# block 1

**src/rtl/part_2_put_sched.sv**
```systemverilog
// Put scheduler: freezes mission clocks on a rising edge and issues one put per arrived clock.
// Build with PUT_SCHED_WDOG_EN to enable the backpressure watchdog and sticky err_o.
module part_2_put_sched #(
  parameter int NUM_CLOCKS     = 4,
  parameter int DATA_W         = 9,
  parameter int FREEZE_STRETCH = 2,
  parameter int WDOG_CYCLES    = 256,
  localparam int IW = (NUM_CLOCKS > 1) ? $clog2(NUM_CLOCKS) : 1
) (
  input  logic                         clk_i,
  input  logic                         rst_i,
  input  logic [NUM_CLOCKS-1:0]        mclk_i,
  input  logic [NUM_CLOCKS*DATA_W-1:0] data_i,
  output logic [NUM_CLOCKS-1:0]        freeze_clk_o,
  output logic                         put_valid_o,
  input  logic                         put_ready_i,
  output logic [IW-1:0]                put_idx_o,
  output logic [DATA_W-1:0]            put_data_o,
  output logic                         busy_o,
  output logic                         err_o
);

  localparam int CW = $clog2(NUM_CLOCKS + 1);
  localparam int SW = (FREEZE_STRETCH > 0) ? $clog2(FREEZE_STRETCH + 1) : 1;

  localparam logic [1:0] S_IDLE    = 2'd0;
  localparam logic [1:0] S_LOAD    = 2'd1;
  localparam logic [1:0] S_ISSUE   = 2'd2;
  localparam logic [1:0] S_STRETCH = 2'd3;

  logic [1:0]            state;
  logic [NUM_CLOCKS-1:0] mclk_d;
  logic [NUM_CLOCKS-1:0] pend;
  logic [NUM_CLOCKS-1:0] rise;
  logic [DATA_W-1:0]     snap [NUM_CLOCKS];
  logic [IW-1:0]         pool [NUM_CLOCKS];
  logic [IW-1:0]         pk_pool [NUM_CLOCKS];
  logic [CW-1:0]         pk_cnt;
  logic [CW-1:0]         w_cnt;
  logic [CW-1:0]         r_cnt;
  logic [SW-1:0]         s_cnt;
  logic                  freeze;
  logic                  valid;
  logic [IW-1:0]         cur_idx;
  logic                  hs;
  logic                  adv;
  logic                  last;

  assign rise         = mclk_i & ~mclk_d;
  assign freeze_clk_o = {NUM_CLOCKS{freeze}};
  assign put_valid_o  = valid;
  assign busy_o       = (state != S_IDLE);
  assign cur_idx      = pool[r_cnt[IW-1:0]];
  assign put_idx_o    = valid ? cur_idx : '0;
  assign put_data_o   = valid ? snap[cur_idx] : '0;
  assign hs           = valid & put_ready_i;
  assign last         = (r_cnt == w_cnt - CW'(1));

`ifdef PUT_SCHED_WDOG_EN
  localparam int WW = $clog2(WDOG_CYCLES + 1);
  logic [WW-1:0] wd;
  logic          drop;
  logic          err_q;

  assign drop  = valid & ~put_ready_i & (wd == WW'(WDOG_CYCLES - 1));
  assign adv   = hs | drop;
  assign err_o = err_q;

  // Count stalled cycles of the current entry; a timeout drops it and latches err.
  always_ff @(posedge clk_i or posedge rst_i) begin
    if (rst_i) begin
      wd    <= '0;
      err_q <= 1'b0;
    end else if (state == S_ISSUE && valid && !put_ready_i) begin
      if (drop) begin
        wd    <= '0;
        err_q <= 1'b1;
      end else begin
        wd <= wd + WW'(1);
      end
    end else begin
      wd <= '0;
    end
  end
`else
  assign adv   = hs;
  assign err_o = 1'b0;
`endif

  // Compact the pending mask into an ascending list of channel indices.
  always_comb begin
    pk_cnt = '0;
    for (int k = 0; k < NUM_CLOCKS; k++) pk_pool[k] = '0;
    for (int k = 0; k < NUM_CLOCKS; k++) begin
      if (pend[k]) begin
        pk_pool[pk_cnt[IW-1:0]] = IW'(k);
        pk_cnt = pk_cnt + CW'(1);
      end
    end
  end

  // Track mission clock levels only while unfrozen, so frozen-time edges surface later.
  always_ff @(posedge clk_i or posedge rst_i) begin
    if (rst_i)
      mclk_d <= '0;
    else if (!freeze)
      mclk_d <= mclk_i;
  end

  // Transaction sequencer: capture, load pool, issue puts, stretch freeze.
  always_ff @(posedge clk_i or posedge rst_i) begin
    if (rst_i) begin
      state  <= S_IDLE;
      pend   <= '0;
      w_cnt  <= '0;
      r_cnt  <= '0;
      s_cnt  <= '0;
      freeze <= 1'b0;
      valid  <= 1'b0;
      for (int k = 0; k < NUM_CLOCKS; k++) begin
        snap[k] <= '0;
        pool[k] <= '0;
      end
    end else begin
      case (state)
        S_IDLE: begin
          if (|rise) begin
            pend   <= rise;
            freeze <= 1'b1;
            state  <= S_LOAD;
            for (int k = 0; k < NUM_CLOCKS; k++)
              snap[k] <= data_i[k*DATA_W +: DATA_W];
          end
        end
        S_LOAD: begin
          for (int k = 0; k < NUM_CLOCKS; k++) pool[k] <= pk_pool[k];
          w_cnt <= pk_cnt;
          r_cnt <= '0;
          valid <= 1'b1;
          state <= S_ISSUE;
        end
        S_ISSUE: begin
          if (adv) begin
            r_cnt <= r_cnt + CW'(1);
            if (last) begin
              valid <= 1'b0;
              s_cnt <= '0;
              state <= S_STRETCH;
            end
          end
        end
        S_STRETCH: begin
          if (s_cnt == SW'(FREEZE_STRETCH)) begin
            freeze <= 1'b0;
            state  <= S_IDLE;
          end else begin
            s_cnt <= s_cnt + SW'(1);
          end
        end
        default: state <= S_IDLE;
      endcase
    end
  end

endmodule

```
**config.mk**
```make
export PLATFORM = sky130hd
export DESIGN_NAME = part_2_put_sched
export DESIGN_NICKNAME = d
export VERILOG_FILES = /design/src/rtl/part_2_put_sched.sv
export SDC_FILE = /design/constraint.sdc
export NUM_CORES = 1
export LEC_CHECK = 0
export CORE_MARGIN = 1.5
export CORE_UTILIZATION = 52
export CTS_CLUSTER_SIZE = 28
export DETAILED_ROUTE_END_ITERATION = 8
export PLACE_DENSITY_LB_ADDON = 0.1
export SLEW_MARGIN = 20
export SYNTH_ARGS = -nofsm -noshare
export SYNTH_HDL_FRONTEND = slang
export SYNTH_SLANG_ARGS = --single-unit
```
**constraint.sdc**
```tcl
create_clock -name clk_i -period 2.65 [get_ports clk_i]
set_input_delay 0.3975 -clock clk_i [delete_from_list [all_inputs] [get_ports clk_i]]
set_output_delay 0.3975 -clock clk_i [all_outputs]
set_load 0.02 [all_outputs]
```
# block 2

### src/rtl/ascon_ad_ctrl.sv
// rtl/ascon_ad_ctrl.sv - Ascon associated-data absorb sequencer (block handshake, rounds, domain separation)
module ascon_ad_ctrl #(
    parameter int ROUND_START = 6,
    parameter int ROUND_LAST  = 11,
    parameter int CNT_W       = 8
) (
    input  logic             clock_i,
    input  logic             reset_i,
    input  logic             init_end_i,
    input  logic             ad_empty_i,
    input  logic             ad_valid_i,
    input  logic             ad_last_i,
    output logic             ad_ready_o,
    output logic [3:0]       round_o,
    output logic             en_reg_state_o,
    output logic             en_xor_data_o,
    output logic             en_xor_lsb_o,
    output logic             done_o,
    output logic [CNT_W-1:0] ad_count_o
);

    typedef enum logic [2:0] {
        IDLE,
        WAIT_AD,
        ABSORB,
        ROUNDS,
        DOMSEP,
        DONE
    } state_t;

    state_t state;
    logic   last_q;

    // Outputs are registered together with the state: each branch loads the
    // output values belonging to the state being entered, so round_o doubles
    // as the round counter.
    always_ff @(posedge clock_i) begin
        if (reset_i) begin
            state          <= IDLE;
            last_q         <= 1'b0;
            ad_count_o     <= '0;
            round_o        <= 4'd0;
            ad_ready_o     <= 1'b0;
            en_reg_state_o <= 1'b0;
            en_xor_data_o  <= 1'b0;
            en_xor_lsb_o   <= 1'b0;
            done_o         <= 1'b0;
        end else begin
            round_o        <= 4'd0;
            ad_ready_o     <= 1'b0;
            en_reg_state_o <= 1'b0;
            en_xor_data_o  <= 1'b0;
            en_xor_lsb_o   <= 1'b0;
            done_o         <= 1'b0;
            case (state)
                IDLE: begin
                    if (init_end_i) begin
                        ad_count_o <= '0;
                        if (ad_empty_i) begin
                            state          <= DOMSEP;
                            en_xor_lsb_o   <= 1'b1;
                            en_reg_state_o <= 1'b1;
                        end else begin
                            state      <= WAIT_AD;
                            ad_ready_o <= 1'b1;
                        end
                    end
                end
                WAIT_AD: begin
                    // ad_ready_o is 1 throughout this state, so valid alone completes the transfer
                    if (ad_valid_i) begin
                        state          <= ABSORB;
                        last_q         <= ad_last_i;
                        round_o        <= 4'(ROUND_START);
                        en_xor_data_o  <= 1'b1;
                        en_reg_state_o <= 1'b1;
                    end else begin
                        ad_ready_o <= 1'b1;
                    end
                end
                ABSORB: begin
                    state          <= ROUNDS;
                    round_o        <= 4'(ROUND_START + 1);
                    en_reg_state_o <= 1'b1;
                end
                ROUNDS: begin
                    if (round_o == 4'(ROUND_LAST)) begin
                        if (ad_count_o != {CNT_W{1'b1}}) begin
                            ad_count_o <= ad_count_o + CNT_W'(1);
                        end
                        if (last_q) begin
                            state          <= DOMSEP;
                            en_xor_lsb_o   <= 1'b1;
                            en_reg_state_o <= 1'b1;
                        end else begin
                            state      <= WAIT_AD;
                            ad_ready_o <= 1'b1;
                        end
                    end else begin
                        round_o        <= round_o + 4'd1;
                        en_reg_state_o <= 1'b1;
                    end
                end
                DOMSEP: begin
                    state  <= DONE;
                    done_o <= 1'b1;
                end
                DONE: begin
                    state <= IDLE;
                end
                default: begin
                    state <= IDLE;
                end
            endcase
        end
    end

endmodule

### config.mk
export PLATFORM = sky130hd
export DESIGN_NAME = ascon_ad_ctrl
export DESIGN_NICKNAME = d
export VERILOG_FILES = /design/src/rtl/ascon_ad_ctrl.sv
export SDC_FILE = /design/constraint.sdc
export NUM_CORES = 1
export LEC_CHECK = 0
export CAP_MARGIN = 10
export CORE_MARGIN = 2
export CORE_UTILIZATION = 48
export CTS_CLUSTER_DIAMETER = 150
export CTS_CLUSTER_SIZE = 40
export DETAILED_ROUTE_END_ITERATION = 8
export PLACE_DENSITY = 0.77
export REMOVE_ABC_BUFFERS = 1
export SLEW_MARGIN = 20
export SYNTH_ARGS = -nofsm -noshare
export SYNTH_HDL_FRONTEND = slang
export SYNTH_SLANG_ARGS = --single-unit
### constraint.sdc
create_clock -name clock_i -period 2.3 [get_ports clock_i]
set_input_delay 0.23 -clock clock_i [delete_from_list [all_inputs] [get_ports clock_i]]
set_output_delay 0.23 -clock clock_i [all_outputs]
set_load 0.01 [all_outputs]
Figure 1. Close-up of the layout (block 2).
Window x 13 to 38, y 13 to 38 microns. Cells in gray, sequential cells in the stronger gray; small squares are vias.
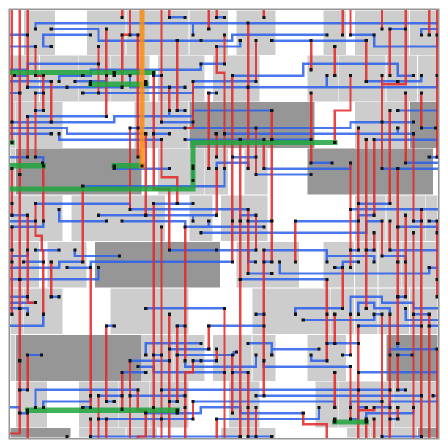
- M4: orange
- M1: blue
- M2: red
- M3: green
- cells with their middle in the window: 61
- sequential cells in the window: 5
- netlist names of flops here include: state (2)

==> flow_summary.ini, block 2 <==
; generated from flow reports
[final_layout]
clkbuf_count = 4
n_all_buffers = 23
num-multi-input-gates = 88
sh_comb_area_pct = 44.1

[final_timing]
finalHoldViolCount = 0

[setup_path]
r2r_slack_ns = 0.41
cp.arrival_ns = 2.13
critical_path.top_delay_family = simple AND/OR/NAND/NOR gates
cp.depth = 5

[status]
status = completed

[pwr]
p_seq_share_pct = 57.4
maxPowerGroup = sequential cells
p_int_w = 0.000514

[logic_synthesis]
top_cell_area_share_pct = 40.8
ys_sh_mux_pct = 2.43

[place]
dp_cells = 162
dp_slack_ns = 0.335

[routing]
drc_errors = 0
drt-vias-per-instance = 5.85
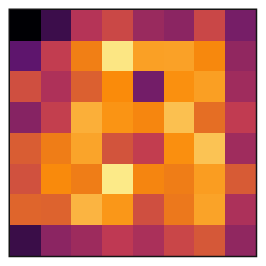
Figure 2: block 1, cell area per tile.
Scale: 3 px per micron. 8 x 8 tiles, from black (low) to pale yellow (high), 0 to 100% covered.
- fullest tile: 95%
- mean over tiles: 59%
- tiles over 75% full: 25%
- emptiest ninth of the die: north-west
final core utilization: 68.2%
Core Util at FP: 54.4%
core area: 5960 sq um

==> flow_summary.ini, block 1 <==
; generated from flow reports
[clocking]
post_cts_resized = 12
cts_buffer_depth = 2
cts_tree = done
cts.sinks = 64

[final_layout]
nNetsFinal = 383
seq_share_pct = 39.5
design_area_sq_um = 4060
top_regs = snap (36), pool (8)
largest_reg_flops = 36
buffer_area_share_pct = 16.1
drive_gt1_share_pct = 10.3
inverters = 15

[global_routing]
use_met3_pct = 5.44
antenna_found_initial = 0
grt_overflow = 0
grt_busiest_layer = met2

[status]
status = completed

[logic_synthesis]
ff_type = dfrtp_1
syn_area_per_cell_sq_um = 12.2
ys_warn_count = 0
syn-num-nets = 323
yosys.area.top_type = dfrtp_1

[setup_path]
criticalPathCategory = flop to output port
worstSetupEndpoint = put_data_o[3]
r2r_start = pend[0]$_DFFE_PP0P_
worst_path_max_delay_cell = mux4_1
cp.depth = 5
r2r_slack_ns = 0.56

[run]
warning_count = 33

[routing]
drc_errors = 0
routedLengthMet1_microns = 2860
drt_wl_total_microns = 6080
ant_nets = 0

[final_timing]
finalCritPeriodShare_pct = 96.6

[floorplanning]
die_y_microns = 81.9
fp.dieW_microns = 81.9

[pwr]
pwr-share-comb_pct = 54.6

[place]
dp_cells = 390
numPortBuffers = 59

## Gallery

Placed cells, one color a class.
picture 1
Scale: 4 px per micron. Fill, decap, tap and diode cells in gray.
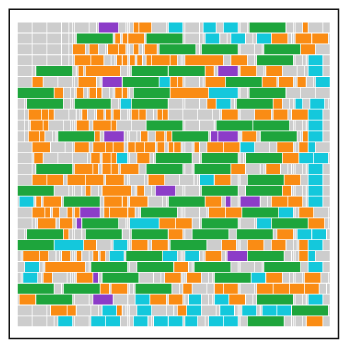
picture 2
Scale: 8 px per micron. Fill, decap, tap and diode cells in gray.
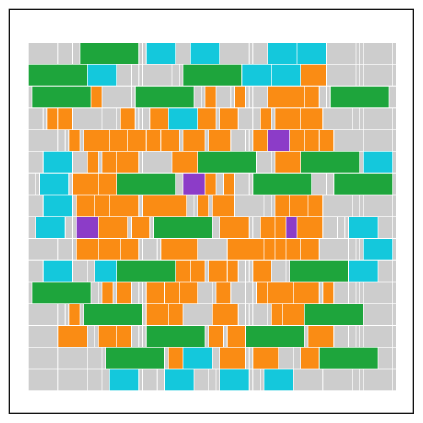
- picture 2 = block 2
- picture 1 = block 1
The one with the most cells is picture 1.
The one with the largest die is picture 1.

Key to picture 2:
- sequential cells: green (cells 21; share of their area 34%)
- remaining buffers and delay cells: cyan (cells 23; share of their area 18%)
- remaining logic cells: orange (cells 91; share of their area 46%)
- clock drivers and dummy loads: purple (cells 4; share of their area 2.1%)


# block 3

Figure 3. Placed cells, one color a class (block 3).
Scale: 4 px per micron. Fill, decap, tap and diode cells in gray.
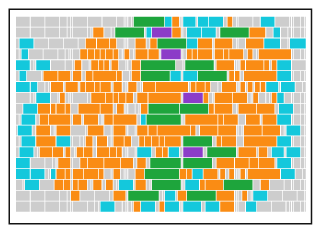

<file path="src/rtl/switch_alloc_4port_if.sv">
// ============================================================================
// Module      : switch_alloc_4port_if
// Description : Allocator-side bundle between route compute, switch allocator
//               and crossbar of the 4-port mesh router.
// Revision    : 1.0 - initial release
// ============================================================================
`default_nettype none

interface switch_alloc_4port_if #(
    parameter int NPORT = 4,
    parameter int SELW  = 2
);
    logic                     en;
    logic [NPORT-1:0]         in_valid;
    logic [NPORT-1:0]         in_head;
    logic [NPORT-1:0]         in_tail;
    logic [3*NPORT-1:0]       in_port;
    logic [NPORT-1:0]         out_ready;
    logic [NPORT-1:0]         in_accept;
    logic [NPORT-1:0]         out_valid;
    logic [NPORT*SELW-1:0]    xbar_sel;
    logic [NPORT-1:0]         out_busy;

    modport master (
        output en, in_valid, in_head, in_tail, in_port, out_ready,
        input  in_accept, out_valid, xbar_sel, out_busy
    );

    modport slave (
        input  en, in_valid, in_head, in_tail, in_port, out_ready,
        output in_accept, out_valid, xbar_sel, out_busy
    );
endinterface

`default_nettype wire

</file>
<file path="src/rtl/switch_alloc_4port.sv">
// ============================================================================
// Module      : switch_alloc_4port
// Description : Round-robin switch allocator; locks each output to a packet
//               from head grant until its tail flit transfers.
// Revision    : 1.0 - initial release
// ============================================================================
`default_nettype none

module switch_alloc_4port #(
    parameter int NPORT = 4,
    parameter int SELW  = 2
) (
    input  wire logic           clk,
    input  wire logic           rst,
    switch_alloc_4port_if.slave bus
);

    typedef enum logic [0:0] {
        S_IDLE   = 1'b0,
        S_LOCKED = 1'b1
    } state_t;

    state_t            r_state   [NPORT];
    state_t            w_state_nxt [NPORT];
    logic [SELW-1:0]   r_sel     [NPORT];
    logic [SELW-1:0]   w_sel_nxt [NPORT];
    logic [SELW-1:0]   r_ptr     [NPORT];
    logic [SELW-1:0]   w_ptr_nxt [NPORT];
    logic [NPORT-1:0]  w_req     [NPORT];
    logic [SELW-1:0]   w_win     [NPORT];
    logic [NPORT-1:0]  w_found;
    logic [NPORT-1:0]  w_xfer;

    // Route code k (1..4) targets output k-1; EMPTY and 5..7 never match.
    always_comb begin
        for (int o = 0; o < NPORT; o++) begin
            for (int i = 0; i < NPORT; i++) begin
                w_req[o][i] = bus.in_valid[i] & bus.in_head[i] &
                              (bus.in_port[3*i +: 3] == 3'(o + 1));
            end
        end
    end

    always_comb begin
        for (int o = 0; o < NPORT; o++) begin
            w_win[o]   = '0;
            w_found[o] = 1'b0;
            for (int k = 0; k < NPORT; k++) begin
                if (!w_found[o] && w_req[o][r_ptr[o] + SELW'(k)]) begin
                    w_win[o]   = r_ptr[o] + SELW'(k);
                    w_found[o] = 1'b1;
                end
            end
        end
    end

    always_comb begin
        bus.in_accept = '0;
        bus.out_valid = '0;
        w_xfer        = '0;
        for (int o = 0; o < NPORT; o++) begin
            if (r_state[o] == S_LOCKED) begin
                bus.out_valid[o] = bus.in_valid[r_sel[o]];
                w_xfer[o]        = bus.in_valid[r_sel[o]] & bus.out_ready[o];
                if (w_xfer[o]) begin
                    bus.in_accept[r_sel[o]] = 1'b1;
                end
            end
        end
    end

    // Release happens only in LOCKED, grant only in IDLE, so a released
    // output needs one full IDLE cycle before it can grant again.
    always_comb begin
        for (int o = 0; o < NPORT; o++) begin
            w_state_nxt[o] = r_state[o];
            w_sel_nxt[o]   = r_sel[o];
            w_ptr_nxt[o]   = r_ptr[o];
            case (r_state[o])
                S_IDLE: begin
                    if (bus.en && w_found[o]) begin
                        w_state_nxt[o] = S_LOCKED;
                        w_sel_nxt[o]   = w_win[o];
                    end
                end
                S_LOCKED: begin
                    if (w_xfer[o] && bus.in_tail[r_sel[o]]) begin
                        w_state_nxt[o] = S_IDLE;
                        w_ptr_nxt[o]   = r_sel[o] + SELW'(1);
                    end
                end
                default: begin
                    w_state_nxt[o] = S_IDLE;
                end
            endcase
        end
    end

    always_ff @(posedge clk) begin
        if (rst) begin
            for (int o = 0; o < NPORT; o++) begin
                r_state[o] <= S_IDLE;
                r_sel[o]   <= '0;
                r_ptr[o]   <= '0;
            end
        end else begin
            for (int o = 0; o < NPORT; o++) begin
                r_state[o] <= w_state_nxt[o];
                r_sel[o]   <= w_sel_nxt[o];
                r_ptr[o]   <= w_ptr_nxt[o];
            end
        end
    end

    generate
        for (genvar o = 0; o < NPORT; o++) begin : g_out
            assign bus.xbar_sel[o*SELW +: SELW] = r_sel[o];
            assign bus.out_busy[o]              = (r_state[o] == S_LOCKED);
        end
    endgenerate

endmodule

`default_nettype wire

</file>
<file path="src/flat_wrapper.sv">
// flat-port wrapper written by rule: the top's interface ports become plain ports
module switch_alloc_4port_flat 
#(
    parameter int NPORT = 4,
    parameter int SELW  = 2
)
  (clk, rst, bus_en, bus_in_valid, bus_in_head, bus_in_tail, bus_in_port, bus_out_ready, bus_in_accept, bus_out_valid, bus_xbar_sel, bus_out_busy);
  switch_alloc_4port_if #(.NPORT(NPORT), .SELW(SELW)) bus_i ();
  input  wire logic clk;
  input  wire logic rst;
  input wire logic [$bits(bus_i.en)-1:0] bus_en;
  input wire logic [$bits(bus_i.in_valid)-1:0] bus_in_valid;
  input wire logic [$bits(bus_i.in_head)-1:0] bus_in_head;
  input wire logic [$bits(bus_i.in_tail)-1:0] bus_in_tail;
  input wire logic [$bits(bus_i.in_port)-1:0] bus_in_port;
  input wire logic [$bits(bus_i.out_ready)-1:0] bus_out_ready;
  output wire logic [$bits(bus_i.in_accept)-1:0] bus_in_accept;
  output wire logic [$bits(bus_i.out_valid)-1:0] bus_out_valid;
  output wire logic [$bits(bus_i.xbar_sel)-1:0] bus_xbar_sel;
  output wire logic [$bits(bus_i.out_busy)-1:0] bus_out_busy;
  assign bus_i.en = bus_en;
  assign bus_i.in_valid = bus_in_valid;
  assign bus_i.in_head = bus_in_head;
  assign bus_i.in_tail = bus_in_tail;
  assign bus_i.in_port = bus_in_port;
  assign bus_i.out_ready = bus_out_ready;
  assign bus_in_accept = bus_i.in_accept;
  assign bus_out_valid = bus_i.out_valid;
  assign bus_xbar_sel = bus_i.xbar_sel;
  assign bus_out_busy = bus_i.out_busy;
  switch_alloc_4port #(.NPORT(NPORT), .SELW(SELW)) u_core (.clk(clk), .rst(rst), .bus(bus_i));
endmodule
</file>
<file path="config.mk">
export PLATFORM = sky130hd
export DESIGN_NAME = switch_alloc_4port_flat
export DESIGN_NICKNAME = d
export VERILOG_FILES = /design/src/rtl/switch_alloc_4port_if.sv /design/src/rtl/switch_alloc_4port.sv /design/src/flat_wrapper.sv
export SDC_FILE = /design/constraint.sdc
export NUM_CORES = 1
export LEC_CHECK = 0
export CORE_ASPECT_RATIO = 0.7
export CORE_UTILIZATION = 49
export CTS_CLUSTER_DIAMETER = 200
export DETAILED_ROUTE_END_ITERATION = 7
export GPL_TIMING_DRIVEN = 0
export PLACE_DENSITY = 0.93
export SYNTH_ARGS = -nofsm -noshare
export SYNTH_HDL_FRONTEND = slang
export SYNTH_SLANG_ARGS = --single-unit
</file>
<file path="constraint.sdc">
create_clock -name clk -period 2.4 [get_ports clk]
set_clock_uncertainty 0.1 [all_clocks]
set_input_delay 0.48 -clock clk [delete_from_list [all_inputs] [get_ports clk]]
set_output_delay 0.48 -clock clk [all_outputs]
set_load 0.02 [all_outputs]
</file>
# block 4

===== config.mk =====
export PLATFORM = sky130hd
export DESIGN_NAME = sseg_scan_ctrl
export DESIGN_NICKNAME = d
export VERILOG_FILES = /design/src/rtl/sseg_scan_ctrl.sv
export SDC_FILE = /design/constraint.sdc
export NUM_CORES = 1
export LEC_CHECK = 0
export ABC_CLOCK_PERIOD_IN_PS = 9800
export CAP_MARGIN = 10
export CORE_MARGIN = 4
export CORE_UTILIZATION = 45
export DETAILED_ROUTE_END_ITERATION = 8
export HOLD_SLACK_MARGIN = 0.08
export PLACE_DENSITY = 0.65
export SLEW_MARGIN = 15
export SYNTH_ARGS = -nofsm -noshare
export SYNTH_HDL_FRONTEND = slang
export SYNTH_SLANG_ARGS = --single-unit

===== constraint.sdc =====
create_clock -name clk -period 9.8 [get_ports clk]
set_clock_uncertainty 0.2 [all_clocks]
set_input_delay 1.96 -clock clk [delete_from_list [all_inputs] [get_ports clk]]
set_output_delay 1.96 -clock clk [all_outputs]
set_load 0.03 [all_outputs]

===== src/rtl/sseg_scan_ctrl.sv =====
// Scan controller for a 4-digit multiplexed seven-segment display.
// Holds a committed BCD value and shows one digit per slot, with an all-off
// blank interval before each digit to avoid ghosting. New values are taken
// through a load/ack handshake and only become visible at frame boundaries.
module sseg_scan_ctrl #(
    parameter int unsigned DWELL = 12500,
    parameter int unsigned BLANK = 250,
    parameter int unsigned CW    = 17
) (
    input  logic        clk,
    input  logic        rst,
    input  logic [15:0] value_in,
    input  logic        load,
    input  logic        lzb_en,
    output logic [3:0]  an,
    output logic [3:0]  digit_bcd,
    output logic        seg_blank,
    output logic        load_ack,
    output logic        frame_done
);

    localparam logic [CW-1:0] DwellLast = CW'(DWELL - 1);
    localparam logic [CW-1:0] BlankLast = CW'(BLANK - 1);

    typedef enum logic {
        StBlank,
        StShow
    } state_t;

    state_t         state_q, state_d;
    logic [1:0]     idx_q, idx_d;
    logic [CW-1:0]  cnt_q, cnt_d;
    logic [15:0]    shadow_q, shadow_d;
    logic [15:0]    pend_val_q, pend_val_d;
    logic           pend_q, pend_d;
    logic           lzb_q, lzb_d;

    logic           commit;
    logic           supp;
    logic           lit;
    logic [3:0]     an_d;
    logic [3:0]     digit_d;
    logic           seg_blank_d;
    logic           ack_d;
    logic           fd_d;

    // Next-state logic; outputs are derived from the next state so that the
    // registered outputs always describe the slot the FSM is currently in.
    always_comb begin
        state_d    = state_q;
        idx_d      = idx_q;
        cnt_d      = cnt_q + CW'(1);
        shadow_d   = shadow_q;
        pend_val_d = pend_val_q;
        pend_d     = pend_q;
        lzb_d      = lzb_q;
        ack_d      = 1'b0;
        fd_d       = 1'b0;

        // Last cycle of the last digit's SHOW slot closes the frame.
        commit = (state_q == StShow) && (idx_q == 2'd3) && (cnt_q == DwellLast);

        unique case (state_q)
            StBlank: begin
                if (cnt_q == BlankLast) begin
                    state_d = StShow;
                    cnt_d   = '0;
                end
            end
            StShow: begin
                if (cnt_q == DwellLast) begin
                    state_d = StBlank;
                    cnt_d   = '0;
                    idx_d   = idx_q + 2'd1;
                end
            end
            default: begin
                state_d = StBlank;
                cnt_d   = '0;
            end
        endcase

        if (commit) begin
            fd_d = 1'b1;
            // A load in the commit cycle itself bypasses the pending register.
            if (load || pend_q) begin
                shadow_d = load ? value_in : pend_val_q;
                lzb_d    = lzb_en;
                ack_d    = 1'b1;
                pend_d   = 1'b0;
            end
        end else if (load) begin
            pend_val_d = value_in;
            pend_d     = 1'b1;
        end

        digit_d = shadow_d[{idx_d, 2'b00} +: 4];

        // Digit k is a leading zero when it and every digit above it are zero.
        unique case (idx_d)
            2'd3:    supp = lzb_d && (shadow_d[15:12] == 4'd0);
            2'd2:    supp = lzb_d && (shadow_d[15:8] == 8'd0);
            2'd1:    supp = lzb_d && (shadow_d[15:4] == 12'd0);
            default: supp = 1'b0;
        endcase

        lit         = (state_d == StShow) && !supp;
        an_d        = lit ? ~(4'b0001 << idx_d) : 4'b1111;
        seg_blank_d = !lit;
    end

    // State and registered outputs; reset drops everything, including pending.
    always_ff @(posedge clk or posedge rst) begin
        if (rst) begin
            state_q    <= StBlank;
            idx_q      <= 2'd0;
            cnt_q      <= '0;
            shadow_q   <= 16'd0;
            pend_val_q <= 16'd0;
            pend_q     <= 1'b0;
            lzb_q      <= 1'b0;
            an         <= 4'b1111;
            digit_bcd  <= 4'd0;
            seg_blank  <= 1'b1;
            load_ack   <= 1'b0;
            frame_done <= 1'b0;
        end else begin
            state_q    <= state_d;
            idx_q      <= idx_d;
            cnt_q      <= cnt_d;
            shadow_q   <= shadow_d;
            pend_val_q <= pend_val_d;
            pend_q     <= pend_d;
            lzb_q      <= lzb_d;
            an         <= an_d;
            digit_bcd  <= digit_d;
            seg_blank  <= seg_blank_d;
            load_ack   <= ack_d;
            frame_done <= fd_d;
        end
    end

endmodule


# block 5

$ cat src/rtl/calc_sequencer.sv
// Operand/opcode entry sequencer with a 4-bit ADD/SUB/MUL/DIV execute stage.
// Button presses are rising-edge detected; results saturate at RESULT_MAX.
module calc_sequencer #(
    parameter logic [7:0] RESULT_MAX = 8'd99
) (
    input  logic       CLK,
    input  logic       RST,
    input  logic [3:0] User_Input0,
    input  logic [3:0] User_Input1,
    output logic [7:0] Result,
    output logic [3:0] State,
    output logic       overflow,
    output logic       underflow
);

    localparam int unsigned RES_W = 9;

    typedef enum logic [3:0] {
        S_A    = 4'b0001,
        S_B    = 4'b0010,
        S_OP   = 4'b0100,
        S_EXEC = 4'b1000,
        S_SHOW = 4'b1111
    } state_t;

    state_t     state_q, state_d;
    logic [3:0] a_q, a_d;
    logic [3:0] b_q, b_d;
    logic [1:0] op_q, op_d;
    logic [3:0] btn_prev_q;
    logic [7:0] result_q, result_d;
    logic       ovf_q, ovf_d;
    logic       unf_q, unf_d;

    logic enter_rise, clear_rise, back_rise;
    logic unused_btn;

    assign enter_rise = User_Input1[0] & ~btn_prev_q[0];
    assign clear_rise = User_Input1[1] & ~btn_prev_q[1];
    assign back_rise  = User_Input1[2] & ~btn_prev_q[2];
    assign unused_btn = User_Input1[3] ^ btn_prev_q[3];

    // Execute datapath: 9-bit true result, then saturation and flags
    logic [RES_W-1:0] true_res;
    logic             sub_neg, div_zero;
    logic [7:0]       exec_res;
    logic             exec_ovf, exec_unf;

    always_comb begin
        true_res = '0;
        sub_neg  = 1'b0;
        div_zero = 1'b0;
        case (op_q)
            2'b00: true_res = RES_W'(a_q) + RES_W'(b_q);
            2'b01: begin
                if (a_q >= b_q) true_res = RES_W'(a_q - b_q);
                else            sub_neg  = 1'b1;
            end
            2'b10: true_res = RES_W'(a_q) * RES_W'(b_q);
            default: begin
                if (b_q == 4'd0) div_zero = 1'b1;
                else             true_res = RES_W'(a_q / b_q);
            end
        endcase

        exec_res = true_res[7:0];
        exec_ovf = 1'b0;
        exec_unf = sub_neg;
        if (div_zero || (true_res > RES_W'(RESULT_MAX))) begin
            exec_res = RESULT_MAX;
            exec_ovf = 1'b1;
            exec_unf = 1'b0;
        end
    end

    // Next-state: execute ignores buttons, otherwise CLEAR > BACK > ENTER
    always_comb begin
        state_d  = state_q;
        a_d      = a_q;
        b_d      = b_q;
        op_d     = op_q;
        result_d = result_q;
        ovf_d    = ovf_q;
        unf_d    = unf_q;

        if (state_q == S_EXEC) begin
            result_d = exec_res;
            ovf_d    = exec_ovf;
            unf_d    = exec_unf;
            state_d  = S_SHOW;
        end else if (clear_rise) begin
            state_d  = S_A;
            a_d      = '0;
            b_d      = '0;
            op_d     = '0;
            result_d = '0;
            ovf_d    = 1'b0;
            unf_d    = 1'b0;
        end else if (back_rise && (state_q != S_A)) begin
            case (state_q)
                S_B:     state_d = S_A;
                S_OP:    state_d = S_B;
                S_SHOW:  state_d = S_OP;
                default: state_d = state_q;
            endcase
        end else if (enter_rise) begin
            case (state_q)
                S_A: begin
                    a_d     = User_Input0;
                    state_d = S_B;
                end
                S_B: begin
                    b_d     = User_Input0;
                    state_d = S_OP;
                end
                S_OP: begin
                    op_d    = User_Input0[1:0];
                    state_d = S_EXEC;
                end
                S_SHOW:  state_d = S_A;
                default: state_d = state_q;
            endcase
        end
    end

    always_ff @(posedge CLK or posedge RST) begin
        if (RST) begin
            state_q    <= S_A;
            a_q        <= '0;
            b_q        <= '0;
            op_q       <= '0;
            btn_prev_q <= 4'b1111;
            result_q   <= '0;
            ovf_q      <= 1'b0;
            unf_q      <= 1'b0;
        end else begin
            state_q    <= state_d;
            a_q        <= a_d;
            b_q        <= b_d;
            op_q       <= op_d;
            btn_prev_q <= User_Input1;
            result_q   <= result_d;
            ovf_q      <= ovf_d;
            unf_q      <= unf_d;
        end
    end

    assign Result    = result_q;
    assign State     = state_q;
    assign overflow  = ovf_q;
    assign underflow = unf_q;

endmodule

$ cat config.mk
export PLATFORM = sky130hd
export DESIGN_NAME = calc_sequencer
export DESIGN_NICKNAME = d
export VERILOG_FILES = /design/src/rtl/calc_sequencer.sv
export SDC_FILE = /design/constraint.sdc
export NUM_CORES = 1
export LEC_CHECK = 0
export ABC_CLOCK_PERIOD_IN_PS = 10800
export CAP_MARGIN = 10
export CORE_MARGIN = 2
export CORE_UTILIZATION = 57
export CTS_BUF_LIST = sky130_fd_sc_hd__clkbuf_2
export CTS_CLUSTER_SIZE = 10
export DETAILED_ROUTE_END_ITERATION = 6
export PLACE_DENSITY = 0.8
export SLEW_MARGIN = 25
export SYNTH_ARGS = -nofsm -noshare
export SYNTH_HDL_FRONTEND = slang
export SYNTH_SLANG_ARGS = --single-unit
$ cat constraint.sdc
create_clock -name CLK -period 10.8 [get_ports CLK]
set_clock_uncertainty 0.05 [all_clocks]
set_input_delay 2.16 -clock CLK [delete_from_list [all_inputs] [get_ports CLK]]
set_output_delay 2.16 -clock CLK [all_outputs]
set_load 0.03 [all_outputs]
# block 6

### src/rtl/uart_pkg.sv
// uart_pkg: shared definitions for the UART transmitter device.
//   - tx_state_e   : transmitter frame state encoding
//   - UART_*       : register offsets decoded from Addr[3:2]
//   - CTRL_* / STAT_* : bit positions inside CTRL and STATUS
//   - parity_even  : even-parity bit for one data byte
//   - eff_div      : divisor clamp (0 behaves as 1)
package uart_pkg;

   typedef enum logic [2:0] {
      ST_IDLE   = 3'd0,
      ST_START  = 3'd1,
      ST_DATA   = 3'd2,
      ST_PARITY = 3'd3,
      ST_STOP   = 3'd4
   } tx_state_e;

   localparam logic [1:0] UART_DATA   = 2'd0;
   localparam logic [1:0] UART_CTRL   = 2'd1;
   localparam logic [1:0] UART_STATUS = 2'd2;
   localparam logic [1:0] UART_DIV    = 2'd3;

   localparam int CTRL_EN_BIT   = 0;
   localparam int CTRL_IE_BIT   = 1;
   localparam int CTRL_PODD_BIT = 2;

   localparam int STAT_BUSY_BIT = 4;
   localparam int STAT_OVF_BIT  = 5;
   localparam int STAT_IRQ_BIT  = 6;

   // Even parity: the extra bit that makes the total number of ones even.
   function automatic logic parity_even(input logic [7:0] b);
      return ^b;
   endfunction

   // A programmed divisor of zero would never produce a bit boundary.
   function automatic logic [15:0] eff_div(input logic [15:0] d);
      return (d == 16'd0) ? 16'd1 : d;
   endfunction

endpackage

### src/rtl/uart_fifo.sv
// uart_fifo: synchronous byte FIFO for the UART transmitter.
// Ports:
//   clk, reset (sync, active-low)
//   push/din  : write one byte (caller guarantees room, or a pop in the same cycle)
//   pop/dout  : dout shows the head entry; pop advances past it
//   count     : number of stored entries
//   full/empty: occupancy flags
// Pointers carry one extra wrap bit so full and empty are distinguishable.
module uart_fifo #(
   parameter int DEPTH = 4,
   parameter int AW    = $clog2(DEPTH)
) (
   input  logic          clk,
   input  logic          reset,
   input  logic          push,
   input  logic          pop,
   input  logic [7:0]    din,
   output logic [7:0]    dout,
   output logic [AW:0]   count,
   output logic          full,
   output logic          empty
);

   localparam logic [AW:0] PTR_ONE = 1;

   logic [7:0]  mem_q [DEPTH];
   logic [AW:0] wptr_q;
   logic [AW:0] rptr_q;

   assign empty = (wptr_q == rptr_q);
   assign full  = (wptr_q[AW] != rptr_q[AW]) && (wptr_q[AW-1:0] == rptr_q[AW-1:0]);
   assign count = wptr_q - rptr_q;
   assign dout  = mem_q[rptr_q[AW-1:0]];

   // Storage and pointer update; a push and a pop may occur together.
   always_ff @(posedge clk) begin
      if (!reset) begin
         wptr_q <= '0;
         rptr_q <= '0;
         for (int i = 0; i < DEPTH; i++) begin
            mem_q[i] <= 8'd0;
         end
      end else begin
         if (push) begin
            mem_q[wptr_q[AW-1:0]] <= din;
            wptr_q                <= wptr_q + PTR_ONE;
         end
         if (pop) begin
            rptr_q <= rptr_q + PTR_ONE;
         end
      end
   end

endmodule

### src/rtl/uart_tx_dev.sv
// uart_tx_dev: memory-mapped UART transmitter on the bridge device bus.
// Ports:
//   clk, reset (sync, active-low)
//   Addr[3:2] selects DATA/CTRL/STATUS/DIV; WE strobes a write of Din
//   Dout : combinational read data for the selected register
//   IRQ  : level interrupt (pending & IE)
//   txd  : serial output, idle high
// Optional build macro UART_TX_PARITY_EN adds a parity bit after the data
// bits, with CTRL bit2 selecting odd (1) or even (0) parity.
module uart_tx_dev
   import uart_pkg::*;
#(
   parameter int          FIFO_DEPTH = 4,
   parameter logic [15:0] DIV_RESET  = 16'd434
) (
   input  logic        clk,
   input  logic        reset,
   input  logic [31:0] Addr,
   input  logic        WE,
   input  logic [31:0] Din,
   output logic [31:0] Dout,
   output logic        IRQ,
   output logic        txd
);

   localparam int AW = $clog2(FIFO_DEPTH);

   // Register file
   logic        en_q, ie_q, ovf_q, pend_q;
   logic [15:0] div_q;
`ifdef UART_TX_PARITY_EN
   logic        podd_q;
   logic        par_q, par_d;
`endif

   // Transmit engine
   tx_state_e   state_q, state_d;
   logic [7:0]  shift_q, shift_d;
   logic [2:0]  idx_q, idx_d;
   logic [15:0] cnt_q, cnt_d;
   logic [15:0] fdiv_q, fdiv_d;
   logic        txd_q, txd_d;

   logic        wr_data_s, wr_ctrl_s, wr_stat_s, wr_div_s;
   logic        push_s, pop_s, ovf_set_s, pend_set_s, load_s, bit_done_s, busy_s;
   logic [7:0]  fifo_dout_s;
   logic [AW:0] fifo_count_s;
   logic        full_s, empty_s;
   logic        unused_s;

   assign unused_s  = ^{Addr[31:4], Addr[1:0], Din[31:16]};

   assign wr_data_s = WE && (Addr[3:2] == UART_DATA);
   assign wr_ctrl_s = WE && (Addr[3:2] == UART_CTRL);
   assign wr_stat_s = WE && (Addr[3:2] == UART_STATUS);
   assign wr_div_s  = WE && (Addr[3:2] == UART_DIV);

   // A pop in the same cycle frees the slot, so a write into a full FIFO then lands.
   assign push_s     = wr_data_s && (!full_s || pop_s);
   assign ovf_set_s  = wr_data_s && full_s && !pop_s;
   assign bit_done_s = (cnt_q == (fdiv_q - 16'd1));
   assign busy_s     = (state_q != ST_IDLE);

   uart_fifo #(.DEPTH(FIFO_DEPTH)) u_fifo (
      .clk   (clk),
      .reset (reset),
      .push  (push_s),
      .pop   (pop_s),
      .din   (Din[7:0]),
      .dout  (fifo_dout_s),
      .count (fifo_count_s),
      .full  (full_s),
      .empty (empty_s)
   );

   // Software-visible control and sticky status registers.
   always_ff @(posedge clk) begin
      if (!reset) begin
         en_q   <= 1'b0;
         ie_q   <= 1'b0;
         div_q  <= DIV_RESET;
         ovf_q  <= 1'b0;
         pend_q <= 1'b0;
`ifdef UART_TX_PARITY_EN
         podd_q <= 1'b0;
`endif
      end else begin
         if (wr_ctrl_s) begin
            en_q   <= Din[CTRL_EN_BIT];
            ie_q   <= Din[CTRL_IE_BIT];
`ifdef UART_TX_PARITY_EN
            podd_q <= Din[CTRL_PODD_BIT];
`endif
         end
         if (wr_div_s) begin
            div_q <= Din[15:0];
         end
         if (ovf_set_s) begin
            ovf_q <= 1'b1;
         end else if (wr_stat_s) begin
            ovf_q <= 1'b0;
         end
         // Setting has priority over a clearing STATUS write in the same cycle.
         if (pend_set_s) begin
            pend_q <= 1'b1;
         end else if (wr_stat_s) begin
            pend_q <= 1'b0;
         end
      end
   end

   // FSM state register together with the frame datapath it steers.
   always_ff @(posedge clk) begin
      if (!reset) begin
         state_q <= ST_IDLE;
         shift_q <= 8'd0;
         idx_q   <= 3'd0;
         cnt_q   <= 16'd0;
         fdiv_q  <= eff_div(DIV_RESET);
         txd_q   <= 1'b1;
`ifdef UART_TX_PARITY_EN
         par_q   <= 1'b0;
`endif
      end else begin
         state_q <= state_d;
         shift_q <= shift_d;
         idx_q   <= idx_d;
         cnt_q   <= cnt_d;
         fdiv_q  <= fdiv_d;
         txd_q   <= txd_d;
`ifdef UART_TX_PARITY_EN
         par_q   <= par_d;
`endif
      end
   end

   // Next-state logic: bit timer, frame sequencing and head-byte loading.
   always_comb begin
      state_d = state_q;
      shift_d = shift_q;
      idx_d   = idx_q;
      fdiv_d  = fdiv_q;
      load_s  = 1'b0;
      pop_s   = 1'b0;
`ifdef UART_TX_PARITY_EN
      par_d   = par_q;
`endif
      if ((state_q == ST_IDLE) || bit_done_s) begin
         cnt_d = 16'd0;
      end else begin
         cnt_d = cnt_q + 16'd1;
      end
      case (state_q)
         ST_IDLE: begin
            load_s = en_q && !empty_s;
         end
         ST_START: begin
            if (bit_done_s) begin
               state_d = ST_DATA;
               idx_d   = 3'd0;
            end else begin
               state_d = ST_START;
            end
         end
         ST_DATA: begin
            if (bit_done_s) begin
               shift_d = {1'b0, shift_q[7:1]};
               idx_d   = idx_q + 3'd1;
               if (idx_q == 3'd7) begin
`ifdef UART_TX_PARITY_EN
                  state_d = ST_PARITY;
`else
                  state_d = ST_STOP;
`endif
               end else begin
                  state_d = ST_DATA;
               end
            end else begin
               state_d = ST_DATA;
            end
         end
         ST_PARITY: begin
            if (bit_done_s) begin
               state_d = ST_STOP;
            end else begin
               state_d = ST_PARITY;
            end
         end
         ST_STOP: begin
            if (bit_done_s) begin
               load_s  = en_q && !empty_s;
               state_d = ST_IDLE;
            end else begin
               state_d = ST_STOP;
            end
         end
         default: begin
            state_d = ST_IDLE;
         end
      endcase
      // Starting a frame pops the head byte and freezes the divisor for the frame.
      if (load_s) begin
         state_d = ST_START;
         shift_d = fifo_dout_s;
         fdiv_d  = eff_div(div_q);
         pop_s   = 1'b1;
`ifdef UART_TX_PARITY_EN
         par_d   = parity_even(fifo_dout_s) ^ podd_q;
`endif
      end else begin
         fdiv_d = fdiv_q;
      end
   end

   // Output logic: line level for the upcoming state, and the drain interrupt event.
   always_comb begin
      pend_set_s = (state_q == ST_STOP) && bit_done_s && empty_s;
      case (state_d)
         ST_IDLE:   txd_d = 1'b1;
         ST_START:  txd_d = 1'b0;
         ST_DATA:   txd_d = shift_d[0];
`ifdef UART_TX_PARITY_EN
         ST_PARITY: txd_d = par_d;
`else
         ST_PARITY: txd_d = 1'b1;
`endif
         ST_STOP:   txd_d = 1'b1;
         default:   txd_d = 1'b1;
      endcase
   end

   // Register read mux.
   always_comb begin
      Dout = 32'd0;
      case (Addr[3:2])
         UART_DATA: Dout = 32'd0;
         UART_CTRL: begin
            Dout[CTRL_EN_BIT]   = en_q;
            Dout[CTRL_IE_BIT]   = ie_q;
`ifdef UART_TX_PARITY_EN
            Dout[CTRL_PODD_BIT] = podd_q;
`endif
         end
         UART_STATUS: begin
            Dout[3:0]           = 4'(fifo_count_s);
            Dout[STAT_BUSY_BIT] = busy_s;
            Dout[STAT_OVF_BIT]  = ovf_q;
            Dout[STAT_IRQ_BIT]  = pend_q;
         end
         UART_DIV: Dout = {16'd0, div_q};
         default:  Dout = 32'd0;
      endcase
   end

   assign IRQ = pend_q & ie_q;
   assign txd = txd_q;

endmodule

### config.mk
export PLATFORM = sky130hd
export DESIGN_NAME = uart_tx_dev
export DESIGN_NICKNAME = d
export VERILOG_FILES = /design/src/rtl/uart_pkg.sv /design/src/rtl/uart_fifo.sv /design/src/rtl/uart_tx_dev.sv
export SDC_FILE = /design/constraint.sdc
export NUM_CORES = 1
export LEC_CHECK = 0
export CORE_AREA = 2 2 106 108
export DETAILED_ROUTE_END_ITERATION = 10
export DIE_AREA = 0 0 108 110
export PLACE_DENSITY = 0.8
export RECOVER_POWER = 50
export SETUP_SLACK_MARGIN = 0.15
export SYNTH_ARGS = -nofsm -noshare
export SYNTH_HDL_FRONTEND = slang
export SYNTH_SLANG_ARGS = --single-unit
### constraint.sdc
create_clock -name clk -period 4 [get_ports clk]
set_input_delay 0.4 -clock clk [delete_from_list [all_inputs] [get_ports clk]]
set_output_delay 0.4 -clock clk [all_outputs]
set_load 0.01 [all_outputs]
Figure 4. Close-up of the layout (block 4).
Window x 34 to 59, y 34 to 59 microns. Cells in gray, sequential cells in the stronger gray; small squares are vias.
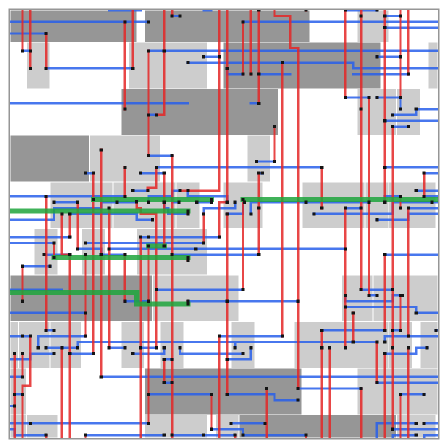
- M1: blue
- M3: green
- M2: red
- most frequent: dfrtp_1 (7), nand2_1 (5)
- cells with their middle in the window: 41
- netlist names of flops here include: shadow_q (4)
- sequential cells in the window: 8

==> flow_summary.ini, block 4 <==
; generated from flow reports
[logic_synthesis]
yosys.area.top_type = dfrtp_1
ys_sh_simple_pct = 15.9
ys_sh_aoi_pct = 5.29
ys_sh_mux_pct = 16.3
top_cell_area_share_pct = 46.3
synth_cell_types = 46
syn_area_per_cell_sq_um = 11.2

[final_layout]
largest_reg_flops = 17
fin_util_pct = 55.1
buffer_area_share_pct = 8.28

[min_path]
worst_hold_path_type = flop to flop

[clocking]
clk_latency_ns = 0.33

[setup_path]
required_ns = 9.85
worstPathMaxFanout = 26

[global_routing]
grt_pass1_vias = 2217
use_met3_pct = 4.39
met2_usage_pct = 23.0

[final_timing]
slew_viol_final = 0

[status]
status = completed

[floorplanning]
die_area_sq_um = 8620
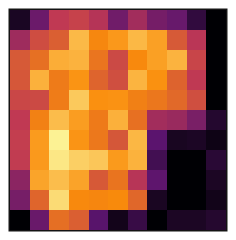
Figure 5: block 6, cell area per tile.
Scale: 2 px per micron. 11 x 11 tiles, from black (low) to pale yellow (high), 0 to 100% covered.
- nearly empty tiles: 11%
- mean over tiles: 50%
- fullest tile: 97%
final core utilization: 57.3%
core area: 10700 sq um
Core Util at FP: 52.1%

==> flow_summary.ini, block 6 <==
; generated from flow reports
[min_path]
worstHoldPathCells = 2

[final_layout]
seq_share_pct = 40.1
diodes = 0
n_fill_cell = 927
final-comb-area_sq_um = 2820
design_area_sq_um = 6130
layout_top_cell = dfxtp_1

[final_timing]
relSlewSlack_pct = 27.6
fmax_mhz = 270
slew_viol_final = 0
setup_viol = 0

[global_routing]
grtUsageTotal_pct = 22.4
met1_usage_pct = 30.0
use_met3_pct = 4.64
grt_overflow = 0

[setup_path]
cp-end-kind = flop
worstSetupEndpoint = shift_q[6]$_SDFFE_PN0P_
critPathLaunchType = flop
rr_endpoint = shift_q[6]$_SDFFE_PN0P_
cp_cell_sequence = inv_1 -> ha_1 -> or4b_4 -> or4_4 -> a2111oi_4 -> o2111ai_1 -> nor4_1 -> clkbuf_2 -> mux2i_1 -> a21oi_1
criticalPathCategory = flop to flop

[routing]
drt-vias-per-instance = 5.94
ant_nets = 0
routedLengthMet1_microns = 5610

[run]
warning_count = 73

[logic_synthesis]
edf_count = 32
ff_type = dfxtp_1
synth_cell_types = 66
ys_sh_mux_pct = 5.56

[status]
status = completed

[place]
numPortBuffers = 38

[floorplanning]
row_count = 38
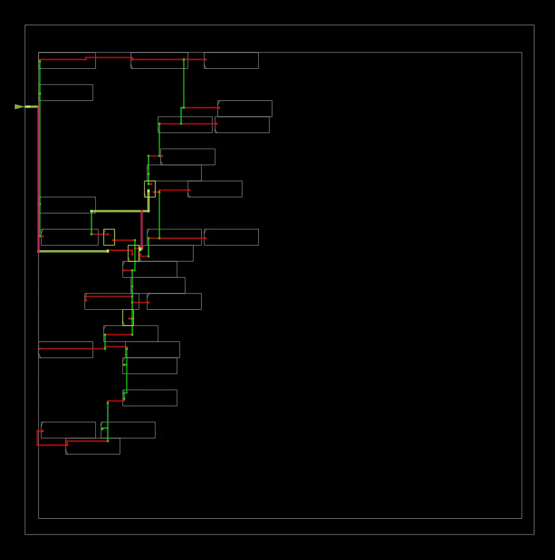
Figure 6: block 5, clock wiring as the flow saved it.
clock sinks: 27
CTS buffer count: 3
CLK BUF: 3
worst skew pair latency: 0.35 ns

==> flow_summary.ini, block 5 <==
; generated from flow reports
[setup_path]
cp.arrival_ns = 10.61
path_buffers = 2
worstSetupEndpoint = Result[0]$_DFFE_PP0P_
critPathLaunchType = flop
cp.depth = 51
critical_path.top_delay_family = AND-OR/OR-AND gates
criticalPathCategory = flop to flop
worstPathMaxFanout = 6

[final_layout]
design_area_sq_um = 4520
drive_gt1_share_pct = 18.0
num-multi-input-gates = 407
nNetsFinal = 586
final-comb-area_sq_um = 3180

[status]
status = completed

[routing]
drt_wl_total_microns = 10500
top_layer_used = met4
ant_nets = 0

[logic_synthesis]
fa_ha_area_share_pct = 20.0
ys_sh_aoi_pct = 28.0
edf_count = 0
synth_cell_types = 72
syn_inst = 472
top_cell_area_share_pct = 16.9

[final_timing]
hold_ws_ns = 0.477
finalHoldViolCount = 0
slew_viol_final = 0
setup_tns_ns = 0

[global_routing]
grt_pass1_vias = 3737
grt_pass1_wl_microns = 17300

[clocking]
cts-root-buf = clkbuf_2
post_cts_buffers = 4
cts_buffer_depth = 2

[place]
dpl_cell_area_sq_um = 4270

[floorplanning]
placeableCoreArea_sq_um = 6460
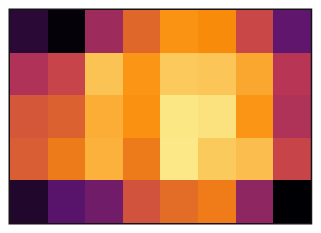
Figure 7: block 3, cell area per tile.
Scale: 4 px per micron. 8 x 5 tiles, from black (low) to pale yellow (high), 0 to 100% covered.
- tiles over 75% full: 38%
- fullest tile: 95%
- emptiest ninth of the die: north-west
- nearly empty tiles: 5.0%
- mean over tiles: 60%
- densest ninth of the die: center
Core Util at FP: 51.7%
core area: 3560 sq um
final core utilization: 69.7%

Notes on Figure 3 above:
- sequential cells: green (cells 20; share of their area 17%)
- remaining logic cells: orange (cells 184; share of their area 58%)
- clock drivers and dummy loads: purple (cells 4; share of their area 2.3%)
- remaining buffers and delay cells: cyan (cells 60; share of their area 22%)
row cnt: 18
Seq/total area: 16.8%
post-route cell area: 2480 sq um

==> flow_summary.ini, block 3 <==
; generated from flow reports
[final_timing]
setup_ws_ns = -0.159
setup_viol = 4

[status]
status = complete, but fails checks
violations = setup timing

[routing]
drc_errors = 0

[setup_path]
r2r_slack_ns = 0.56
rr_endpoint = u_core.r_ptr[0][0]$_SDFFE_PP0P_
critPathLaunchType = flop

[run]
warning_count = 40

[clocking]
cts_tree = done

[floorplanning]
fp.dieW_microns = 75.2

[global_routing]
met2_usage_pct = 49.2

[final_layout]
num-multi-input-gates = 172

[logic_synthesis]
ys_sh_aoi_pct = 16.6

# block 7

Figure 8. Close-up of the layout (block 7).
Window x 20 to 45, y 20 to 45 microns. Cells in gray, sequential cells in the stronger gray; small squares are vias.
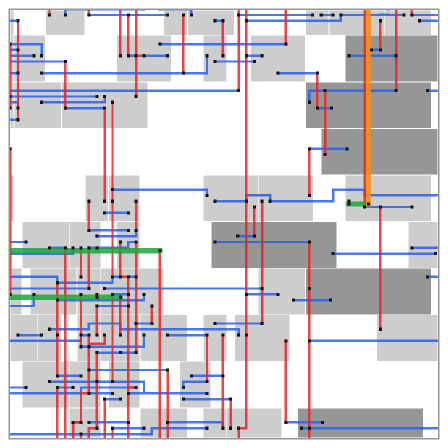

<file path="src/rtl/riscv_ctrl_pkg.sv">
// Shared encodings for the pipelined RISC-V control path: opcodes, mux selects,
// ALU operations and the decoded control bundle carried into EX.
package riscv_ctrl_pkg;

  localparam logic [6:0] OpLoad   = 7'b0000011;
  localparam logic [6:0] OpStore  = 7'b0100011;
  localparam logic [6:0] OpRtype  = 7'b0110011;
  localparam logic [6:0] OpItype  = 7'b0010011;
  localparam logic [6:0] OpBranch = 7'b1100011;
  localparam logic [6:0] OpJal    = 7'b1101111;
  localparam logic [6:0] OpJalr   = 7'b1100111;
  localparam logic [6:0] OpLui    = 7'b0110111;

  localparam logic [2:0] F3Beq  = 3'b000;
  localparam logic [2:0] F3Bne  = 3'b001;
  localparam logic [2:0] F3Blt  = 3'b100;
  localparam logic [2:0] F3Bge  = 3'b101;
  localparam logic [2:0] F3Bltu = 3'b110;
  localparam logic [2:0] F3Bgeu = 3'b111;

  typedef enum logic [2:0] {
    ImmI = 3'b000,
    ImmS = 3'b001,
    ImmB = 3'b010,
    ImmJ = 3'b011,
    ImmU = 3'b100
  } imm_src_e;

  typedef enum logic [1:0] {
    ResAlu = 2'b00,
    ResMem = 2'b01,
    ResPc4 = 2'b10,
    ResImm = 2'b11
  } result_src_e;

  typedef enum logic [3:0] {
    AluAdd  = 4'd0,
    AluSub  = 4'd1,
    AluAnd  = 4'd2,
    AluOr   = 4'd3,
    AluXor  = 4'd4,
    AluSlt  = 4'd5,
    AluSltu = 4'd6,
    AluSll  = 4'd7,
    AluSrl  = 4'd8,
    AluSra  = 4'd9
  } alu_op_e;

  typedef struct packed {
    logic        reg_write;
    result_src_e result_src;
    logic        mem_write;
    logic        jump;
    logic        branch;
    alu_op_e     alu_op;
    logic        alu_src;
    logic        pc_tgt_src;
    logic [2:0]  funct3;
  } ctrl_t;

  localparam ctrl_t CtrlNop = '0;

endpackage

</file>
<file path="src/rtl/ctrl_decode.sv">
// Combinational main decoder plus ALU decoder; unsupported encodings flag illegal
// and leave every control field at NOP.
module ctrl_decode
  import riscv_ctrl_pkg::*;
#(
  parameter bit EN_FULL_BRANCH = 1'b1,
  parameter bit EN_JALR        = 1'b1
) (
  input  logic [6:0] op_i,
  input  logic [2:0] funct3_i,
  input  logic       funct7b5_i,
  output imm_src_e   imm_src_o,
  output logic       illegal_o,
  output ctrl_t      ctrl_o
);

  alu_op_e alu_funct;

  // Shared by R-type and I-type; funct7b5 picks sra for both.
  always_comb begin
    case (funct3_i)
      3'b000:  alu_funct = AluAdd;
      3'b001:  alu_funct = AluSll;
      3'b010:  alu_funct = AluSlt;
      3'b011:  alu_funct = AluSltu;
      3'b100:  alu_funct = AluXor;
      3'b101:  alu_funct = funct7b5_i ? AluSra : AluSrl;
      3'b110:  alu_funct = AluOr;
      default: alu_funct = AluAnd;
    endcase
  end

  always_comb begin
    ctrl_o    = CtrlNop;
    imm_src_o = ImmI;
    illegal_o = 1'b0;
    case (op_i)
      OpLoad: begin
        ctrl_o.reg_write  = 1'b1;
        ctrl_o.alu_src    = 1'b1;
        ctrl_o.result_src = ResMem;
      end
      OpStore: begin
        ctrl_o.mem_write = 1'b1;
        ctrl_o.alu_src   = 1'b1;
        imm_src_o        = ImmS;
      end
      OpRtype: begin
        ctrl_o.reg_write = 1'b1;
        ctrl_o.alu_op    = (funct3_i == 3'b000 && funct7b5_i) ? AluSub : alu_funct;
      end
      OpItype: begin
        ctrl_o.reg_write = 1'b1;
        ctrl_o.alu_src   = 1'b1;
        ctrl_o.alu_op    = alu_funct;
      end
      OpBranch: begin
        if (funct3_i == 3'b010 || funct3_i == 3'b011 ||
            (!EN_FULL_BRANCH && funct3_i != F3Beq)) begin
          illegal_o = 1'b1;
        end else begin
          ctrl_o.branch = 1'b1;
          ctrl_o.alu_op = AluSub;
          ctrl_o.funct3 = funct3_i;
          imm_src_o     = ImmB;
        end
      end
      OpJal: begin
        ctrl_o.reg_write  = 1'b1;
        ctrl_o.jump       = 1'b1;
        ctrl_o.result_src = ResPc4;
        imm_src_o         = ImmJ;
      end
      OpLui: begin
        ctrl_o.reg_write  = 1'b1;
        ctrl_o.result_src = ResImm;
        imm_src_o         = ImmU;
      end
      OpJalr: begin
        if (!EN_JALR) begin
          illegal_o = 1'b1;
        end else begin
          ctrl_o.reg_write  = 1'b1;
          ctrl_o.alu_src    = 1'b1;
          ctrl_o.jump       = 1'b1;
          ctrl_o.pc_tgt_src = 1'b1;
          ctrl_o.result_src = ResPc4;
        end
      end
      default: illegal_o = 1'b1;
    endcase
  end

endmodule

</file>
<file path="src/rtl/pipe_controller.sv">
// Pipelined control unit: decode in D, ID/EX/MEM/WB control registers and
// branch resolution in EX.
module pipe_controller
  import riscv_ctrl_pkg::*;
#(
  parameter int unsigned ALUCTRL_W      = 4,
  parameter bit          EN_FULL_BRANCH = 1'b1,
  parameter bit          EN_JALR        = 1'b1
) (
  input  logic                 clk,
  input  logic                 reset,
  input  logic [6:0]           opD,
  input  logic [2:0]           funct3D,
  input  logic                 funct7b5D,
  input  logic                 FlushE,
  input  logic                 ZeroE,
  input  logic                 LtE,
  input  logic                 LtuE,
  output logic [2:0]           ImmSrcD,
  output logic                 IllegalD,
  output logic                 ALUSrcE,
  output logic [ALUCTRL_W-1:0] ALUControlE,
  output logic                 PCSrcE,
  output logic                 PCTgtSrcE,
  output logic [1:0]           ResultSrcE,
  output logic                 RegWriteM,
  output logic                 MemWriteM,
  output logic [1:0]           ResultSrcM,
  output logic                 RegWriteW,
  output logic [1:0]           ResultSrcW
);

  if (ALUCTRL_W < 4) begin : g_bad_width
    $error("pipe_controller: ALUCTRL_W must be at least 4");
  end

  imm_src_e   imm_src_d;
  ctrl_t      ctrl_d;
  ctrl_t      ctrl_e_q;
  logic       reg_write_m_q, mem_write_m_q, reg_write_w_q;
  logic [1:0] result_src_m_q, result_src_w_q;
  logic       taken_e;

  ctrl_decode #(
    .EN_FULL_BRANCH(EN_FULL_BRANCH),
    .EN_JALR       (EN_JALR)
  ) u_decode (
    .op_i      (opD),
    .funct3_i  (funct3D),
    .funct7b5_i(funct7b5D),
    .imm_src_o (imm_src_d),
    .illegal_o (IllegalD),
    .ctrl_o    (ctrl_d)
  );

  // Reset outranks flush; both turn the EX slot into a bubble.
  always_ff @(posedge clk) begin
    if (reset || FlushE) begin
      ctrl_e_q <= CtrlNop;
    end else begin
      ctrl_e_q <= ctrl_d;
    end
  end

  always_ff @(posedge clk) begin
    if (reset) begin
      reg_write_m_q  <= 1'b0;
      mem_write_m_q  <= 1'b0;
      result_src_m_q <= 2'b00;
      reg_write_w_q  <= 1'b0;
      result_src_w_q <= 2'b00;
    end else begin
      reg_write_m_q  <= ctrl_e_q.reg_write;
      mem_write_m_q  <= ctrl_e_q.mem_write;
      result_src_m_q <= ctrl_e_q.result_src;
      reg_write_w_q  <= reg_write_m_q;
      result_src_w_q <= result_src_m_q;
    end
  end

  always_comb begin
    taken_e = 1'b0;
    case (ctrl_e_q.funct3)
      F3Beq:   taken_e = ZeroE;
      F3Bne:   taken_e = ~ZeroE;
      F3Blt:   taken_e = LtE;
      F3Bge:   taken_e = ~LtE;
      F3Bltu:  taken_e = LtuE;
      F3Bgeu:  taken_e = ~LtuE;
      default: taken_e = 1'b0;
    endcase
  end

  always_comb begin
    ALUControlE      = '0;
    ALUControlE[3:0] = ctrl_e_q.alu_op;
  end

  assign ImmSrcD    = imm_src_d;
  assign ALUSrcE    = ctrl_e_q.alu_src;
  assign PCSrcE     = (ctrl_e_q.branch & taken_e) | ctrl_e_q.jump;
  assign PCTgtSrcE  = ctrl_e_q.pc_tgt_src;
  assign ResultSrcE = ctrl_e_q.result_src;
  assign RegWriteM  = reg_write_m_q;
  assign MemWriteM  = mem_write_m_q;
  assign ResultSrcM = result_src_m_q;
  assign RegWriteW  = reg_write_w_q;
  assign ResultSrcW = result_src_w_q;

endmodule

</file>
<file path="config.mk">
export PLATFORM = sky130hd
export DESIGN_NAME = pipe_controller
export DESIGN_NICKNAME = d
export VERILOG_FILES = /design/src/rtl/riscv_ctrl_pkg.sv /design/src/rtl/ctrl_decode.sv /design/src/rtl/pipe_controller.sv
export SDC_FILE = /design/constraint.sdc
export NUM_CORES = 1
export LEC_CHECK = 0
export CAP_MARGIN = 0
export CORE_MARGIN = 3
export CORE_UTILIZATION = 31
export CTS_BUF_LIST = sky130_fd_sc_hd__clkbuf_8
export DETAILED_ROUTE_END_ITERATION = 12
export GPL_ROUTABILITY_DRIVEN = 0
export SKIP_CTS_REPAIR_TIMING = 1
export SLEW_MARGIN = 20
export SYNTH_ARGS = -nofsm -noshare
export SYNTH_HDL_FRONTEND = slang
export SYNTH_HIERARCHICAL = 1
export SYNTH_SLANG_ARGS = --single-unit
</file>
<file path="constraint.sdc">
create_clock -name clk -period 1.5 [get_ports clk]
set_input_delay 0.3 -clock clk [delete_from_list [all_inputs] [get_ports clk]]
set_output_delay 0.3 -clock clk [all_outputs]
set_load 0.005 [all_outputs]
</file>
# block 8

==> config.mk <==
export PLATFORM = sky130hd
export DESIGN_NAME = simon_game_ctrl_flat
export DESIGN_NICKNAME = d
export VERILOG_FILES = /design/src/rtl/simon_pkg.sv /design/src/rtl/simon_game_ctrl_if.sv /design/src/rtl/simon_led_player.sv /design/src/rtl/simon_game_ctrl.sv /design/src/flat_wrapper.sv
export SDC_FILE = /design/constraint.sdc
export NUM_CORES = 1
export LEC_CHECK = 0
export CELL_PAD_IN_SITES_DETAIL_PLACEMENT = 0
export CELL_PAD_IN_SITES_GLOBAL_PLACEMENT = 2
export CORE_ASPECT_RATIO = 0.5
export CORE_MARGIN = 4
export CORE_UTILIZATION = 25
export DETAILED_ROUTE_END_ITERATION = 16
export DONT_BUFFER_PORTS = 1
export GPL_TIMING_DRIVEN = 0
export PLACE_DENSITY_LB_ADDON = 0.05
export SKIP_CTS_REPAIR_TIMING = 1
export SYNTH_ARGS = -nofsm -noshare
export SYNTH_HDL_FRONTEND = slang
export SYNTH_HIERARCHICAL = 1
export SYNTH_SLANG_ARGS = --single-unit
==> constraint.sdc <==
create_clock -name clk -period 2.8 [get_ports clk]
set_input_delay 0.56 -clock clk [delete_from_list [all_inputs] [get_ports clk]]
set_output_delay 0.56 -clock clk [all_outputs]
set_load 0.01 [all_outputs]
==> src/rtl/simon_pkg.sv <==
// Shared encodings and widths for the colour memory game controller.
package simon_pkg;
   localparam int COLOUR_W = 2;
   localparam int SEQ_W    = 32;
   localparam int IDX_W    = 4;

   localparam logic [IDX_W-1:0] MAX_ROUND = 4'd15;

   localparam logic [2:0] ST_IDLE       = 3'd0;
   localparam logic [2:0] ST_DISPLAY    = 3'd1;
   localparam logic [2:0] ST_INPUT      = 3'd2;
   localparam logic [2:0] ST_CHECK_REQ  = 3'd3;
   localparam logic [2:0] ST_CHECK_WAIT = 3'd4;
   localparam logic [2:0] ST_WIN        = 3'd5;
   localparam logic [2:0] ST_LOSE       = 3'd6;

   typedef logic [COLOUR_W-1:0] colour_t;

   function automatic colour_t seq_colour(input logic [SEQ_W-1:0] seq, input logic [IDX_W-1:0] idx);
      return seq[{idx, 1'b0} +: COLOUR_W];
   endfunction
endpackage

==> src/rtl/simon_game_ctrl_if.sv <==
// Button/LED and check-block signals of the game controller; slave is the controller side.
interface simon_game_ctrl_if;
   import simon_pkg::*;

   logic             start;
   logic             btn_valid;
   colour_t          btn_colour;
   logic [SEQ_W-1:0] seq_mem;
   logic             complete_check;
   logic             game_complete;
   logic [SEQ_W-1:0] seq_in;
   logic             chk_en;
   logic             chk_rst;
   logic [IDX_W-1:0] round_ctr;
   logic             led_on;
   colour_t          led_colour;
   logic [2:0]       state_o;

   modport master (
      output start, btn_valid, btn_colour, seq_mem, complete_check, game_complete,
      input  seq_in, chk_en, chk_rst, round_ctr, led_on, led_colour, state_o
   );

   modport slave (
      input  start, btn_valid, btn_colour, seq_mem, complete_check, game_complete,
      output seq_in, chk_en, chk_rst, round_ctr, led_on, led_colour, state_o
   );
endinterface

==> src/rtl/simon_led_player.sv <==
// Shows colours 0..last of the golden sequence, ON_CYC clocks lit then OFF_CYC dark each.
// LED lights in the cycle after start; done is asserted combinationally in the last dark cycle.
module simon_led_player
   import simon_pkg::*;
#(
   parameter int ON_CYC  = 1000,
   parameter int OFF_CYC = 250
) (
   input  logic             clk,
   input  logic             rst_n,
   input  logic             start,
   input  logic [IDX_W-1:0] last,
   input  logic [SEQ_W-1:0] seq_mem,
   output logic             led_on,
   output colour_t          led_colour,
   output logic             done
);
   localparam int T_MAX = (ON_CYC > OFF_CYC) ? ON_CYC : OFF_CYC;
   localparam int TW    = (T_MAX > 1) ? $clog2(T_MAX) : 1;

   logic             busy;
   logic             off_ph;
   logic [TW-1:0]    tmr;
   logic [IDX_W-1:0] idx;
   logic [IDX_W-1:0] last_q;
   logic             on_end;
   logic             off_end;

   assign on_end  = (tmr == TW'(ON_CYC - 1));
   assign off_end = (tmr == TW'(OFF_CYC - 1));
   assign done    = busy && off_ph && off_end && (idx == last_q);

   always_ff @(posedge clk or negedge rst_n) begin
      if (!rst_n) begin
         busy       <= 1'b0;
         off_ph     <= 1'b0;
         tmr        <= '0;
         idx        <= '0;
         last_q     <= '0;
         led_on     <= 1'b0;
         led_colour <= '0;
      end else if (start) begin
         busy       <= 1'b1;
         off_ph     <= 1'b0;
         tmr        <= '0;
         idx        <= '0;
         last_q     <= last;
         led_on     <= 1'b1;
         led_colour <= seq_colour(seq_mem, '0);
      end else if (busy) begin
         if (!off_ph) begin
            if (on_end) begin
               off_ph <= 1'b1;
               tmr    <= '0;
               led_on <= 1'b0;
            end else begin
               tmr <= tmr + 1'b1;
            end
         end else if (off_end) begin
            if (idx == last_q) begin
               busy <= 1'b0;
            end else begin
               idx        <= idx + 1'b1;
               off_ph     <= 1'b0;
               tmr        <= '0;
               led_on     <= 1'b1;
               led_colour <= seq_colour(seq_mem, idx + 1'b1);
            end
         end else begin
            tmr <= tmr + 1'b1;
         end
      end
   end
endmodule

==> src/rtl/simon_game_ctrl.sv <==
// Round sequencer: plays the golden sequence, captures presses, launches the check block.
// All outputs registered; chk_en follows the final press by one cycle, result sampled one cycle later.
module simon_game_ctrl
   import simon_pkg::*;
#(
   parameter int DISP_ON_CYC  = 1000,
   parameter int DISP_OFF_CYC = 250,
   parameter int TIMEOUT_CYC  = 100000
) (
   input logic               clk,
   input logic               rst_n,
   simon_game_ctrl_if.slave  io
);
   localparam int TMR_W = (TIMEOUT_CYC > 1) ? $clog2(TIMEOUT_CYC) : 1;

   logic [2:0]       state;
   logic [IDX_W-1:0] rnd;
   logic [IDX_W-1:0] idx;
   logic [TMR_W-1:0] tmr;
   logic [SEQ_W-1:0] seq;
   logic             chk_en;
   logic             chk_rst;
   logic             go_start;
   logic             last_round;
   logic             chk_pass;
   logic             play_start;
   logic             play_done;
   logic [IDX_W-1:0] play_last;

   assign go_start   = io.start && (state == ST_IDLE || state == ST_WIN || state == ST_LOSE);
   // game_complete only ever accompanies success in the final round, so either marks a win
   assign last_round = (rnd == MAX_ROUND) || io.game_complete;
   assign chk_pass   = (state == ST_CHECK_WAIT) && io.complete_check && !last_round;
   assign play_start = go_start || chk_pass;
   assign play_last  = go_start ? '0 : rnd + 1'b1;

   simon_led_player #(
      .ON_CYC  (DISP_ON_CYC),
      .OFF_CYC (DISP_OFF_CYC)
   ) u_player (
      .clk        (clk),
      .rst_n      (rst_n),
      .start      (play_start),
      .last       (play_last),
      .seq_mem    (io.seq_mem),
      .led_on     (io.led_on),
      .led_colour (io.led_colour),
      .done       (play_done)
   );

   always_ff @(posedge clk or negedge rst_n) begin
      if (!rst_n) begin
         state   <= ST_IDLE;
         rnd     <= '0;
         idx     <= '0;
         tmr     <= '0;
         seq     <= '0;
         chk_en  <= 1'b0;
         chk_rst <= 1'b0;
      end else begin
         chk_en  <= 1'b0;
         chk_rst <= 1'b0;
         case (state)
            ST_IDLE, ST_WIN, ST_LOSE: begin
               if (io.start) begin
                  state   <= ST_DISPLAY;
                  rnd     <= '0;
                  idx     <= '0;
                  seq     <= '0;
                  chk_rst <= 1'b1;
               end
            end
            ST_DISPLAY: begin
               if (play_done) begin
                  state <= ST_INPUT;
                  idx   <= '0;
                  tmr   <= '0;
               end
            end
            ST_INPUT: begin
               // a press in the expiry cycle takes priority over the timeout
               if (io.btn_valid) begin
                  seq[{idx, 1'b0} +: COLOUR_W] <= io.btn_colour;
                  idx <= idx + 1'b1;
                  tmr <= '0;
                  if (idx == rnd) begin
                     state  <= ST_CHECK_REQ;
                     chk_en <= 1'b1;
                  end
               end else if (tmr == TMR_W'(TIMEOUT_CYC - 1)) begin
                  state <= ST_LOSE;
               end else begin
                  tmr <= tmr + 1'b1;
               end
            end
            ST_CHECK_REQ: state <= ST_CHECK_WAIT;
            ST_CHECK_WAIT: begin
               if (!io.complete_check) begin
                  state <= ST_LOSE;
               end else if (last_round) begin
                  state <= ST_WIN;
               end else begin
                  rnd   <= rnd + 1'b1;
                  idx   <= '0;
                  state <= ST_DISPLAY;
               end
            end
            default: state <= ST_IDLE;
         endcase
      end
   end

   assign io.seq_in    = seq;
   assign io.chk_en    = chk_en;
   assign io.chk_rst   = chk_rst;
   assign io.round_ctr = rnd;
   assign io.state_o   = state;
endmodule

==> src/flat_wrapper.sv <==
// flat-port wrapper written by rule: the top's interface ports become plain ports
module simon_game_ctrl_flat import simon_pkg::*;
#(
   parameter int DISP_ON_CYC  = 1000,
   parameter int DISP_OFF_CYC = 250,
   parameter int TIMEOUT_CYC  = 100000
)
  (clk, rst_n, io_start, io_btn_valid, io_btn_colour, io_seq_mem, io_complete_check, io_game_complete, io_seq_in, io_chk_en, io_chk_rst, io_round_ctr, io_led_on, io_led_colour, io_state_o);
  simon_game_ctrl_if io_i ();
  input logic clk;
  input logic rst_n;
  input wire logic [$bits(io_i.start)-1:0] io_start;
  input wire logic [$bits(io_i.btn_valid)-1:0] io_btn_valid;
  input wire logic [$bits(io_i.btn_colour)-1:0] io_btn_colour;
  input wire logic [$bits(io_i.seq_mem)-1:0] io_seq_mem;
  input wire logic [$bits(io_i.complete_check)-1:0] io_complete_check;
  input wire logic [$bits(io_i.game_complete)-1:0] io_game_complete;
  output wire logic [$bits(io_i.seq_in)-1:0] io_seq_in;
  output wire logic [$bits(io_i.chk_en)-1:0] io_chk_en;
  output wire logic [$bits(io_i.chk_rst)-1:0] io_chk_rst;
  output wire logic [$bits(io_i.round_ctr)-1:0] io_round_ctr;
  output wire logic [$bits(io_i.led_on)-1:0] io_led_on;
  output wire logic [$bits(io_i.led_colour)-1:0] io_led_colour;
  output wire logic [$bits(io_i.state_o)-1:0] io_state_o;
  assign io_i.start = io_start;
  assign io_i.btn_valid = io_btn_valid;
  assign io_i.btn_colour = io_btn_colour;
  assign io_i.seq_mem = io_seq_mem;
  assign io_i.complete_check = io_complete_check;
  assign io_i.game_complete = io_game_complete;
  assign io_seq_in = io_i.seq_in;
  assign io_chk_en = io_i.chk_en;
  assign io_chk_rst = io_i.chk_rst;
  assign io_round_ctr = io_i.round_ctr;
  assign io_led_on = io_i.led_on;
  assign io_led_colour = io_i.led_colour;
  assign io_state_o = io_i.state_o;
  simon_game_ctrl #(.DISP_ON_CYC(DISP_ON_CYC), .DISP_OFF_CYC(DISP_OFF_CYC), .TIMEOUT_CYC(TIMEOUT_CYC)) u_core (.clk(clk), .rst_n(rst_n), .io(io_i));
endmodule
Figure 9. Clock distribution (block 8).
Scale: 4 px per micron.
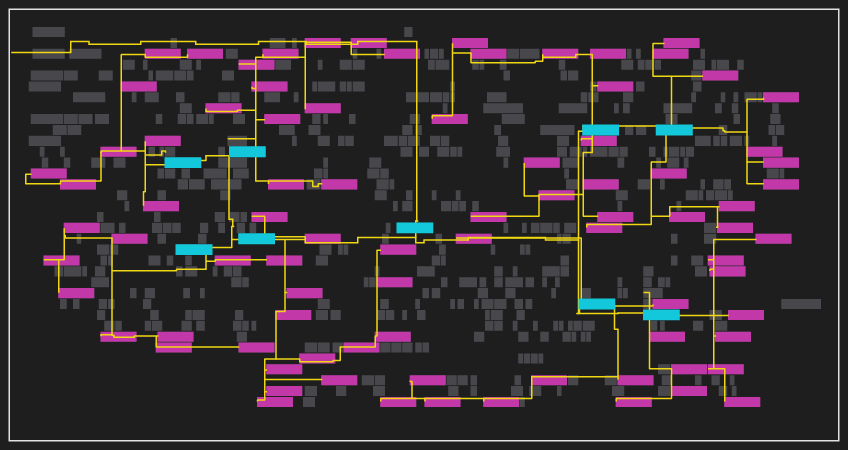
- flip-flops: magenta (count 85)
- clock wires: yellow (length 1520 microns)
- clock-net drivers: cyan (count 9)
- routed clock nets: 10
- flops lie: spread over the die
worst skew pair latency: 0.34 ns
clock share of power: 30.7%

==> flow_summary.ini, block 8 <==
; generated from flow reports
[status]
status = completed

[logic_synthesis]
ys_async_sr_fraction_pct = 100
ys_sh_aoi_pct = 16.3

[final_layout]
fin_util_pct = 29.2
diodes = 0
layoutNonFillerInstCount = 785
n_fill_cell = 2106
final-seq-area_sq_um = 2130

[final_timing]
slew_viol_final = 0
setup_ws_ns = 0.152
relSlewSlack_pct = 58.3

[routing]
avgRoutedWirePerCell_microns = 18.7

[floorplanning]
placeableCoreArea_sq_um = 19500
tap_cells = 266

[place]
dp_slack_ns = -0.536

[global_routing]
grt_busiest_layer = met1

[setup_path]
rr_endpoint = u_core/tmr[10]$_DFFE_PN0P_

[pwr]
pwr-share-comb_pct = 28.4
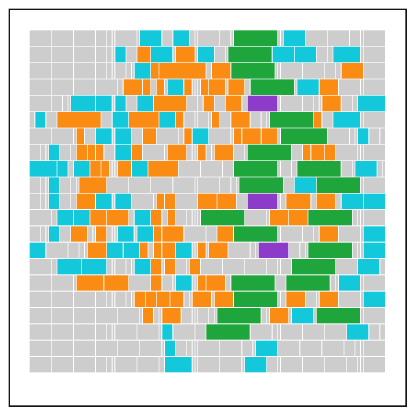
Figure 10: block 7, placed cells, one color a class.
Scale: 6 px per micron. Fill, decap, tap and diode cells in gray.
- clock-net drivers: purple (cells 3; share of their area 2.5%)
- sequential cells: green (cells 22; share of their area 27%)
- remaining buffers and delay cells: cyan (cells 65; share of their area 33%)
- remaining logic cells: orange (cells 89; share of their area 38%)
post-route cell area: 1720 sq um
core area: 3390 sq um

## Picture notes: Figure 8
- M4: orange
- M3: green
- M1: blue
- M2: red
- most frequent: buf_4 (8), nor2_1 (7)
- cells with their middle in the window: 47
- netlist names of flops here include: ctrl_e_q (4), ResultSrcE (2)
- sequential cells in the window: 6

==> flow_summary.ini, block 7 <==
; generated from flow reports
[pwr]
ir_worst_vdd_v = 0.000258
pg_seq_w = 0.000586

[floorplanning]
tap_cells = 46
row_count = 21
fp.dieW_microns = 65.9
die_y_microns = 65.9

[logic_synthesis]
most_common_cell = dfxtp_1
ys_sh_simple_pct = 38.7
synth_flop_count = 22
netlist_top_cells_count = dfxtp_1 (22), nor2_1 (11), and2_4 (10)
edf_count = 0
syn_area_per_cell_sq_um = 9.12
ys_warn_count = 6

[routing]
drt-vias-per-instance = 4.39
ant_nets = 0
drt_iter0_drc = 32

[final_timing]
rsz0062_at_grt = true
relSlewSlack_pct = 79.5

[final_layout]
area_growth_pct = 54.9
final_layout_top_logic_cells = buf_4 (27), dfxtp_1 (21), clkdlybuf4s50_1 (19), nor2_1 (11), and2_4 (10)
n_fill_cell = 320
n_all_buffers = 65
inverters = 4
ff_count = 22

[setup_path]
cp.arrival_ns = 1.17
rr_endpoint = ResultSrcM[0]$_SDFF_PP0_
r2r_slack_ns = 0.90

[global_routing]
met2_usage_pct = 19.3
grt_start_max_net_pins = 16

[clocking]
cts_buffer_depth = 2
cts-root-buf = clkbuf_8
cts_buffers = 3

[status]
status = completed

[place]
dp_slack_ns = -0.716
dpl_cell_area_sq_um = 1640

# block 9

Figure 11. Clock wiring as the flow saved it (block 9).
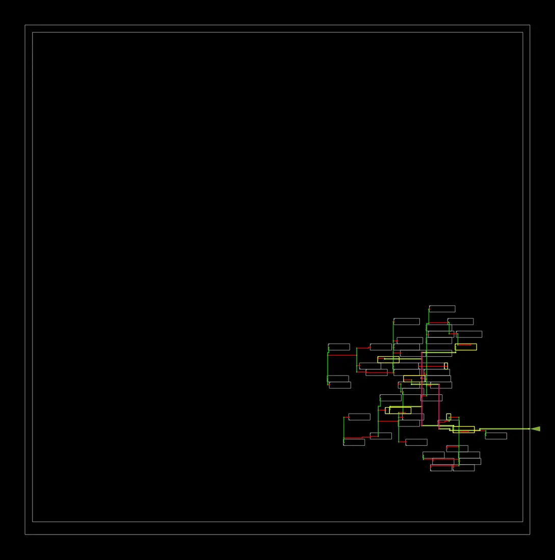

`config.mk`:
```
export PLATFORM = sky130hd
export DESIGN_NAME = mem_arbiter_rr
export DESIGN_NICKNAME = d
export VERILOG_FILES = /design/src/rtl/mem_arbiter_rr.sv
export SDC_FILE = /design/constraint.sdc
export NUM_CORES = 1
export LEC_CHECK = 0
export CAP_MARGIN = 20
export CORE_AREA = 3 3 213 215
export DETAILED_ROUTE_END_ITERATION = 6
export DIE_AREA = 0 0 216 218
export GPL_ROUTABILITY_DRIVEN = 0
export MAX_ROUTING_LAYER = met4
export SETUP_SLACK_MARGIN = 0.2
export SLEW_MARGIN = 10
export SYNTH_ARGS = -nofsm -noshare
export SYNTH_HDL_FRONTEND = slang
export SYNTH_SLANG_ARGS = --single-unit
```
`constraint.sdc`:
```
create_clock -name clock -period 3.4 [get_ports clock]
set_clock_uncertainty 0.1 [all_clocks]
set_input_delay 0.68 -clock clock [delete_from_list [all_inputs] [get_ports clock]]
set_output_delay 0.68 -clock clock [all_outputs]
set_load 0.01 [all_outputs]
```
`src/rtl/mem_arbiter_rr.sv`:
```
// Arbitrates N cache front-ends onto one tagged memory port and routes each
// returned load tag back to the requester that issued it.
module mem_arbiter_rr #(
    parameter int unsigned NUM_REQ   = 2,
    parameter int unsigned ADDR_W    = 64,
    parameter int unsigned DATA_W    = 64,
    parameter int unsigned TAG_W     = 4,
    parameter int unsigned RR_MODE   = 1,
    parameter int unsigned MAX_OUTST = 4
) (
    input  logic                      clock,
    input  logic                      reset_n,
    input  logic [NUM_REQ*ADDR_W-1:0] req_addr_in,
    input  logic [NUM_REQ*DATA_W-1:0] req_data_in,
    input  logic [NUM_REQ*2-1:0]      req_command_in,
    output logic [NUM_REQ*TAG_W-1:0]  req_response_out,
    output logic [NUM_REQ*TAG_W-1:0]  req_tag_out,
    output logic [DATA_W-1:0]         req_data_out,
    output logic [NUM_REQ-1:0]        req_busy_out,
    output logic [ADDR_W-1:0]         mem_addr_out,
    output logic [DATA_W-1:0]         mem_data_out,
    output logic [1:0]                mem_command_out,
    input  logic [TAG_W-1:0]          mem_response_in,
    input  logic [TAG_W-1:0]          mem_tag_in,
    input  logic [DATA_W-1:0]         mem_data_in,
    output logic                      orphan_err_out
);

    localparam int unsigned ID_W   = (NUM_REQ > 1) ? $clog2(NUM_REQ) : 1;
    localparam int unsigned CNT_W  = $clog2(MAX_OUTST + 1);
    localparam int unsigned N_TAGS = 1 << TAG_W;

    localparam logic [1:0] BUS_NONE  = 2'd0;
    localparam logic [1:0] BUS_LOAD  = 2'd1;
    localparam logic [1:0] BUS_STORE = 2'd2;

    logic [CNT_W-1:0]  cnt_q [NUM_REQ];
    logic [ID_W-1:0]   owner_q [N_TAGS];
    logic [N_TAGS-1:0] owner_vld_q;
    logic              lock_vld_q;
    logic [ID_W-1:0]   lock_id_q;
    logic [ID_W-1:0]   rr_ptr_q;
    logic              orphan_q;

    logic [1:0]        cmd   [NUM_REQ];
    logic [ADDR_W-1:0] addr  [NUM_REQ];
    logic [DATA_W-1:0] wdata [NUM_REQ];
    logic [NUM_REQ-1:0] busy;
    logic [NUM_REQ-1:0] elig;
    logic              gnt_vld;
    logic [ID_W-1:0]   gnt_id;
    logic [1:0]        gnt_cmd;
    logic              accept;
    logic              load_acc;
    logic              cpl;
    logic              cpl_hit;
    logic [ID_W-1:0]   cpl_owner;
    logic [ID_W-1:0]   rr_next;
    int unsigned       idx;

    // Per-requester unpacking, eligibility and busy (busy from registered count only)
    always_comb begin
        for (int unsigned i = 0; i < NUM_REQ; i++) begin
            cmd[i]   = req_command_in[i*2 +: 2];
            addr[i]  = req_addr_in[i*ADDR_W +: ADDR_W];
            wdata[i] = req_data_in[i*DATA_W +: DATA_W];
            busy[i]  = (cnt_q[i] == CNT_W'(MAX_OUTST));
            elig[i]  = (cmd[i] != BUS_NONE) && !((cmd[i] == BUS_LOAD) && busy[i]);
        end
    end

    assign req_busy_out = busy;

    // Grant selection: a held (rejected) grant wins while its requester still asks
    always_comb begin
        gnt_vld = 1'b0;
        gnt_id  = '0;
        idx     = 0;
        if (lock_vld_q && elig[lock_id_q]) begin
            gnt_vld = 1'b1;
            gnt_id  = lock_id_q;
        end else begin
            for (int unsigned k = 0; k < NUM_REQ; k++) begin
                idx = (RR_MODE != 0) ? 32'(rr_ptr_q) + k : k;
                if (idx >= NUM_REQ) idx = idx - NUM_REQ;
                if (!gnt_vld && elig[ID_W'(idx)]) begin
                    gnt_vld = 1'b1;
                    gnt_id  = ID_W'(idx);
                end
            end
        end
    end

    assign gnt_cmd   = cmd[gnt_id];
    assign accept    = gnt_vld && (mem_response_in != '0);
    assign load_acc  = accept && (gnt_cmd == BUS_LOAD);
    assign cpl       = (mem_tag_in != '0);
    assign cpl_hit   = cpl && owner_vld_q[mem_tag_in];
    assign cpl_owner = owner_q[mem_tag_in];
    assign rr_next   = (32'(gnt_id) == NUM_REQ - 1) ? '0 : gnt_id + ID_W'(1);

    // Memory-side and requester-side muxing; everything reads idle during reset
    always_comb begin
        mem_command_out  = BUS_NONE;
        mem_addr_out     = '0;
        mem_data_out     = '0;
        req_response_out = '0;
        req_tag_out      = '0;
        req_data_out     = reset_n ? mem_data_in : '0;
        if (reset_n && gnt_vld) begin
            mem_command_out = gnt_cmd;
            mem_addr_out    = addr[gnt_id];
            if (gnt_cmd == BUS_STORE) mem_data_out = wdata[gnt_id];
            req_response_out[32'(gnt_id)*TAG_W +: TAG_W] = mem_response_in;
        end
        if (reset_n && cpl_hit) begin
            req_tag_out[32'(cpl_owner)*TAG_W +: TAG_W] = mem_tag_in;
        end
    end

    assign orphan_err_out = orphan_q;

    // Tag ownership table payload; only meaningful where owner_vld_q is set
    always_ff @(posedge clock) begin
        if (load_acc) owner_q[mem_response_in] <= gnt_id;
    end

    // Control state: valid bits, counts, grant lock, round-robin pointer, orphan flag
    always_ff @(posedge clock or negedge reset_n) begin
        if (!reset_n) begin
            owner_vld_q <= '0;
            lock_vld_q  <= 1'b0;
            lock_id_q   <= '0;
            rr_ptr_q    <= '0;
            orphan_q    <= 1'b0;
            for (int unsigned i = 0; i < NUM_REQ; i++) cnt_q[i] <= '0;
        end else begin
            if (cpl && !owner_vld_q[mem_tag_in]) orphan_q <= 1'b1;
            // Clear before set so a same-cycle reissue of the returning tag stays valid
            if (cpl_hit)  owner_vld_q[mem_tag_in]      <= 1'b0;
            if (load_acc) owner_vld_q[mem_response_in] <= 1'b1;

            if (accept) begin
                lock_vld_q <= 1'b0;
                rr_ptr_q   <= rr_next;
            end else if (gnt_vld) begin
                lock_vld_q <= 1'b1;
                lock_id_q  <= gnt_id;
            end else begin
                lock_vld_q <= 1'b0;
            end

            for (int unsigned i = 0; i < NUM_REQ; i++) begin
                if ((load_acc && gnt_id == ID_W'(i)) && !(cpl_hit && cpl_owner == ID_W'(i)))
                    cnt_q[i] <= cnt_q[i] + CNT_W'(1);
                else if (!(load_acc && gnt_id == ID_W'(i)) && (cpl_hit && cpl_owner == ID_W'(i)))
                    cnt_q[i] <= cnt_q[i] - CNT_W'(1);
            end
        end
    end

endmodule
```
# block 10

<file path="config.mk">
export PLATFORM = sky130hd
export DESIGN_NAME = bcd_seq_conv
export DESIGN_NICKNAME = d
export VERILOG_FILES = /design/src/rtl/bcd_seq_conv.sv
export SDC_FILE = /design/constraint.sdc
export NUM_CORES = 1
export LEC_CHECK = 0
export ABC_AREA = 1
export CAP_MARGIN = 20
export CORE_AREA = 4 4 90 75
export DETAILED_ROUTE_END_ITERATION = 10
export DIE_AREA = 0 0 94 79
export HOLD_SLACK_MARGIN = 0.06
export SLEW_MARGIN = 20
export SYNTH_ARGS = -nofsm -noshare
export SYNTH_HDL_FRONTEND = slang
export SYNTH_SLANG_ARGS = --single-unit
</file>
<file path="constraint.sdc">
create_clock -name Clock -period 1.6 [get_ports Clock]
set_input_delay 0.48 -clock Clock [delete_from_list [all_inputs] [get_ports Clock]]
set_output_delay 0.48 -clock Clock [all_outputs]
set_load 0.1 [all_outputs]
</file>
<file path="src/rtl/bcd_seq_conv.sv">
// bcd_seq_conv: sequential binary-to-BCD converter (shift-and-add-3, one bit per clock).
// A shared per-digit correction datapath is stepped over the WIDTH-bit operand by
// a three-state controller (IDLE -> SHIFT x WIDTH -> DONE -> IDLE).
// Optional build macro: BCD_SEQ_HEX_EN adds a registered active-low 7-segment output
// (HexOut) per digit, updated together with BCDOut.

// Per-digit correction lane: add 3 when the digit is 5 or more (4-bit, no carry out).
module bcd_seq_digit_adj (
    input  logic [3:0] din,
    output logic [3:0] dout
);
    assign dout = (din >= 4'd5) ? din + 4'd3 : din;
endmodule

module bcd_seq_conv #(
    parameter int WIDTH  = 8,
    parameter int DIGITS = 3
) (
    input  logic                  Clock,
    input  logic                  Resetn,
    input  logic                  Start,
    input  logic [WIDTH-1:0]      BinIn,
    output logic                  Busy,
    output logic                  Done,
`ifdef BCD_SEQ_HEX_EN
    output logic [7*DIGITS-1:0]   HexOut,
`endif
    output logic [4*DIGITS-1:0]   BCDOut
);
    localparam int CW = $clog2(WIDTH + 1);

    typedef enum logic [1:0] {S_IDLE, S_SHIFT, S_DONE} state_t;

    state_t                    state, state_nxt;
    logic [DIGITS-1:0][3:0]    bcd;
    logic [DIGITS-1:0][3:0]    bcd_adj;
    logic [4*DIGITS-1:0]       bcd_adj_flat;
    logic [4*DIGITS-1:0]       bcd_shift;
    logic [WIDTH-1:0]          bin;
    logic [CW-1:0]             cnt;
    logic                      load;
    logic                      last;

    // One correction lane per BCD digit
    for (genvar i = 0; i < DIGITS; i++) begin : g_lane
        bcd_seq_digit_adj u_adj (
            .din  (bcd[i]),
            .dout (bcd_adj[i])
        );
    end

    // Corrected digits shifted left once, operand MSB entering the ones digit.
    // The top digit MSB falls off; it is always 0 for legal parameters.
    assign bcd_adj_flat = bcd_adj;
    assign bcd_shift    = (bcd_adj_flat << 1) | {{(4*DIGITS-1){1'b0}}, bin[WIDTH-1]};
    assign last         = (cnt == CW'(1));

    // State register
    always_ff @(posedge Clock or negedge Resetn) begin
        if (!Resetn) state <= S_IDLE;
        else         state <= state_nxt;
    end

    // Next-state and status decode
    always_comb begin
        state_nxt = state;
        load      = 1'b0;
        Busy      = 1'b0;
        Done      = 1'b0;
        case (state)
            S_IDLE: begin
                if (Start) begin
                    load      = 1'b1;
                    state_nxt = S_SHIFT;
                end
            end
            S_SHIFT: begin
                Busy = 1'b1;
                if (last) state_nxt = S_DONE;
            end
            S_DONE: begin
                Done      = 1'b1;
                state_nxt = S_IDLE;
            end
            default: state_nxt = S_IDLE;
        endcase
    end

    // Shift register and bit counter: load on accepted Start, step once per SHIFT cycle
    always_ff @(posedge Clock or negedge Resetn) begin
        if (!Resetn) begin
            bcd <= '0;
            bin <= '0;
            cnt <= '0;
        end else if (load) begin
            bcd <= '0;
            bin <= BinIn;
            cnt <= CW'(WIDTH);
        end else if (state == S_SHIFT) begin
            bcd <= bcd_shift;
            bin <= bin << 1;
            cnt <= cnt - CW'(1);
        end
    end

    // Result register: captured by the final shift, held until the next one
    always_ff @(posedge Clock or negedge Resetn) begin
        if (!Resetn)                        BCDOut <= '0;
        else if (state == S_SHIFT && last)  BCDOut <= bcd_shift;
    end

`ifdef BCD_SEQ_HEX_EN
    logic [DIGITS-1:0][6:0] hex_nxt;

    // Active-low {g,f,e,d,c,b,a} pattern for one BCD digit
    function automatic logic [6:0] seg7(input logic [3:0] d);
        case (d)
            4'd0:    seg7 = 7'b1000000;
            4'd1:    seg7 = 7'b1111001;
            4'd2:    seg7 = 7'b0100100;
            4'd3:    seg7 = 7'b0110000;
            4'd4:    seg7 = 7'b0011001;
            4'd5:    seg7 = 7'b0010010;
            4'd6:    seg7 = 7'b0000010;
            4'd7:    seg7 = 7'b1111000;
            4'd8:    seg7 = 7'b0000000;
            4'd9:    seg7 = 7'b0010000;
            default: seg7 = 7'b1111111;
        endcase
    endfunction

    for (genvar i = 0; i < DIGITS; i++) begin : g_hex
        assign hex_nxt[i] = seg7(bcd_shift[4*i +: 4]);
    end

    // Segment register: follows BCDOut, resets to every digit showing 0
    always_ff @(posedge Clock or negedge Resetn) begin
        if (!Resetn)                        HexOut <= {DIGITS{7'b1000000}};
        else if (state == S_SHIFT && last)  HexOut <= hex_nxt;
    end
`endif

endmodule
</file>
Figure 12. Placed cells, one color a class (block 9).
Scale: 1.5 px per micron. Fill, decap, tap and diode cells in gray.
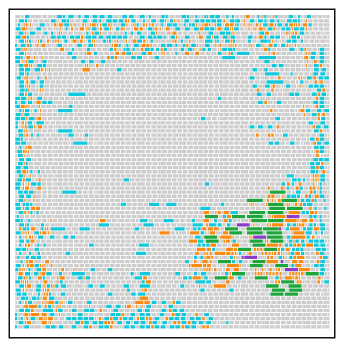
- clock drivers and dummy loads: purple (cells 8; share of their area 1.2%)
- remaining logic cells: orange (cells 620; share of their area 32%)
- remaining buffers and delay cells: cyan (cells 711; share of their area 57%)
- sequential cells: green (cells 42; share of their area 9.6%)
Seq/total area: 9.05%
row cnt: 77

About Figure 11:
CTS buffer count: 5
clock sinks: 42
CLK BUF: 6

==> flow_summary.ini, block 9 <==
; generated from flow reports
[clocking]
post_cts_resized = 575
cts_buffer_depth = 2

[final_timing]
hold_ws_ns = 0.160

[final_layout]
area_growth_pct = 164
sh_comb_area_pct = 30.0

[floorplanning]
ioPinCount = 547

[logic_synthesis]
synth_flop_count = 42
top_cell_area_share_pct = 20.7

[setup_path]
rr_worst_depth = 14
cp.depth = 10
cp_slowest_stage_delay_ns = 0.42

[status]
status = completed

[run]
maxCapViolations = 0

[place]
numPortBuffers = 546

[routing]
wl_met2_microns = 18400
drt-vias-per-instance = 3.93
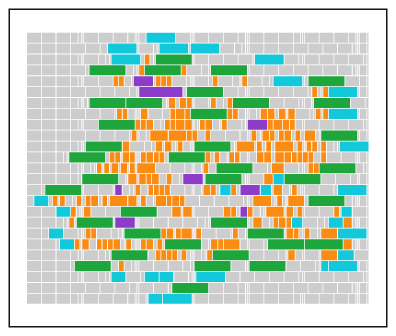
Figure 13: block 10, placed cells, one color a class.
Scale: 4 px per micron. Fill, decap, tap and diode cells in gray.
- remaining logic cells: orange (cells 185; share of their area 37%)
- clock drivers and dummy loads: purple (cells 8; share of their area 4.5%)
- sequential cells: green (cells 38; share of their area 40%)
- remaining buffers and delay cells: cyan (cells 31; share of their area 19%)
core area: 5820 sq um
Seq/total area: 38.1%

==> flow_summary.ini, block 10 <==
; generated from flow reports
[clocking]
clk_latency_ns = 0.30
htreeDepth = 2
cts_buffer_depth = 2
post_cts_buffers = 3
cts_hold_buf = 0

[final_layout]
diodes = 0
largestClassByArea = sequential cells
ff_count = 38
layout_top_cell = nand2_1

[final_timing]
relSlewSlack_pct = 80.8
hold_ws_ns = 0.125
skew_ns = 0.0165
worst_pin_slew_ns = 0.286
finalCritPeriodShare_pct = 98.2
finalHoldViolCount = 0

[setup_path]
criticalPathCategory = flop to output port
cp_slowest_stage_delay_ns = 0.36
rr_worst_depth = 7
worstSetupEndpoint = Done
cp_cell_sequence = inv_2 -> buf_6 -> nor2_4 -> buf_12

[logic_synthesis]
top_cell_area_share_pct = 50.5
edf_count = 0
ys_sh_xor_pct = 0.465
area_leaders = dfrtp_1 (51%), nand2_1 (19%), nand3_1 (8.0%)
syn-num-nets = 247
ys_seq_share_pct = 50.5
ys_async_sr_fraction_pct = 100
topCombFamilyByArea = simple AND/OR/NAND/NOR gates
most_common_cell = nand2_1
ys_warn_count = 0

[status]
status = completed

[place]
dp_slack_ns = 0.0379
dpl_cell_area_sq_um = 2360

[global_routing]
met2_usage_pct = 19.4

[routing]
drt_iter0_drc = 63

## Gallery

Clock distribution.
(a)
Scale: 2 px per micron.
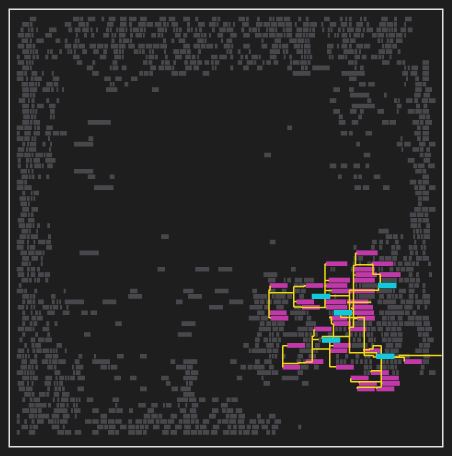
(b)
Scale: 6 px per micron.
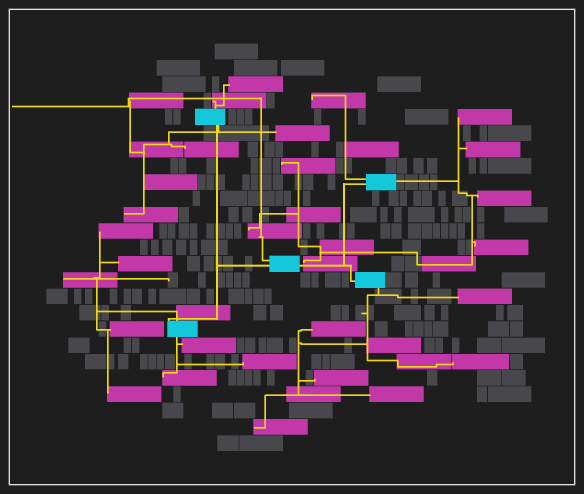
| from | picture |
|---|---|
| block 10 | (b) |
| block 9 | (a) |
- largest die: (a)


# block 11

Figure 14. Cell area per tile (block 11).
Scale: 1.5 px per micron. 20 x 20 tiles, from black (low) to pale yellow (high), 0 to 100% covered.
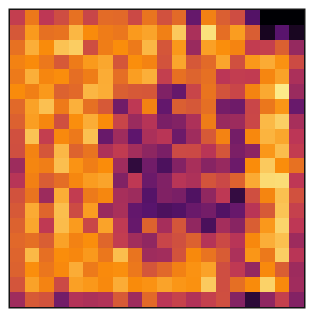

--- config.mk ---
export PLATFORM = sky130hd
export DESIGN_NAME = mem_port_arbiter
export DESIGN_NICKNAME = d
export VERILOG_FILES = /design/src/rtl/mem_arb_pkg.sv /design/src/rtl/mem_lane_unit.sv /design/src/rtl/mem_port_arbiter.sv
export SDC_FILE = /design/constraint.sdc
export NUM_CORES = 1
export LEC_CHECK = 0
export ABC_AREA = 1
export CORE_AREA = 2 2 194 196
export CTS_BUF_LIST = sky130_fd_sc_hd__clkbuf_16
export CTS_CLUSTER_DIAMETER = 60
export CTS_CLUSTER_SIZE = 20
export DETAILED_ROUTE_END_ITERATION = 8
export DIE_AREA = 0 0 196 198
export HOLD_SLACK_MARGIN = 0.1
export PLACE_DENSITY = 0.82
export SYNTH_ARGS = -nofsm -noshare
export SYNTH_HDL_FRONTEND = slang
export SYNTH_HIERARCHICAL = 1
export SYNTH_SLANG_ARGS = --single-unit
--- constraint.sdc ---
create_clock -name clk -period 28.5 [get_ports clk]
set_input_delay 2.85 -clock clk [delete_from_list [all_inputs] [get_ports clk]]
set_output_delay 2.85 -clock clk [all_outputs]
set_load 0.05 [all_outputs]
--- src/rtl/mem_arb_pkg.sv ---
// mem_arb_pkg: shared types and helpers for the memory port arbiter.
// Provides the FSM state enum, access size enum, misalignment check and byte-lane mask.
package mem_arb_pkg;
  typedef enum logic [2:0] {IDLE, RD, CAP, WR, RESP} state_t;
  typedef enum logic [1:0] {SZ_B, SZ_H, SZ_W, SZ_D} size_t;
  function automatic logic misalign(size_t s, logic [2:0] a);
    return s == SZ_H ? a[0] : s == SZ_W ? |a[1:0] : s == SZ_D ? |a : 1'b0;
  endfunction
  function automatic logic [7:0] lane_mask(size_t s, logic [2:0] off);
    return (s == SZ_B ? 8'h01 : s == SZ_H ? 8'h03 : s == SZ_W ? 8'h0f : 8'hff) << off;
  endfunction
endpackage

--- src/rtl/mem_lane_unit.sv ---
// mem_lane_unit: byte-lane store merge and load extract/extend on one doubleword.
// Ports: old (memory doubleword), wdata (right-aligned store data), size, off (byte offset),
//        uns (zero-extend), merged (old with store lanes replaced), loaded (extended field).
module mem_lane_unit
  import mem_arb_pkg::*;
(
  input  logic [63:0] old,
  input  logic [63:0] wdata,
  input  size_t       size,
  input  logic [2:0]  off,
  input  logic        uns,
  output logic [63:0] merged,
  output logic [63:0] loaded
);
  logic [7:0] m;
  logic [63:0] bm, sh;
  always_comb begin
    m = lane_mask(size, off);
    for (int i = 0; i < 8; i++) bm[i*8 +: 8] = {8{m[i]}};
    merged = ((wdata << {off, 3'b000}) & bm) | (old & ~bm);
    sh = old >> {off, 3'b000};
    loaded = size == SZ_B ? {{56{~uns & sh[7]}}, sh[7:0]} :
             size == SZ_H ? {{48{~uns & sh[15]}}, sh[15:0]} :
             size == SZ_W ? {{32{~uns & sh[31]}}, sh[31:0]} : sh;
  end
endmodule

--- src/rtl/mem_port_arbiter.sv ---
// mem_port_arbiter: sequences the shared single-port data memory for fetch and load/store.
// Ports: f_* fetch request/response, d_* data request/response, mem_* memory macro side,
//        busy high outside IDLE. Data wins over fetch; all outputs are registered.
module mem_port_arbiter
  import mem_arb_pkg::*;
(
  input  logic        clk,
  input  logic        reset,
  input  logic        f_req,
  input  logic [63:0] f_addr,
  output logic        f_ack,
  output logic [31:0] f_instr,
  output logic        f_err,
  input  logic        d_req,
  input  logic        d_we,
  input  logic [1:0]  d_size,
  input  logic        d_uns,
  input  logic [63:0] d_addr,
  input  logic [63:0] d_wdata,
  output logic        d_ack,
  output logic [63:0] d_rdata,
  output logic        d_err,
  output logic [63:0] mem_addr,
  output logic        mem_wr,
  output logic [63:0] mem_wdata,
  input  logic [63:0] mem_rdata,
  output logic        busy
);
  state_t state, state_n;
  size_t size, size_n;
  logic gnt_d, gnt_n, we, we_n, uns, uns_n, resp, err, mw_n;
  logic [63:0] addr, addr_n, wdata, wdata_n, ma_n, mwd_n, dr_n, merged, loaded;
  logic [31:0] fi_n;
  mem_lane_unit lanes (
    .old(mem_rdata), .wdata(wdata), .size(size), .off(addr[2:0]), .uns(uns),
    .merged(merged), .loaded(loaded)
  );
  always_comb begin
    state_n = state;
    gnt_n = gnt_d;
    addr_n = addr;
    size_n = size;
    we_n = we;
    uns_n = uns;
    wdata_n = wdata;
    ma_n = mem_addr;
    mw_n = 1'b0;
    mwd_n = mem_wdata;
    fi_n = f_instr;
    dr_n = d_rdata;
    resp = 1'b0;
    err = 1'b0;
    case (state)
      IDLE: if (d_req || f_req) begin
        gnt_n = d_req;
        addr_n = d_req ? d_addr : f_addr;
        size_n = d_req ? size_t'(d_size) : SZ_W;
        we_n = d_req & d_we;
        uns_n = d_uns;
        wdata_n = d_wdata;
        err = misalign(size_n, addr_n[2:0]);
        resp = err;
        mw_n = !err && we_n && size_n == SZ_D;
        state_n = err ? RESP : mw_n ? WR : RD;
        ma_n = err ? mem_addr : {addr_n[63:3], 3'b000};
        mwd_n = mw_n ? d_wdata : mem_wdata;
      end
      RD: state_n = CAP;
      CAP: begin
        state_n = we ? WR : RESP;
        mw_n = we;
        mwd_n = we ? merged : mem_wdata;
        resp = !we;
        fi_n = we || gnt_d ? f_instr : addr[2] ? mem_rdata[63:32] : mem_rdata[31:0];
        dr_n = !we && gnt_d ? loaded : d_rdata;
      end
      WR: begin
        state_n = RESP;
        resp = 1'b1;
      end
      default: state_n = IDLE;
    endcase
  end
  always_ff @(posedge clk or posedge reset) begin
    if (reset) begin
      state <= IDLE;
      gnt_d <= 1'b0;
      addr <= '0;
      size <= SZ_B;
      we <= 1'b0;
      uns <= 1'b0;
      wdata <= '0;
      f_ack <= 1'b0;
      d_ack <= 1'b0;
      f_err <= 1'b0;
      d_err <= 1'b0;
      f_instr <= '0;
      d_rdata <= '0;
      mem_addr <= '0;
      mem_wr <= 1'b0;
      mem_wdata <= '0;
      busy <= 1'b0;
    end else begin
      state <= state_n;
      gnt_d <= gnt_n;
      addr <= addr_n;
      size <= size_n;
      we <= we_n;
      uns <= uns_n;
      wdata <= wdata_n;
      f_ack <= resp & ~gnt_n;
      d_ack <= resp & gnt_n;
      f_err <= resp & ~gnt_n & err;
      d_err <= resp & gnt_n & err;
      f_instr <= fi_n;
      d_rdata <= dr_n;
      mem_addr <= ma_n;
      mem_wr <= mw_n;
      mem_wdata <= mwd_n;
      busy <= state_n != IDLE;
    end
  end
endmodule
# block 12

===== src/rtl/cv32e40p_pkg.sv =====
// Shared definitions for the cv32e40p string extension: operator codes and
// the request payload carried through the issue stage.
package cv32e40p_pkg;

   localparam int unsigned STR_OP_WIDTH = 2;

   localparam logic [STR_OP_WIDTH-1:0] STR_OP_UPPER = 2'd0;
   localparam logic [STR_OP_WIDTH-1:0] STR_OP_LOWER = 2'd1;
   localparam logic [STR_OP_WIDTH-1:0] STR_OP_LEET  = 2'd2;
   localparam logic [STR_OP_WIDTH-1:0] STR_OP_ROT13 = 2'd3;

   // Storage width of the destination tag inside the payload.
   localparam int unsigned STR_TAG_W = 5;

   typedef struct packed {
      logic [STR_OP_WIDTH-1:0] op;
      logic [31:0]             operand;
      logic [STR_TAG_W-1:0]    tag;
   } str_req_t;

endpackage


===== src/rtl/riscv_str_fifo.sv =====
// Circular request buffer with naturally wrapping pointers, occupancy counter
// and synchronous flush. Push/pop requests are masked internally on full/empty.
module riscv_str_fifo
   import cv32e40p_pkg::*;
#(
   parameter int unsigned DEPTH = 2,
   parameter type         T     = str_req_t
) (
   input  logic clk,
   input  logic rst,
   input  logic flush,
   input  logic push,
   input  T     wdata,
   input  logic pop,
   output T     rdata,
   output logic empty,
   output logic full
);

   localparam int unsigned AW = $clog2(DEPTH);

   T               mem [DEPTH];
   logic [AW-1:0]  wptr;
   logic [AW-1:0]  rptr;
   logic [AW:0]    count;
   logic           do_push;
   logic           do_pop;

   assign full    = (count == (AW+1)'(DEPTH));
   assign empty   = (count == '0);
   assign do_push = push && !full && !flush;
   assign do_pop  = pop && !empty && !flush;
   assign rdata   = mem[rptr];

   always_ff @(posedge clk or posedge rst) begin
      if (rst) begin
         wptr  <= '0;
         rptr  <= '0;
         count <= '0;
         for (int i = 0; i < int'(DEPTH); i++) begin
            mem[i] <= '0;
         end
      end else if (flush) begin
         wptr  <= '0;
         rptr  <= '0;
         count <= '0;
      end else begin
         if (do_push) begin
            mem[wptr] <= wdata;
            wptr      <= wptr + AW'(1);
         end
         if (do_pop) begin
            rptr <= rptr + AW'(1);
         end
         case ({do_push, do_pop})
            2'b10:   count <= count + (AW+1)'(1);
            2'b01:   count <= count - (AW+1)'(1);
            default: count <= count;
         endcase
      end
   end

endmodule


===== src/rtl/riscv_str_issue.sv =====
// Issue stage for the string unit: buffers requests, drives one operation per
// cycle into riscv_str_ops and holds its result for writeback.
module riscv_str_issue
   import cv32e40p_pkg::*;
#(
   parameter int unsigned DEPTH = 2,
   parameter int unsigned TAG_W = 5
) (
   input  logic                    clk,
   input  logic                    rst,
   input  logic                    flush_i,
   input  logic                    req_valid_i,
   output logic                    req_ready_o,
   input  logic [STR_OP_WIDTH-1:0] req_op_i,
   input  logic [31:0]             req_operand_i,
   input  logic [TAG_W-1:0]        req_tag_i,
   output logic                    str_en_o,
   output logic [STR_OP_WIDTH-1:0] str_op_o,
   output logic [31:0]             str_operand_o,
   input  logic [31:0]             str_result_i,
   output logic                    res_valid_o,
   input  logic                    res_ready_i,
   output logic [31:0]             res_data_o,
   output logic [TAG_W-1:0]        res_tag_o,
   output logic                    busy_o
);

   str_req_t wreq;
   str_req_t head;
   logic     fifo_empty;
   logic     fifo_full;
   logic     push;
   logic     issue;

   assign wreq = '{op: req_op_i, operand: req_operand_i, tag: STR_TAG_W'(req_tag_i)};

   // Ready depends on registered occupancy only; it is held low during reset.
   assign req_ready_o = !rst && !fifo_full;
   assign push        = req_valid_i && req_ready_o && !flush_i;
   assign issue       = !fifo_empty && (!res_valid_o || res_ready_i) && !flush_i;

   riscv_str_fifo #(
      .DEPTH (DEPTH),
      .T     (str_req_t)
   ) u_fifo (
      .clk   (clk),
      .rst   (rst),
      .flush (flush_i),
      .push  (push),
      .wdata (wreq),
      .pop   (issue),
      .rdata (head),
      .empty (fifo_empty),
      .full  (fifo_full)
   );

   always_comb begin
      str_en_o      = issue;
      str_op_o      = '0;
      str_operand_o = '0;
      if (issue) begin
         str_op_o      = head.op;
         str_operand_o = head.operand;
      end
   end

   always_ff @(posedge clk or posedge rst) begin
      if (rst) begin
         res_valid_o <= 1'b0;
         res_data_o  <= '0;
         res_tag_o   <= '0;
      end else if (flush_i) begin
         res_valid_o <= 1'b0;
      end else if (issue) begin
         res_valid_o <= 1'b1;
         res_data_o  <= str_result_i;
         res_tag_o   <= TAG_W'(head.tag);
      end else if (res_ready_i) begin
         res_valid_o <= 1'b0;
      end
   end

   assign busy_o = !fifo_empty || res_valid_o;

endmodule


===== config.mk =====
export PLATFORM = sky130hd
export DESIGN_NAME = riscv_str_issue
export DESIGN_NICKNAME = d
export VERILOG_FILES = /design/src/rtl/cv32e40p_pkg.sv /design/src/rtl/riscv_str_fifo.sv /design/src/rtl/riscv_str_issue.sv
export SDC_FILE = /design/constraint.sdc
export NUM_CORES = 1
export LEC_CHECK = 0
export ABC_CLOCK_PERIOD_IN_PS = 8200
export CAP_MARGIN = 20
export CORE_ASPECT_RATIO = 1.75
export CORE_MARGIN = 4
export CORE_UTILIZATION = 50
export DETAILED_ROUTE_END_ITERATION = 16
export PLACE_DENSITY = 0.82
export SYNTH_ARGS = -nofsm -noshare
export SYNTH_HDL_FRONTEND = slang
export SYNTH_SLANG_ARGS = --single-unit

===== constraint.sdc =====
create_clock -name clk -period 8.2 [get_ports clk]
set_clock_uncertainty 0.05 [all_clocks]
set_input_delay 1.64 -clock clk [delete_from_list [all_inputs] [get_ports clk]]
set_output_delay 1.64 -clock clk [all_outputs]
set_load 0.02 [all_outputs]

# block 13

<file path="config.mk">
export PLATFORM = sky130hd
export DESIGN_NAME = async_fifo_wr_arb
export DESIGN_NICKNAME = d
export VERILOG_FILES = /design/src/rtl/async_fifo_wr_arb.sv
export SDC_FILE = /design/constraint.sdc
export NUM_CORES = 1
export LEC_CHECK = 0
export CAP_MARGIN = 25
export CORE_ASPECT_RATIO = 0.6
export CORE_MARGIN = 4
export CORE_UTILIZATION = 24
export CTS_CLUSTER_SIZE = 20
export DETAILED_ROUTE_END_ITERATION = 8
export PLACE_DENSITY = 0.86
export SYNTH_ARGS = -nofsm -noshare
export SYNTH_HDL_FRONTEND = slang
export SYNTH_SLANG_ARGS = --single-unit
</file>
<file path="constraint.sdc">
create_clock -name wclk -period 2 [get_ports wclk]
set_input_delay 0.4 -clock wclk [delete_from_list [all_inputs] [get_ports wclk]]
set_output_delay 0.4 -clock wclk [all_outputs]
set_load 0.02 [all_outputs]
</file>
<file path="src/rtl/async_fifo_wr_arb.sv">
// async_fifo_wr_arb: round-robin write arbiter feeding one async FIFO write port; define WR_ARB_PKT_LOCK_EN to hold the grant until the last beat of a packet
module async_fifo_wr_arb #(
    parameter int NUM_REQ    = 4,
    parameter int DATA_WIDTH = 32,
    localparam int IW        = $clog2(NUM_REQ)
) (
    input  logic                          wclk,
    input  logic                          wrst,
    input  logic [NUM_REQ-1:0]            req_valid,
    input  logic [NUM_REQ*DATA_WIDTH-1:0] req_data,
    input  logic [NUM_REQ-1:0]            req_last,
    output logic [NUM_REQ-1:0]            req_ready,
    output logic                          fifo_w_valid,
    output logic [DATA_WIDTH-1:0]         fifo_w_data,
    input  logic                          fifo_w_ready,
    output logic [IW-1:0]                 grant_id,
    output logic                          grant_active
);
    typedef enum logic {IDLE, BUSY} state_t;
    state_t          state_q;
    logic [IW-1:0]   grant_id_q, rr_ptr_q, rr_ptr_d, pick_d, idx;
    logic            grant_active_q, busy, beat, release_d;
    // First requester at or above rr_ptr, wrapping; lowest offset wins
    always_comb begin
        pick_d = rr_ptr_q;
        idx    = rr_ptr_q;
        for (int k = NUM_REQ - 1; k >= 0; k--) begin
            idx = IW'((int'(rr_ptr_q) + k) % NUM_REQ);
            pick_d = req_valid[idx] ? idx : pick_d;
        end
    end
    assign busy         = state_q == BUSY;
    assign beat         = busy && req_valid[grant_id_q] && fifo_w_ready;
    assign rr_ptr_d     = (grant_id_q == IW'(NUM_REQ - 1)) ? '0 : grant_id_q + 1'b1;
    assign fifo_w_valid = busy && req_valid[grant_id_q];
    assign fifo_w_data  = req_data[grant_id_q*DATA_WIDTH +: DATA_WIDTH];
    assign req_ready    = (busy && fifo_w_ready) ? NUM_REQ'(1) << grant_id_q : '0;
    assign grant_id     = grant_id_q;
    assign grant_active = grant_active_q;
`ifdef WR_ARB_PKT_LOCK_EN
    assign release_d = beat && req_last[grant_id_q];
`else
    logic unused_last;
    assign unused_last = ^req_last;
    assign release_d   = beat;
`endif
    // Grant FSM: latch a winner in IDLE, hold it in BUSY until release
    always_ff @(posedge wclk) begin
        if (wrst) begin
            state_q        <= IDLE;
            grant_id_q     <= '0;
            rr_ptr_q       <= '0;
            grant_active_q <= 1'b0;
        end else if (state_q == IDLE) begin
            if (|req_valid) begin
                state_q        <= BUSY;
                grant_id_q     <= pick_d;
                grant_active_q <= 1'b1;
            end
        end else if (release_d) begin
            state_q        <= IDLE;
            rr_ptr_q       <= rr_ptr_d;
            grant_active_q <= 1'b0;
        end
    end
endmodule

</file>

==> notes/layouts.md <==
Pictures saved along the way, in no particular order.

Clock distribution.
image #1
Scale: 4 px per micron.
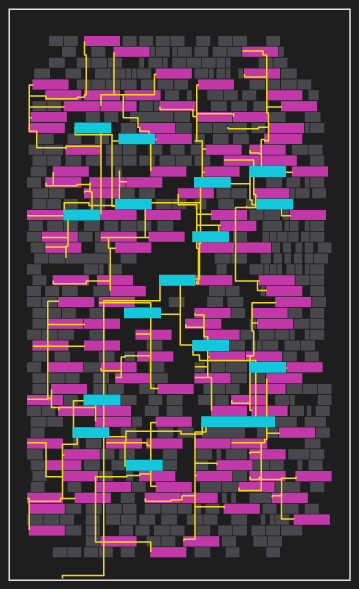
image #2
Scale: 6 px per micron.
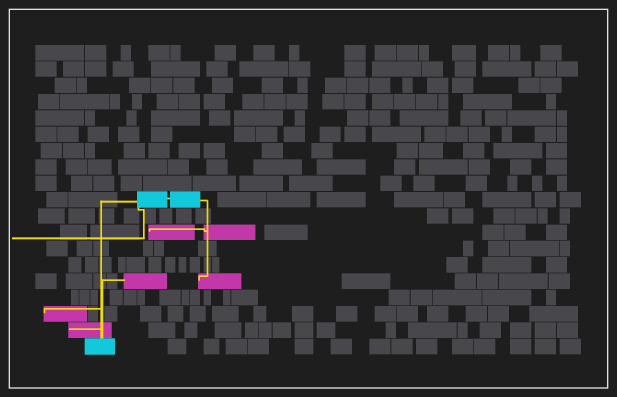
image #3
Scale: 3 px per micron.
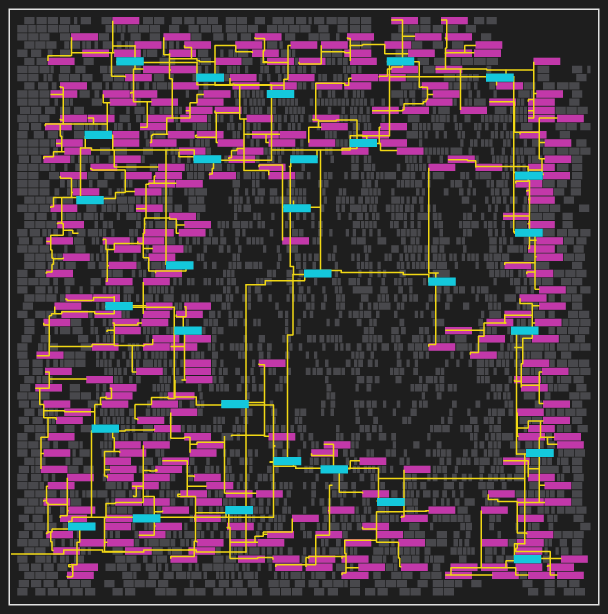
- largest die: image #3
- smallest die: image #2
Image #3 comes from block 11.
Image #2 comes from block 13.
Image #1 comes from block 12.

Figure 15. Close-up of the layout (block 12).
Window x 30 to 55, y 59 to 84 microns. Cells in gray, sequential cells in the stronger gray; small squares are vias.
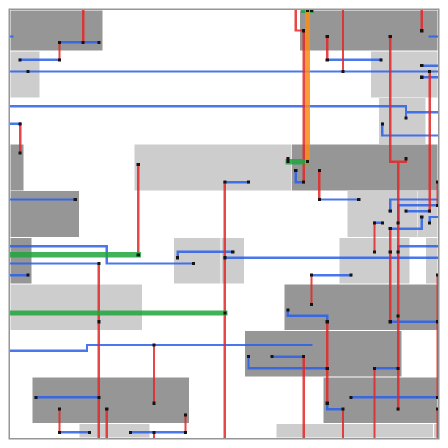
- M2: red
- M4: orange
- M1: blue
- M3: green
- most frequent: dfrtp_1 (7), mux2_2 (3)
- sequential cells in the window: 7
- cells with their middle in the window: 15
- netlist names of flops here include: u_fifo.mem (7)

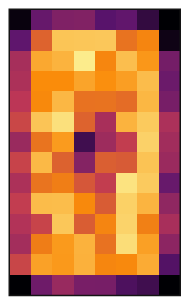
Figure 16: block 12, cell area per tile.
Scale: 2 px per micron. 8 x 14 tiles, from black (low) to pale yellow (high), 0 to 100% covered.
- fullest tile: 96%
- tiles over 75% full: 35%
- mean over tiles: 60%
- nearly empty tiles: 2.7%
final core utilization: 73.6%
Core Util at FP: 51.7%
core area: 9970 sq um

==> flow_summary.ini, block 12 <==
; generated from flow reports
[final_layout]
clkbuf_count = 20
final-clk-cell-share_pct = 8.39
n_fill_cell = 665
drive_gt1_share_pct = 28.9
largest_reg_flops = 78
n_all_buffers = 154

[logic_synthesis]
area_leaders = dfrtp_1 (58%), mux2_2 (22%), mux2i_1 (6.6%)
netlist_top_cells_count = dfrtp_1 (120), mux2_2 (100), nor2_1 (36)
syn_inst = 357

[status]
status = completed

[global_routing]
grt_start_max_net_pins = 63
met2_usage_pct = 37.4
use_met3_pct = 5.21
grt_overflow = 0

[clocking]
cts-root-buf = clkbuf_16

[setup_path]
worst_path_max_delay_cell = or3_1
rr_endpoint = res_data_o[31]$_DFFE_PP0P_

[routing]
avgRoutedWirePerCell_microns = 18.1

[final_timing]
final.min_clock_period_ns = 5.84

[run]
maxCapViolations = 0
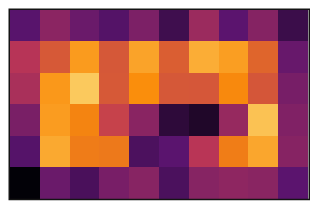
Figure 17: block 13, cell area per tile.
Scale: 3 px per micron. 10 x 6 tiles, from black (low) to pale yellow (high), 0 to 100% covered.
- emptiest ninth of the die: south
- densest ninth of the die: west
- tiles over 75% full: 18%
- nearly empty tiles: 1.7%
- mean over tiles: 47%
- fullest tile: 88%
Core Util at FP: 25.6%
core area: 4710 sq um
final core utilization: 64.0%

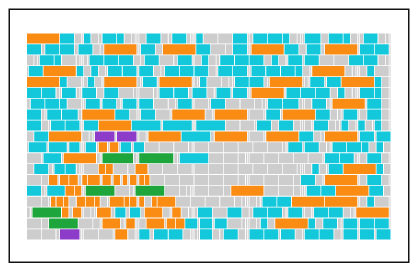
Figure 18: block 13, placed cells, one color a class.
Scale: 4 px per micron. Fill, decap, tap and diode cells in gray.
- remaining buffers and delay cells: cyan (cells 187; share of their area 60%)
- remaining logic cells: orange (cells 74; share of their area 34%)
- clock-net drivers: purple (cells 3; share of their area 1.4%)
- sequential cells: green (cells 6; share of their area 4.3%)
Seq/total area: 4.15%
post-route cell area: 3010 sq um
row cnt: 19

==> flow_summary.ini, block 13 <==
; generated from flow reports
[logic_synthesis]
yosys.area.top_type = mux4_2
ys_sh_xor_pct = 0
ys_warn_count = 0
syn_area_sq_um = 1200
topCombFamilyByArea = multiplexers
netlist_top_cells_count = mux4_2 (33), dfxtp_1 (6), nor2_1 (6)
syn-num-nets = 232

[floorplanning]
tap_cells = 63

[final_layout]
area_growth_pct = 150
ff_count = 6
buffer_area_share_pct = 58.5

[global_routing]
met2_usage_pct = 33.5

[clocking]
post_cts_buffers = 0
cts_buffer_depth = 2
cts-root-buf = clkbuf_8

[final_timing]
hold_ws_ns = 0.473
slew_viol_final = 0
final.min_clock_period_ns = 1.98
finalHoldViolCount = 0
finalCritPeriodShare_pct = 99.1

[routing]
ant_nets = 0
drt_iter0_drc = 33
drc_errors = 0

[pwr]
maxPowerGroup = combinational logic
p_leak_nw = 1.19
p_int_w = 0.000721

[run]
warning_count = 34

[status]
status = completed
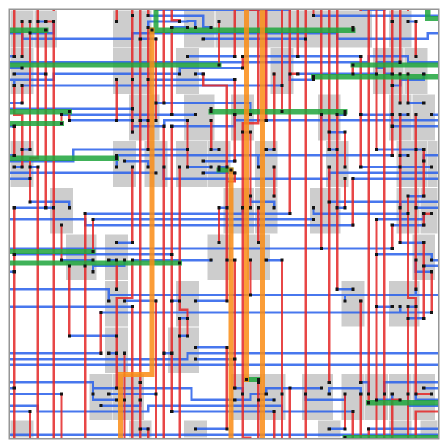
Figure 19: block 11, close-up of the layout.
Window x 86 to 111, y 86 to 111 microns. Cells in gray, sequential cells in the stronger gray; small squares are vias.
- M1: blue
- M3: green
- M4: orange
- M2: red
- cells with their middle in the window: 52
- most frequent: nand2_1 (31), o21ai_0 (7), nand3_1 (5)
- sequential cells in the window: 0

## Picture notes: Figure 14
- emptiest ninth of the die: center
- mean over tiles: 60%
- tiles over 75% full: 25%
- nearly empty tiles: 0.70%
- fullest tile: 96%
final core utilization: 64.6%
core area: 37000 sq um
Core Util at FP: 49.3%

==> flow_summary.ini, block 11 <==
; generated from flow reports
[final_timing]
setup_ws_ns = 22.68
relSlewSlack_pct = 15.8
final.min_clock_period_ns = 5.82
skew_ns = 0.0164
setup_viol = 0

[floorplanning]
row_count = 71
fp.dieW_microns = 196

[final_layout]
ff_count = 302
layout_top_cell = nand2_1
inverters = 94

[clocking]
cts-root-buf = clkbuf_16
clk_latency_ns = 0.59
cts_hold_buf = 0

[status]
status = completed

[setup_path]
path_buffers = 4
rr_endpoint = d_rdata[32]$_DFFE_PP0P_
worst_path_max_delay_cell = nand2_2
cp-end-kind = flop

[global_routing]
grt_start_max_net_pins = 124
met1_usage_pct = 45.2

[place]
numPortBuffers = 490

[min_path]
worst_hold_path_type = flop to flop

[pwr]
power_w = 0.00325
clock_power_share_pct = 12.6
p_int_w = 0.00148

[logic_synthesis]
most_common_cell = nand2_1
fa_ha_area_share_pct = 0

[routing]
drt_iter0_drc = 1842


==> gallery <==
Close-up of the layout.
Plate I
Window x 34 to 59, y 27 to 52 microns. Cells in gray, sequential cells in the stronger gray; small squares are vias.
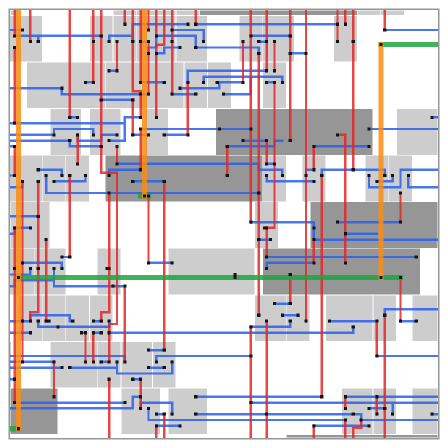
Plate II
Window x 42 to 67, y 42 to 67 microns. Cells in gray, sequential cells in the stronger gray; small squares are vias.
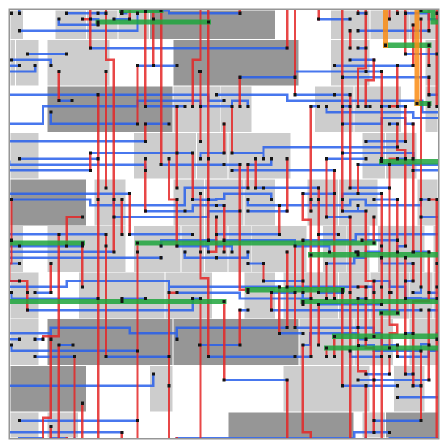
Plate III
Window x 28 to 53, y 28 to 53 microns. Cells in gray, sequential cells in the stronger gray; small squares are vias.
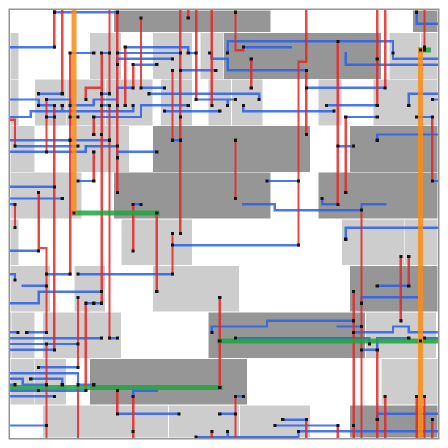
Plate IV
Window x 91 to 116, y 41 to 66 microns. Cells in gray, sequential cells in the stronger gray; small squares are vias.
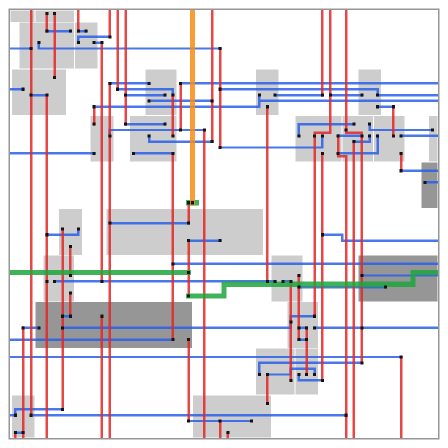
Plate V
Window x 37 to 62, y 19 to 44 microns. Cells in gray, sequential cells in the stronger gray; small squares are vias.
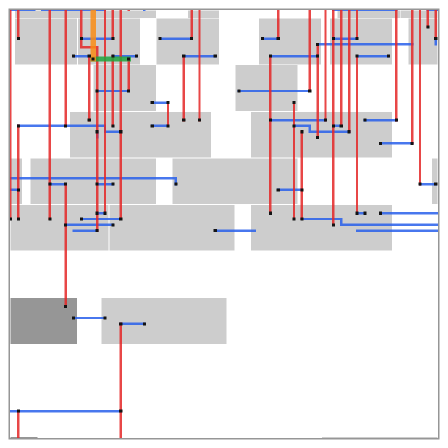
Plate VI
Window x 31 to 56, y 31 to 56 microns. Cells in gray, sequential cells in the stronger gray; small squares are vias.
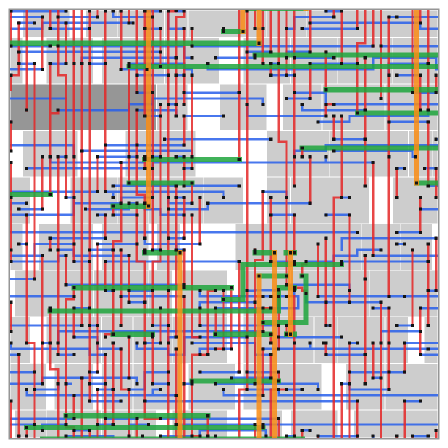
Plate II: block 6
Plate V: block 13
Plate IV: block 8
Plate III: block 1
Plate I: block 10
Plate VI: block 5

Key to Plate III:
- M3: green
- M2: red
- M1: blue
- M4: orange
- sequential cells in the window: 9
- most frequent: dfrtp_1 (9), mux2_1 (4), a21oi_1 (4)
- cells with their middle in the window: 36
- netlist names of flops here include: snap (6), pool (3)


## Gallery

Placed cells, one color a class.
shot_01.png
Scale: 3 px per micron. Fill, decap, tap and diode cells in gray.
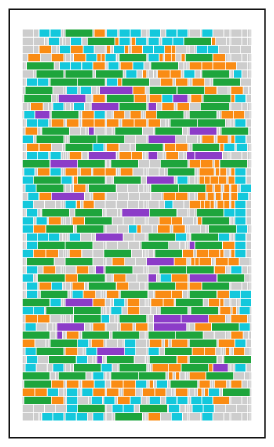
shot_02.png
Scale: 4 px per micron. Fill, decap, tap and diode cells in gray.
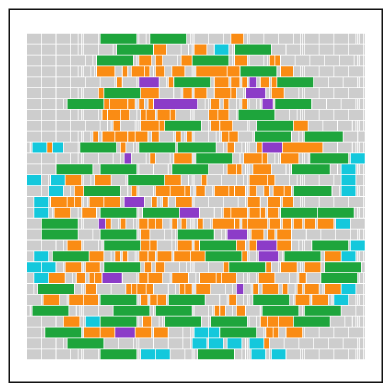
shot_03.png
Scale: 2 px per micron. Fill, decap, tap and diode cells in gray.
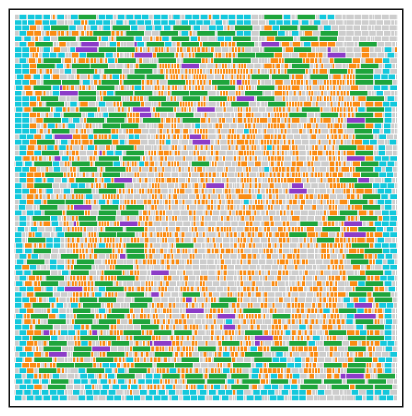
shot_04.png
Scale: 4 px per micron. Fill, decap, tap and diode cells in gray.
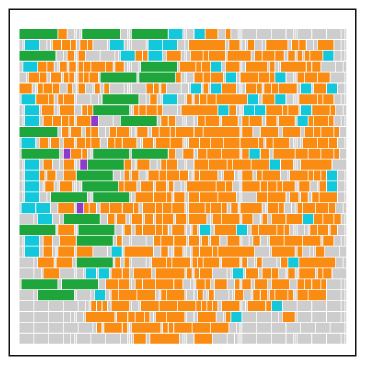
shot_05.png
Scale: 3 px per micron. Fill, decap, tap and diode cells in gray.
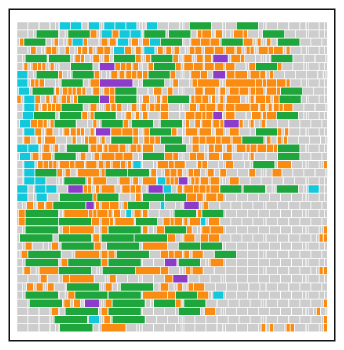
shot_06.png
Scale: 2 px per micron. Fill, decap, tap and diode cells in gray.
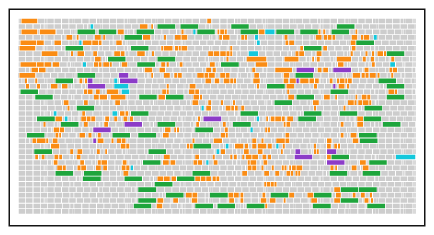
Of these, most sequential cells: shot_03.png
shot_05.png -> block 6
shot_04.png -> block 5
shot_06.png -> block 8
shot_03.png -> block 11
shot_01.png -> block 12
shot_02.png -> block 4

Power is estimated from default activity; no workload was simulated.
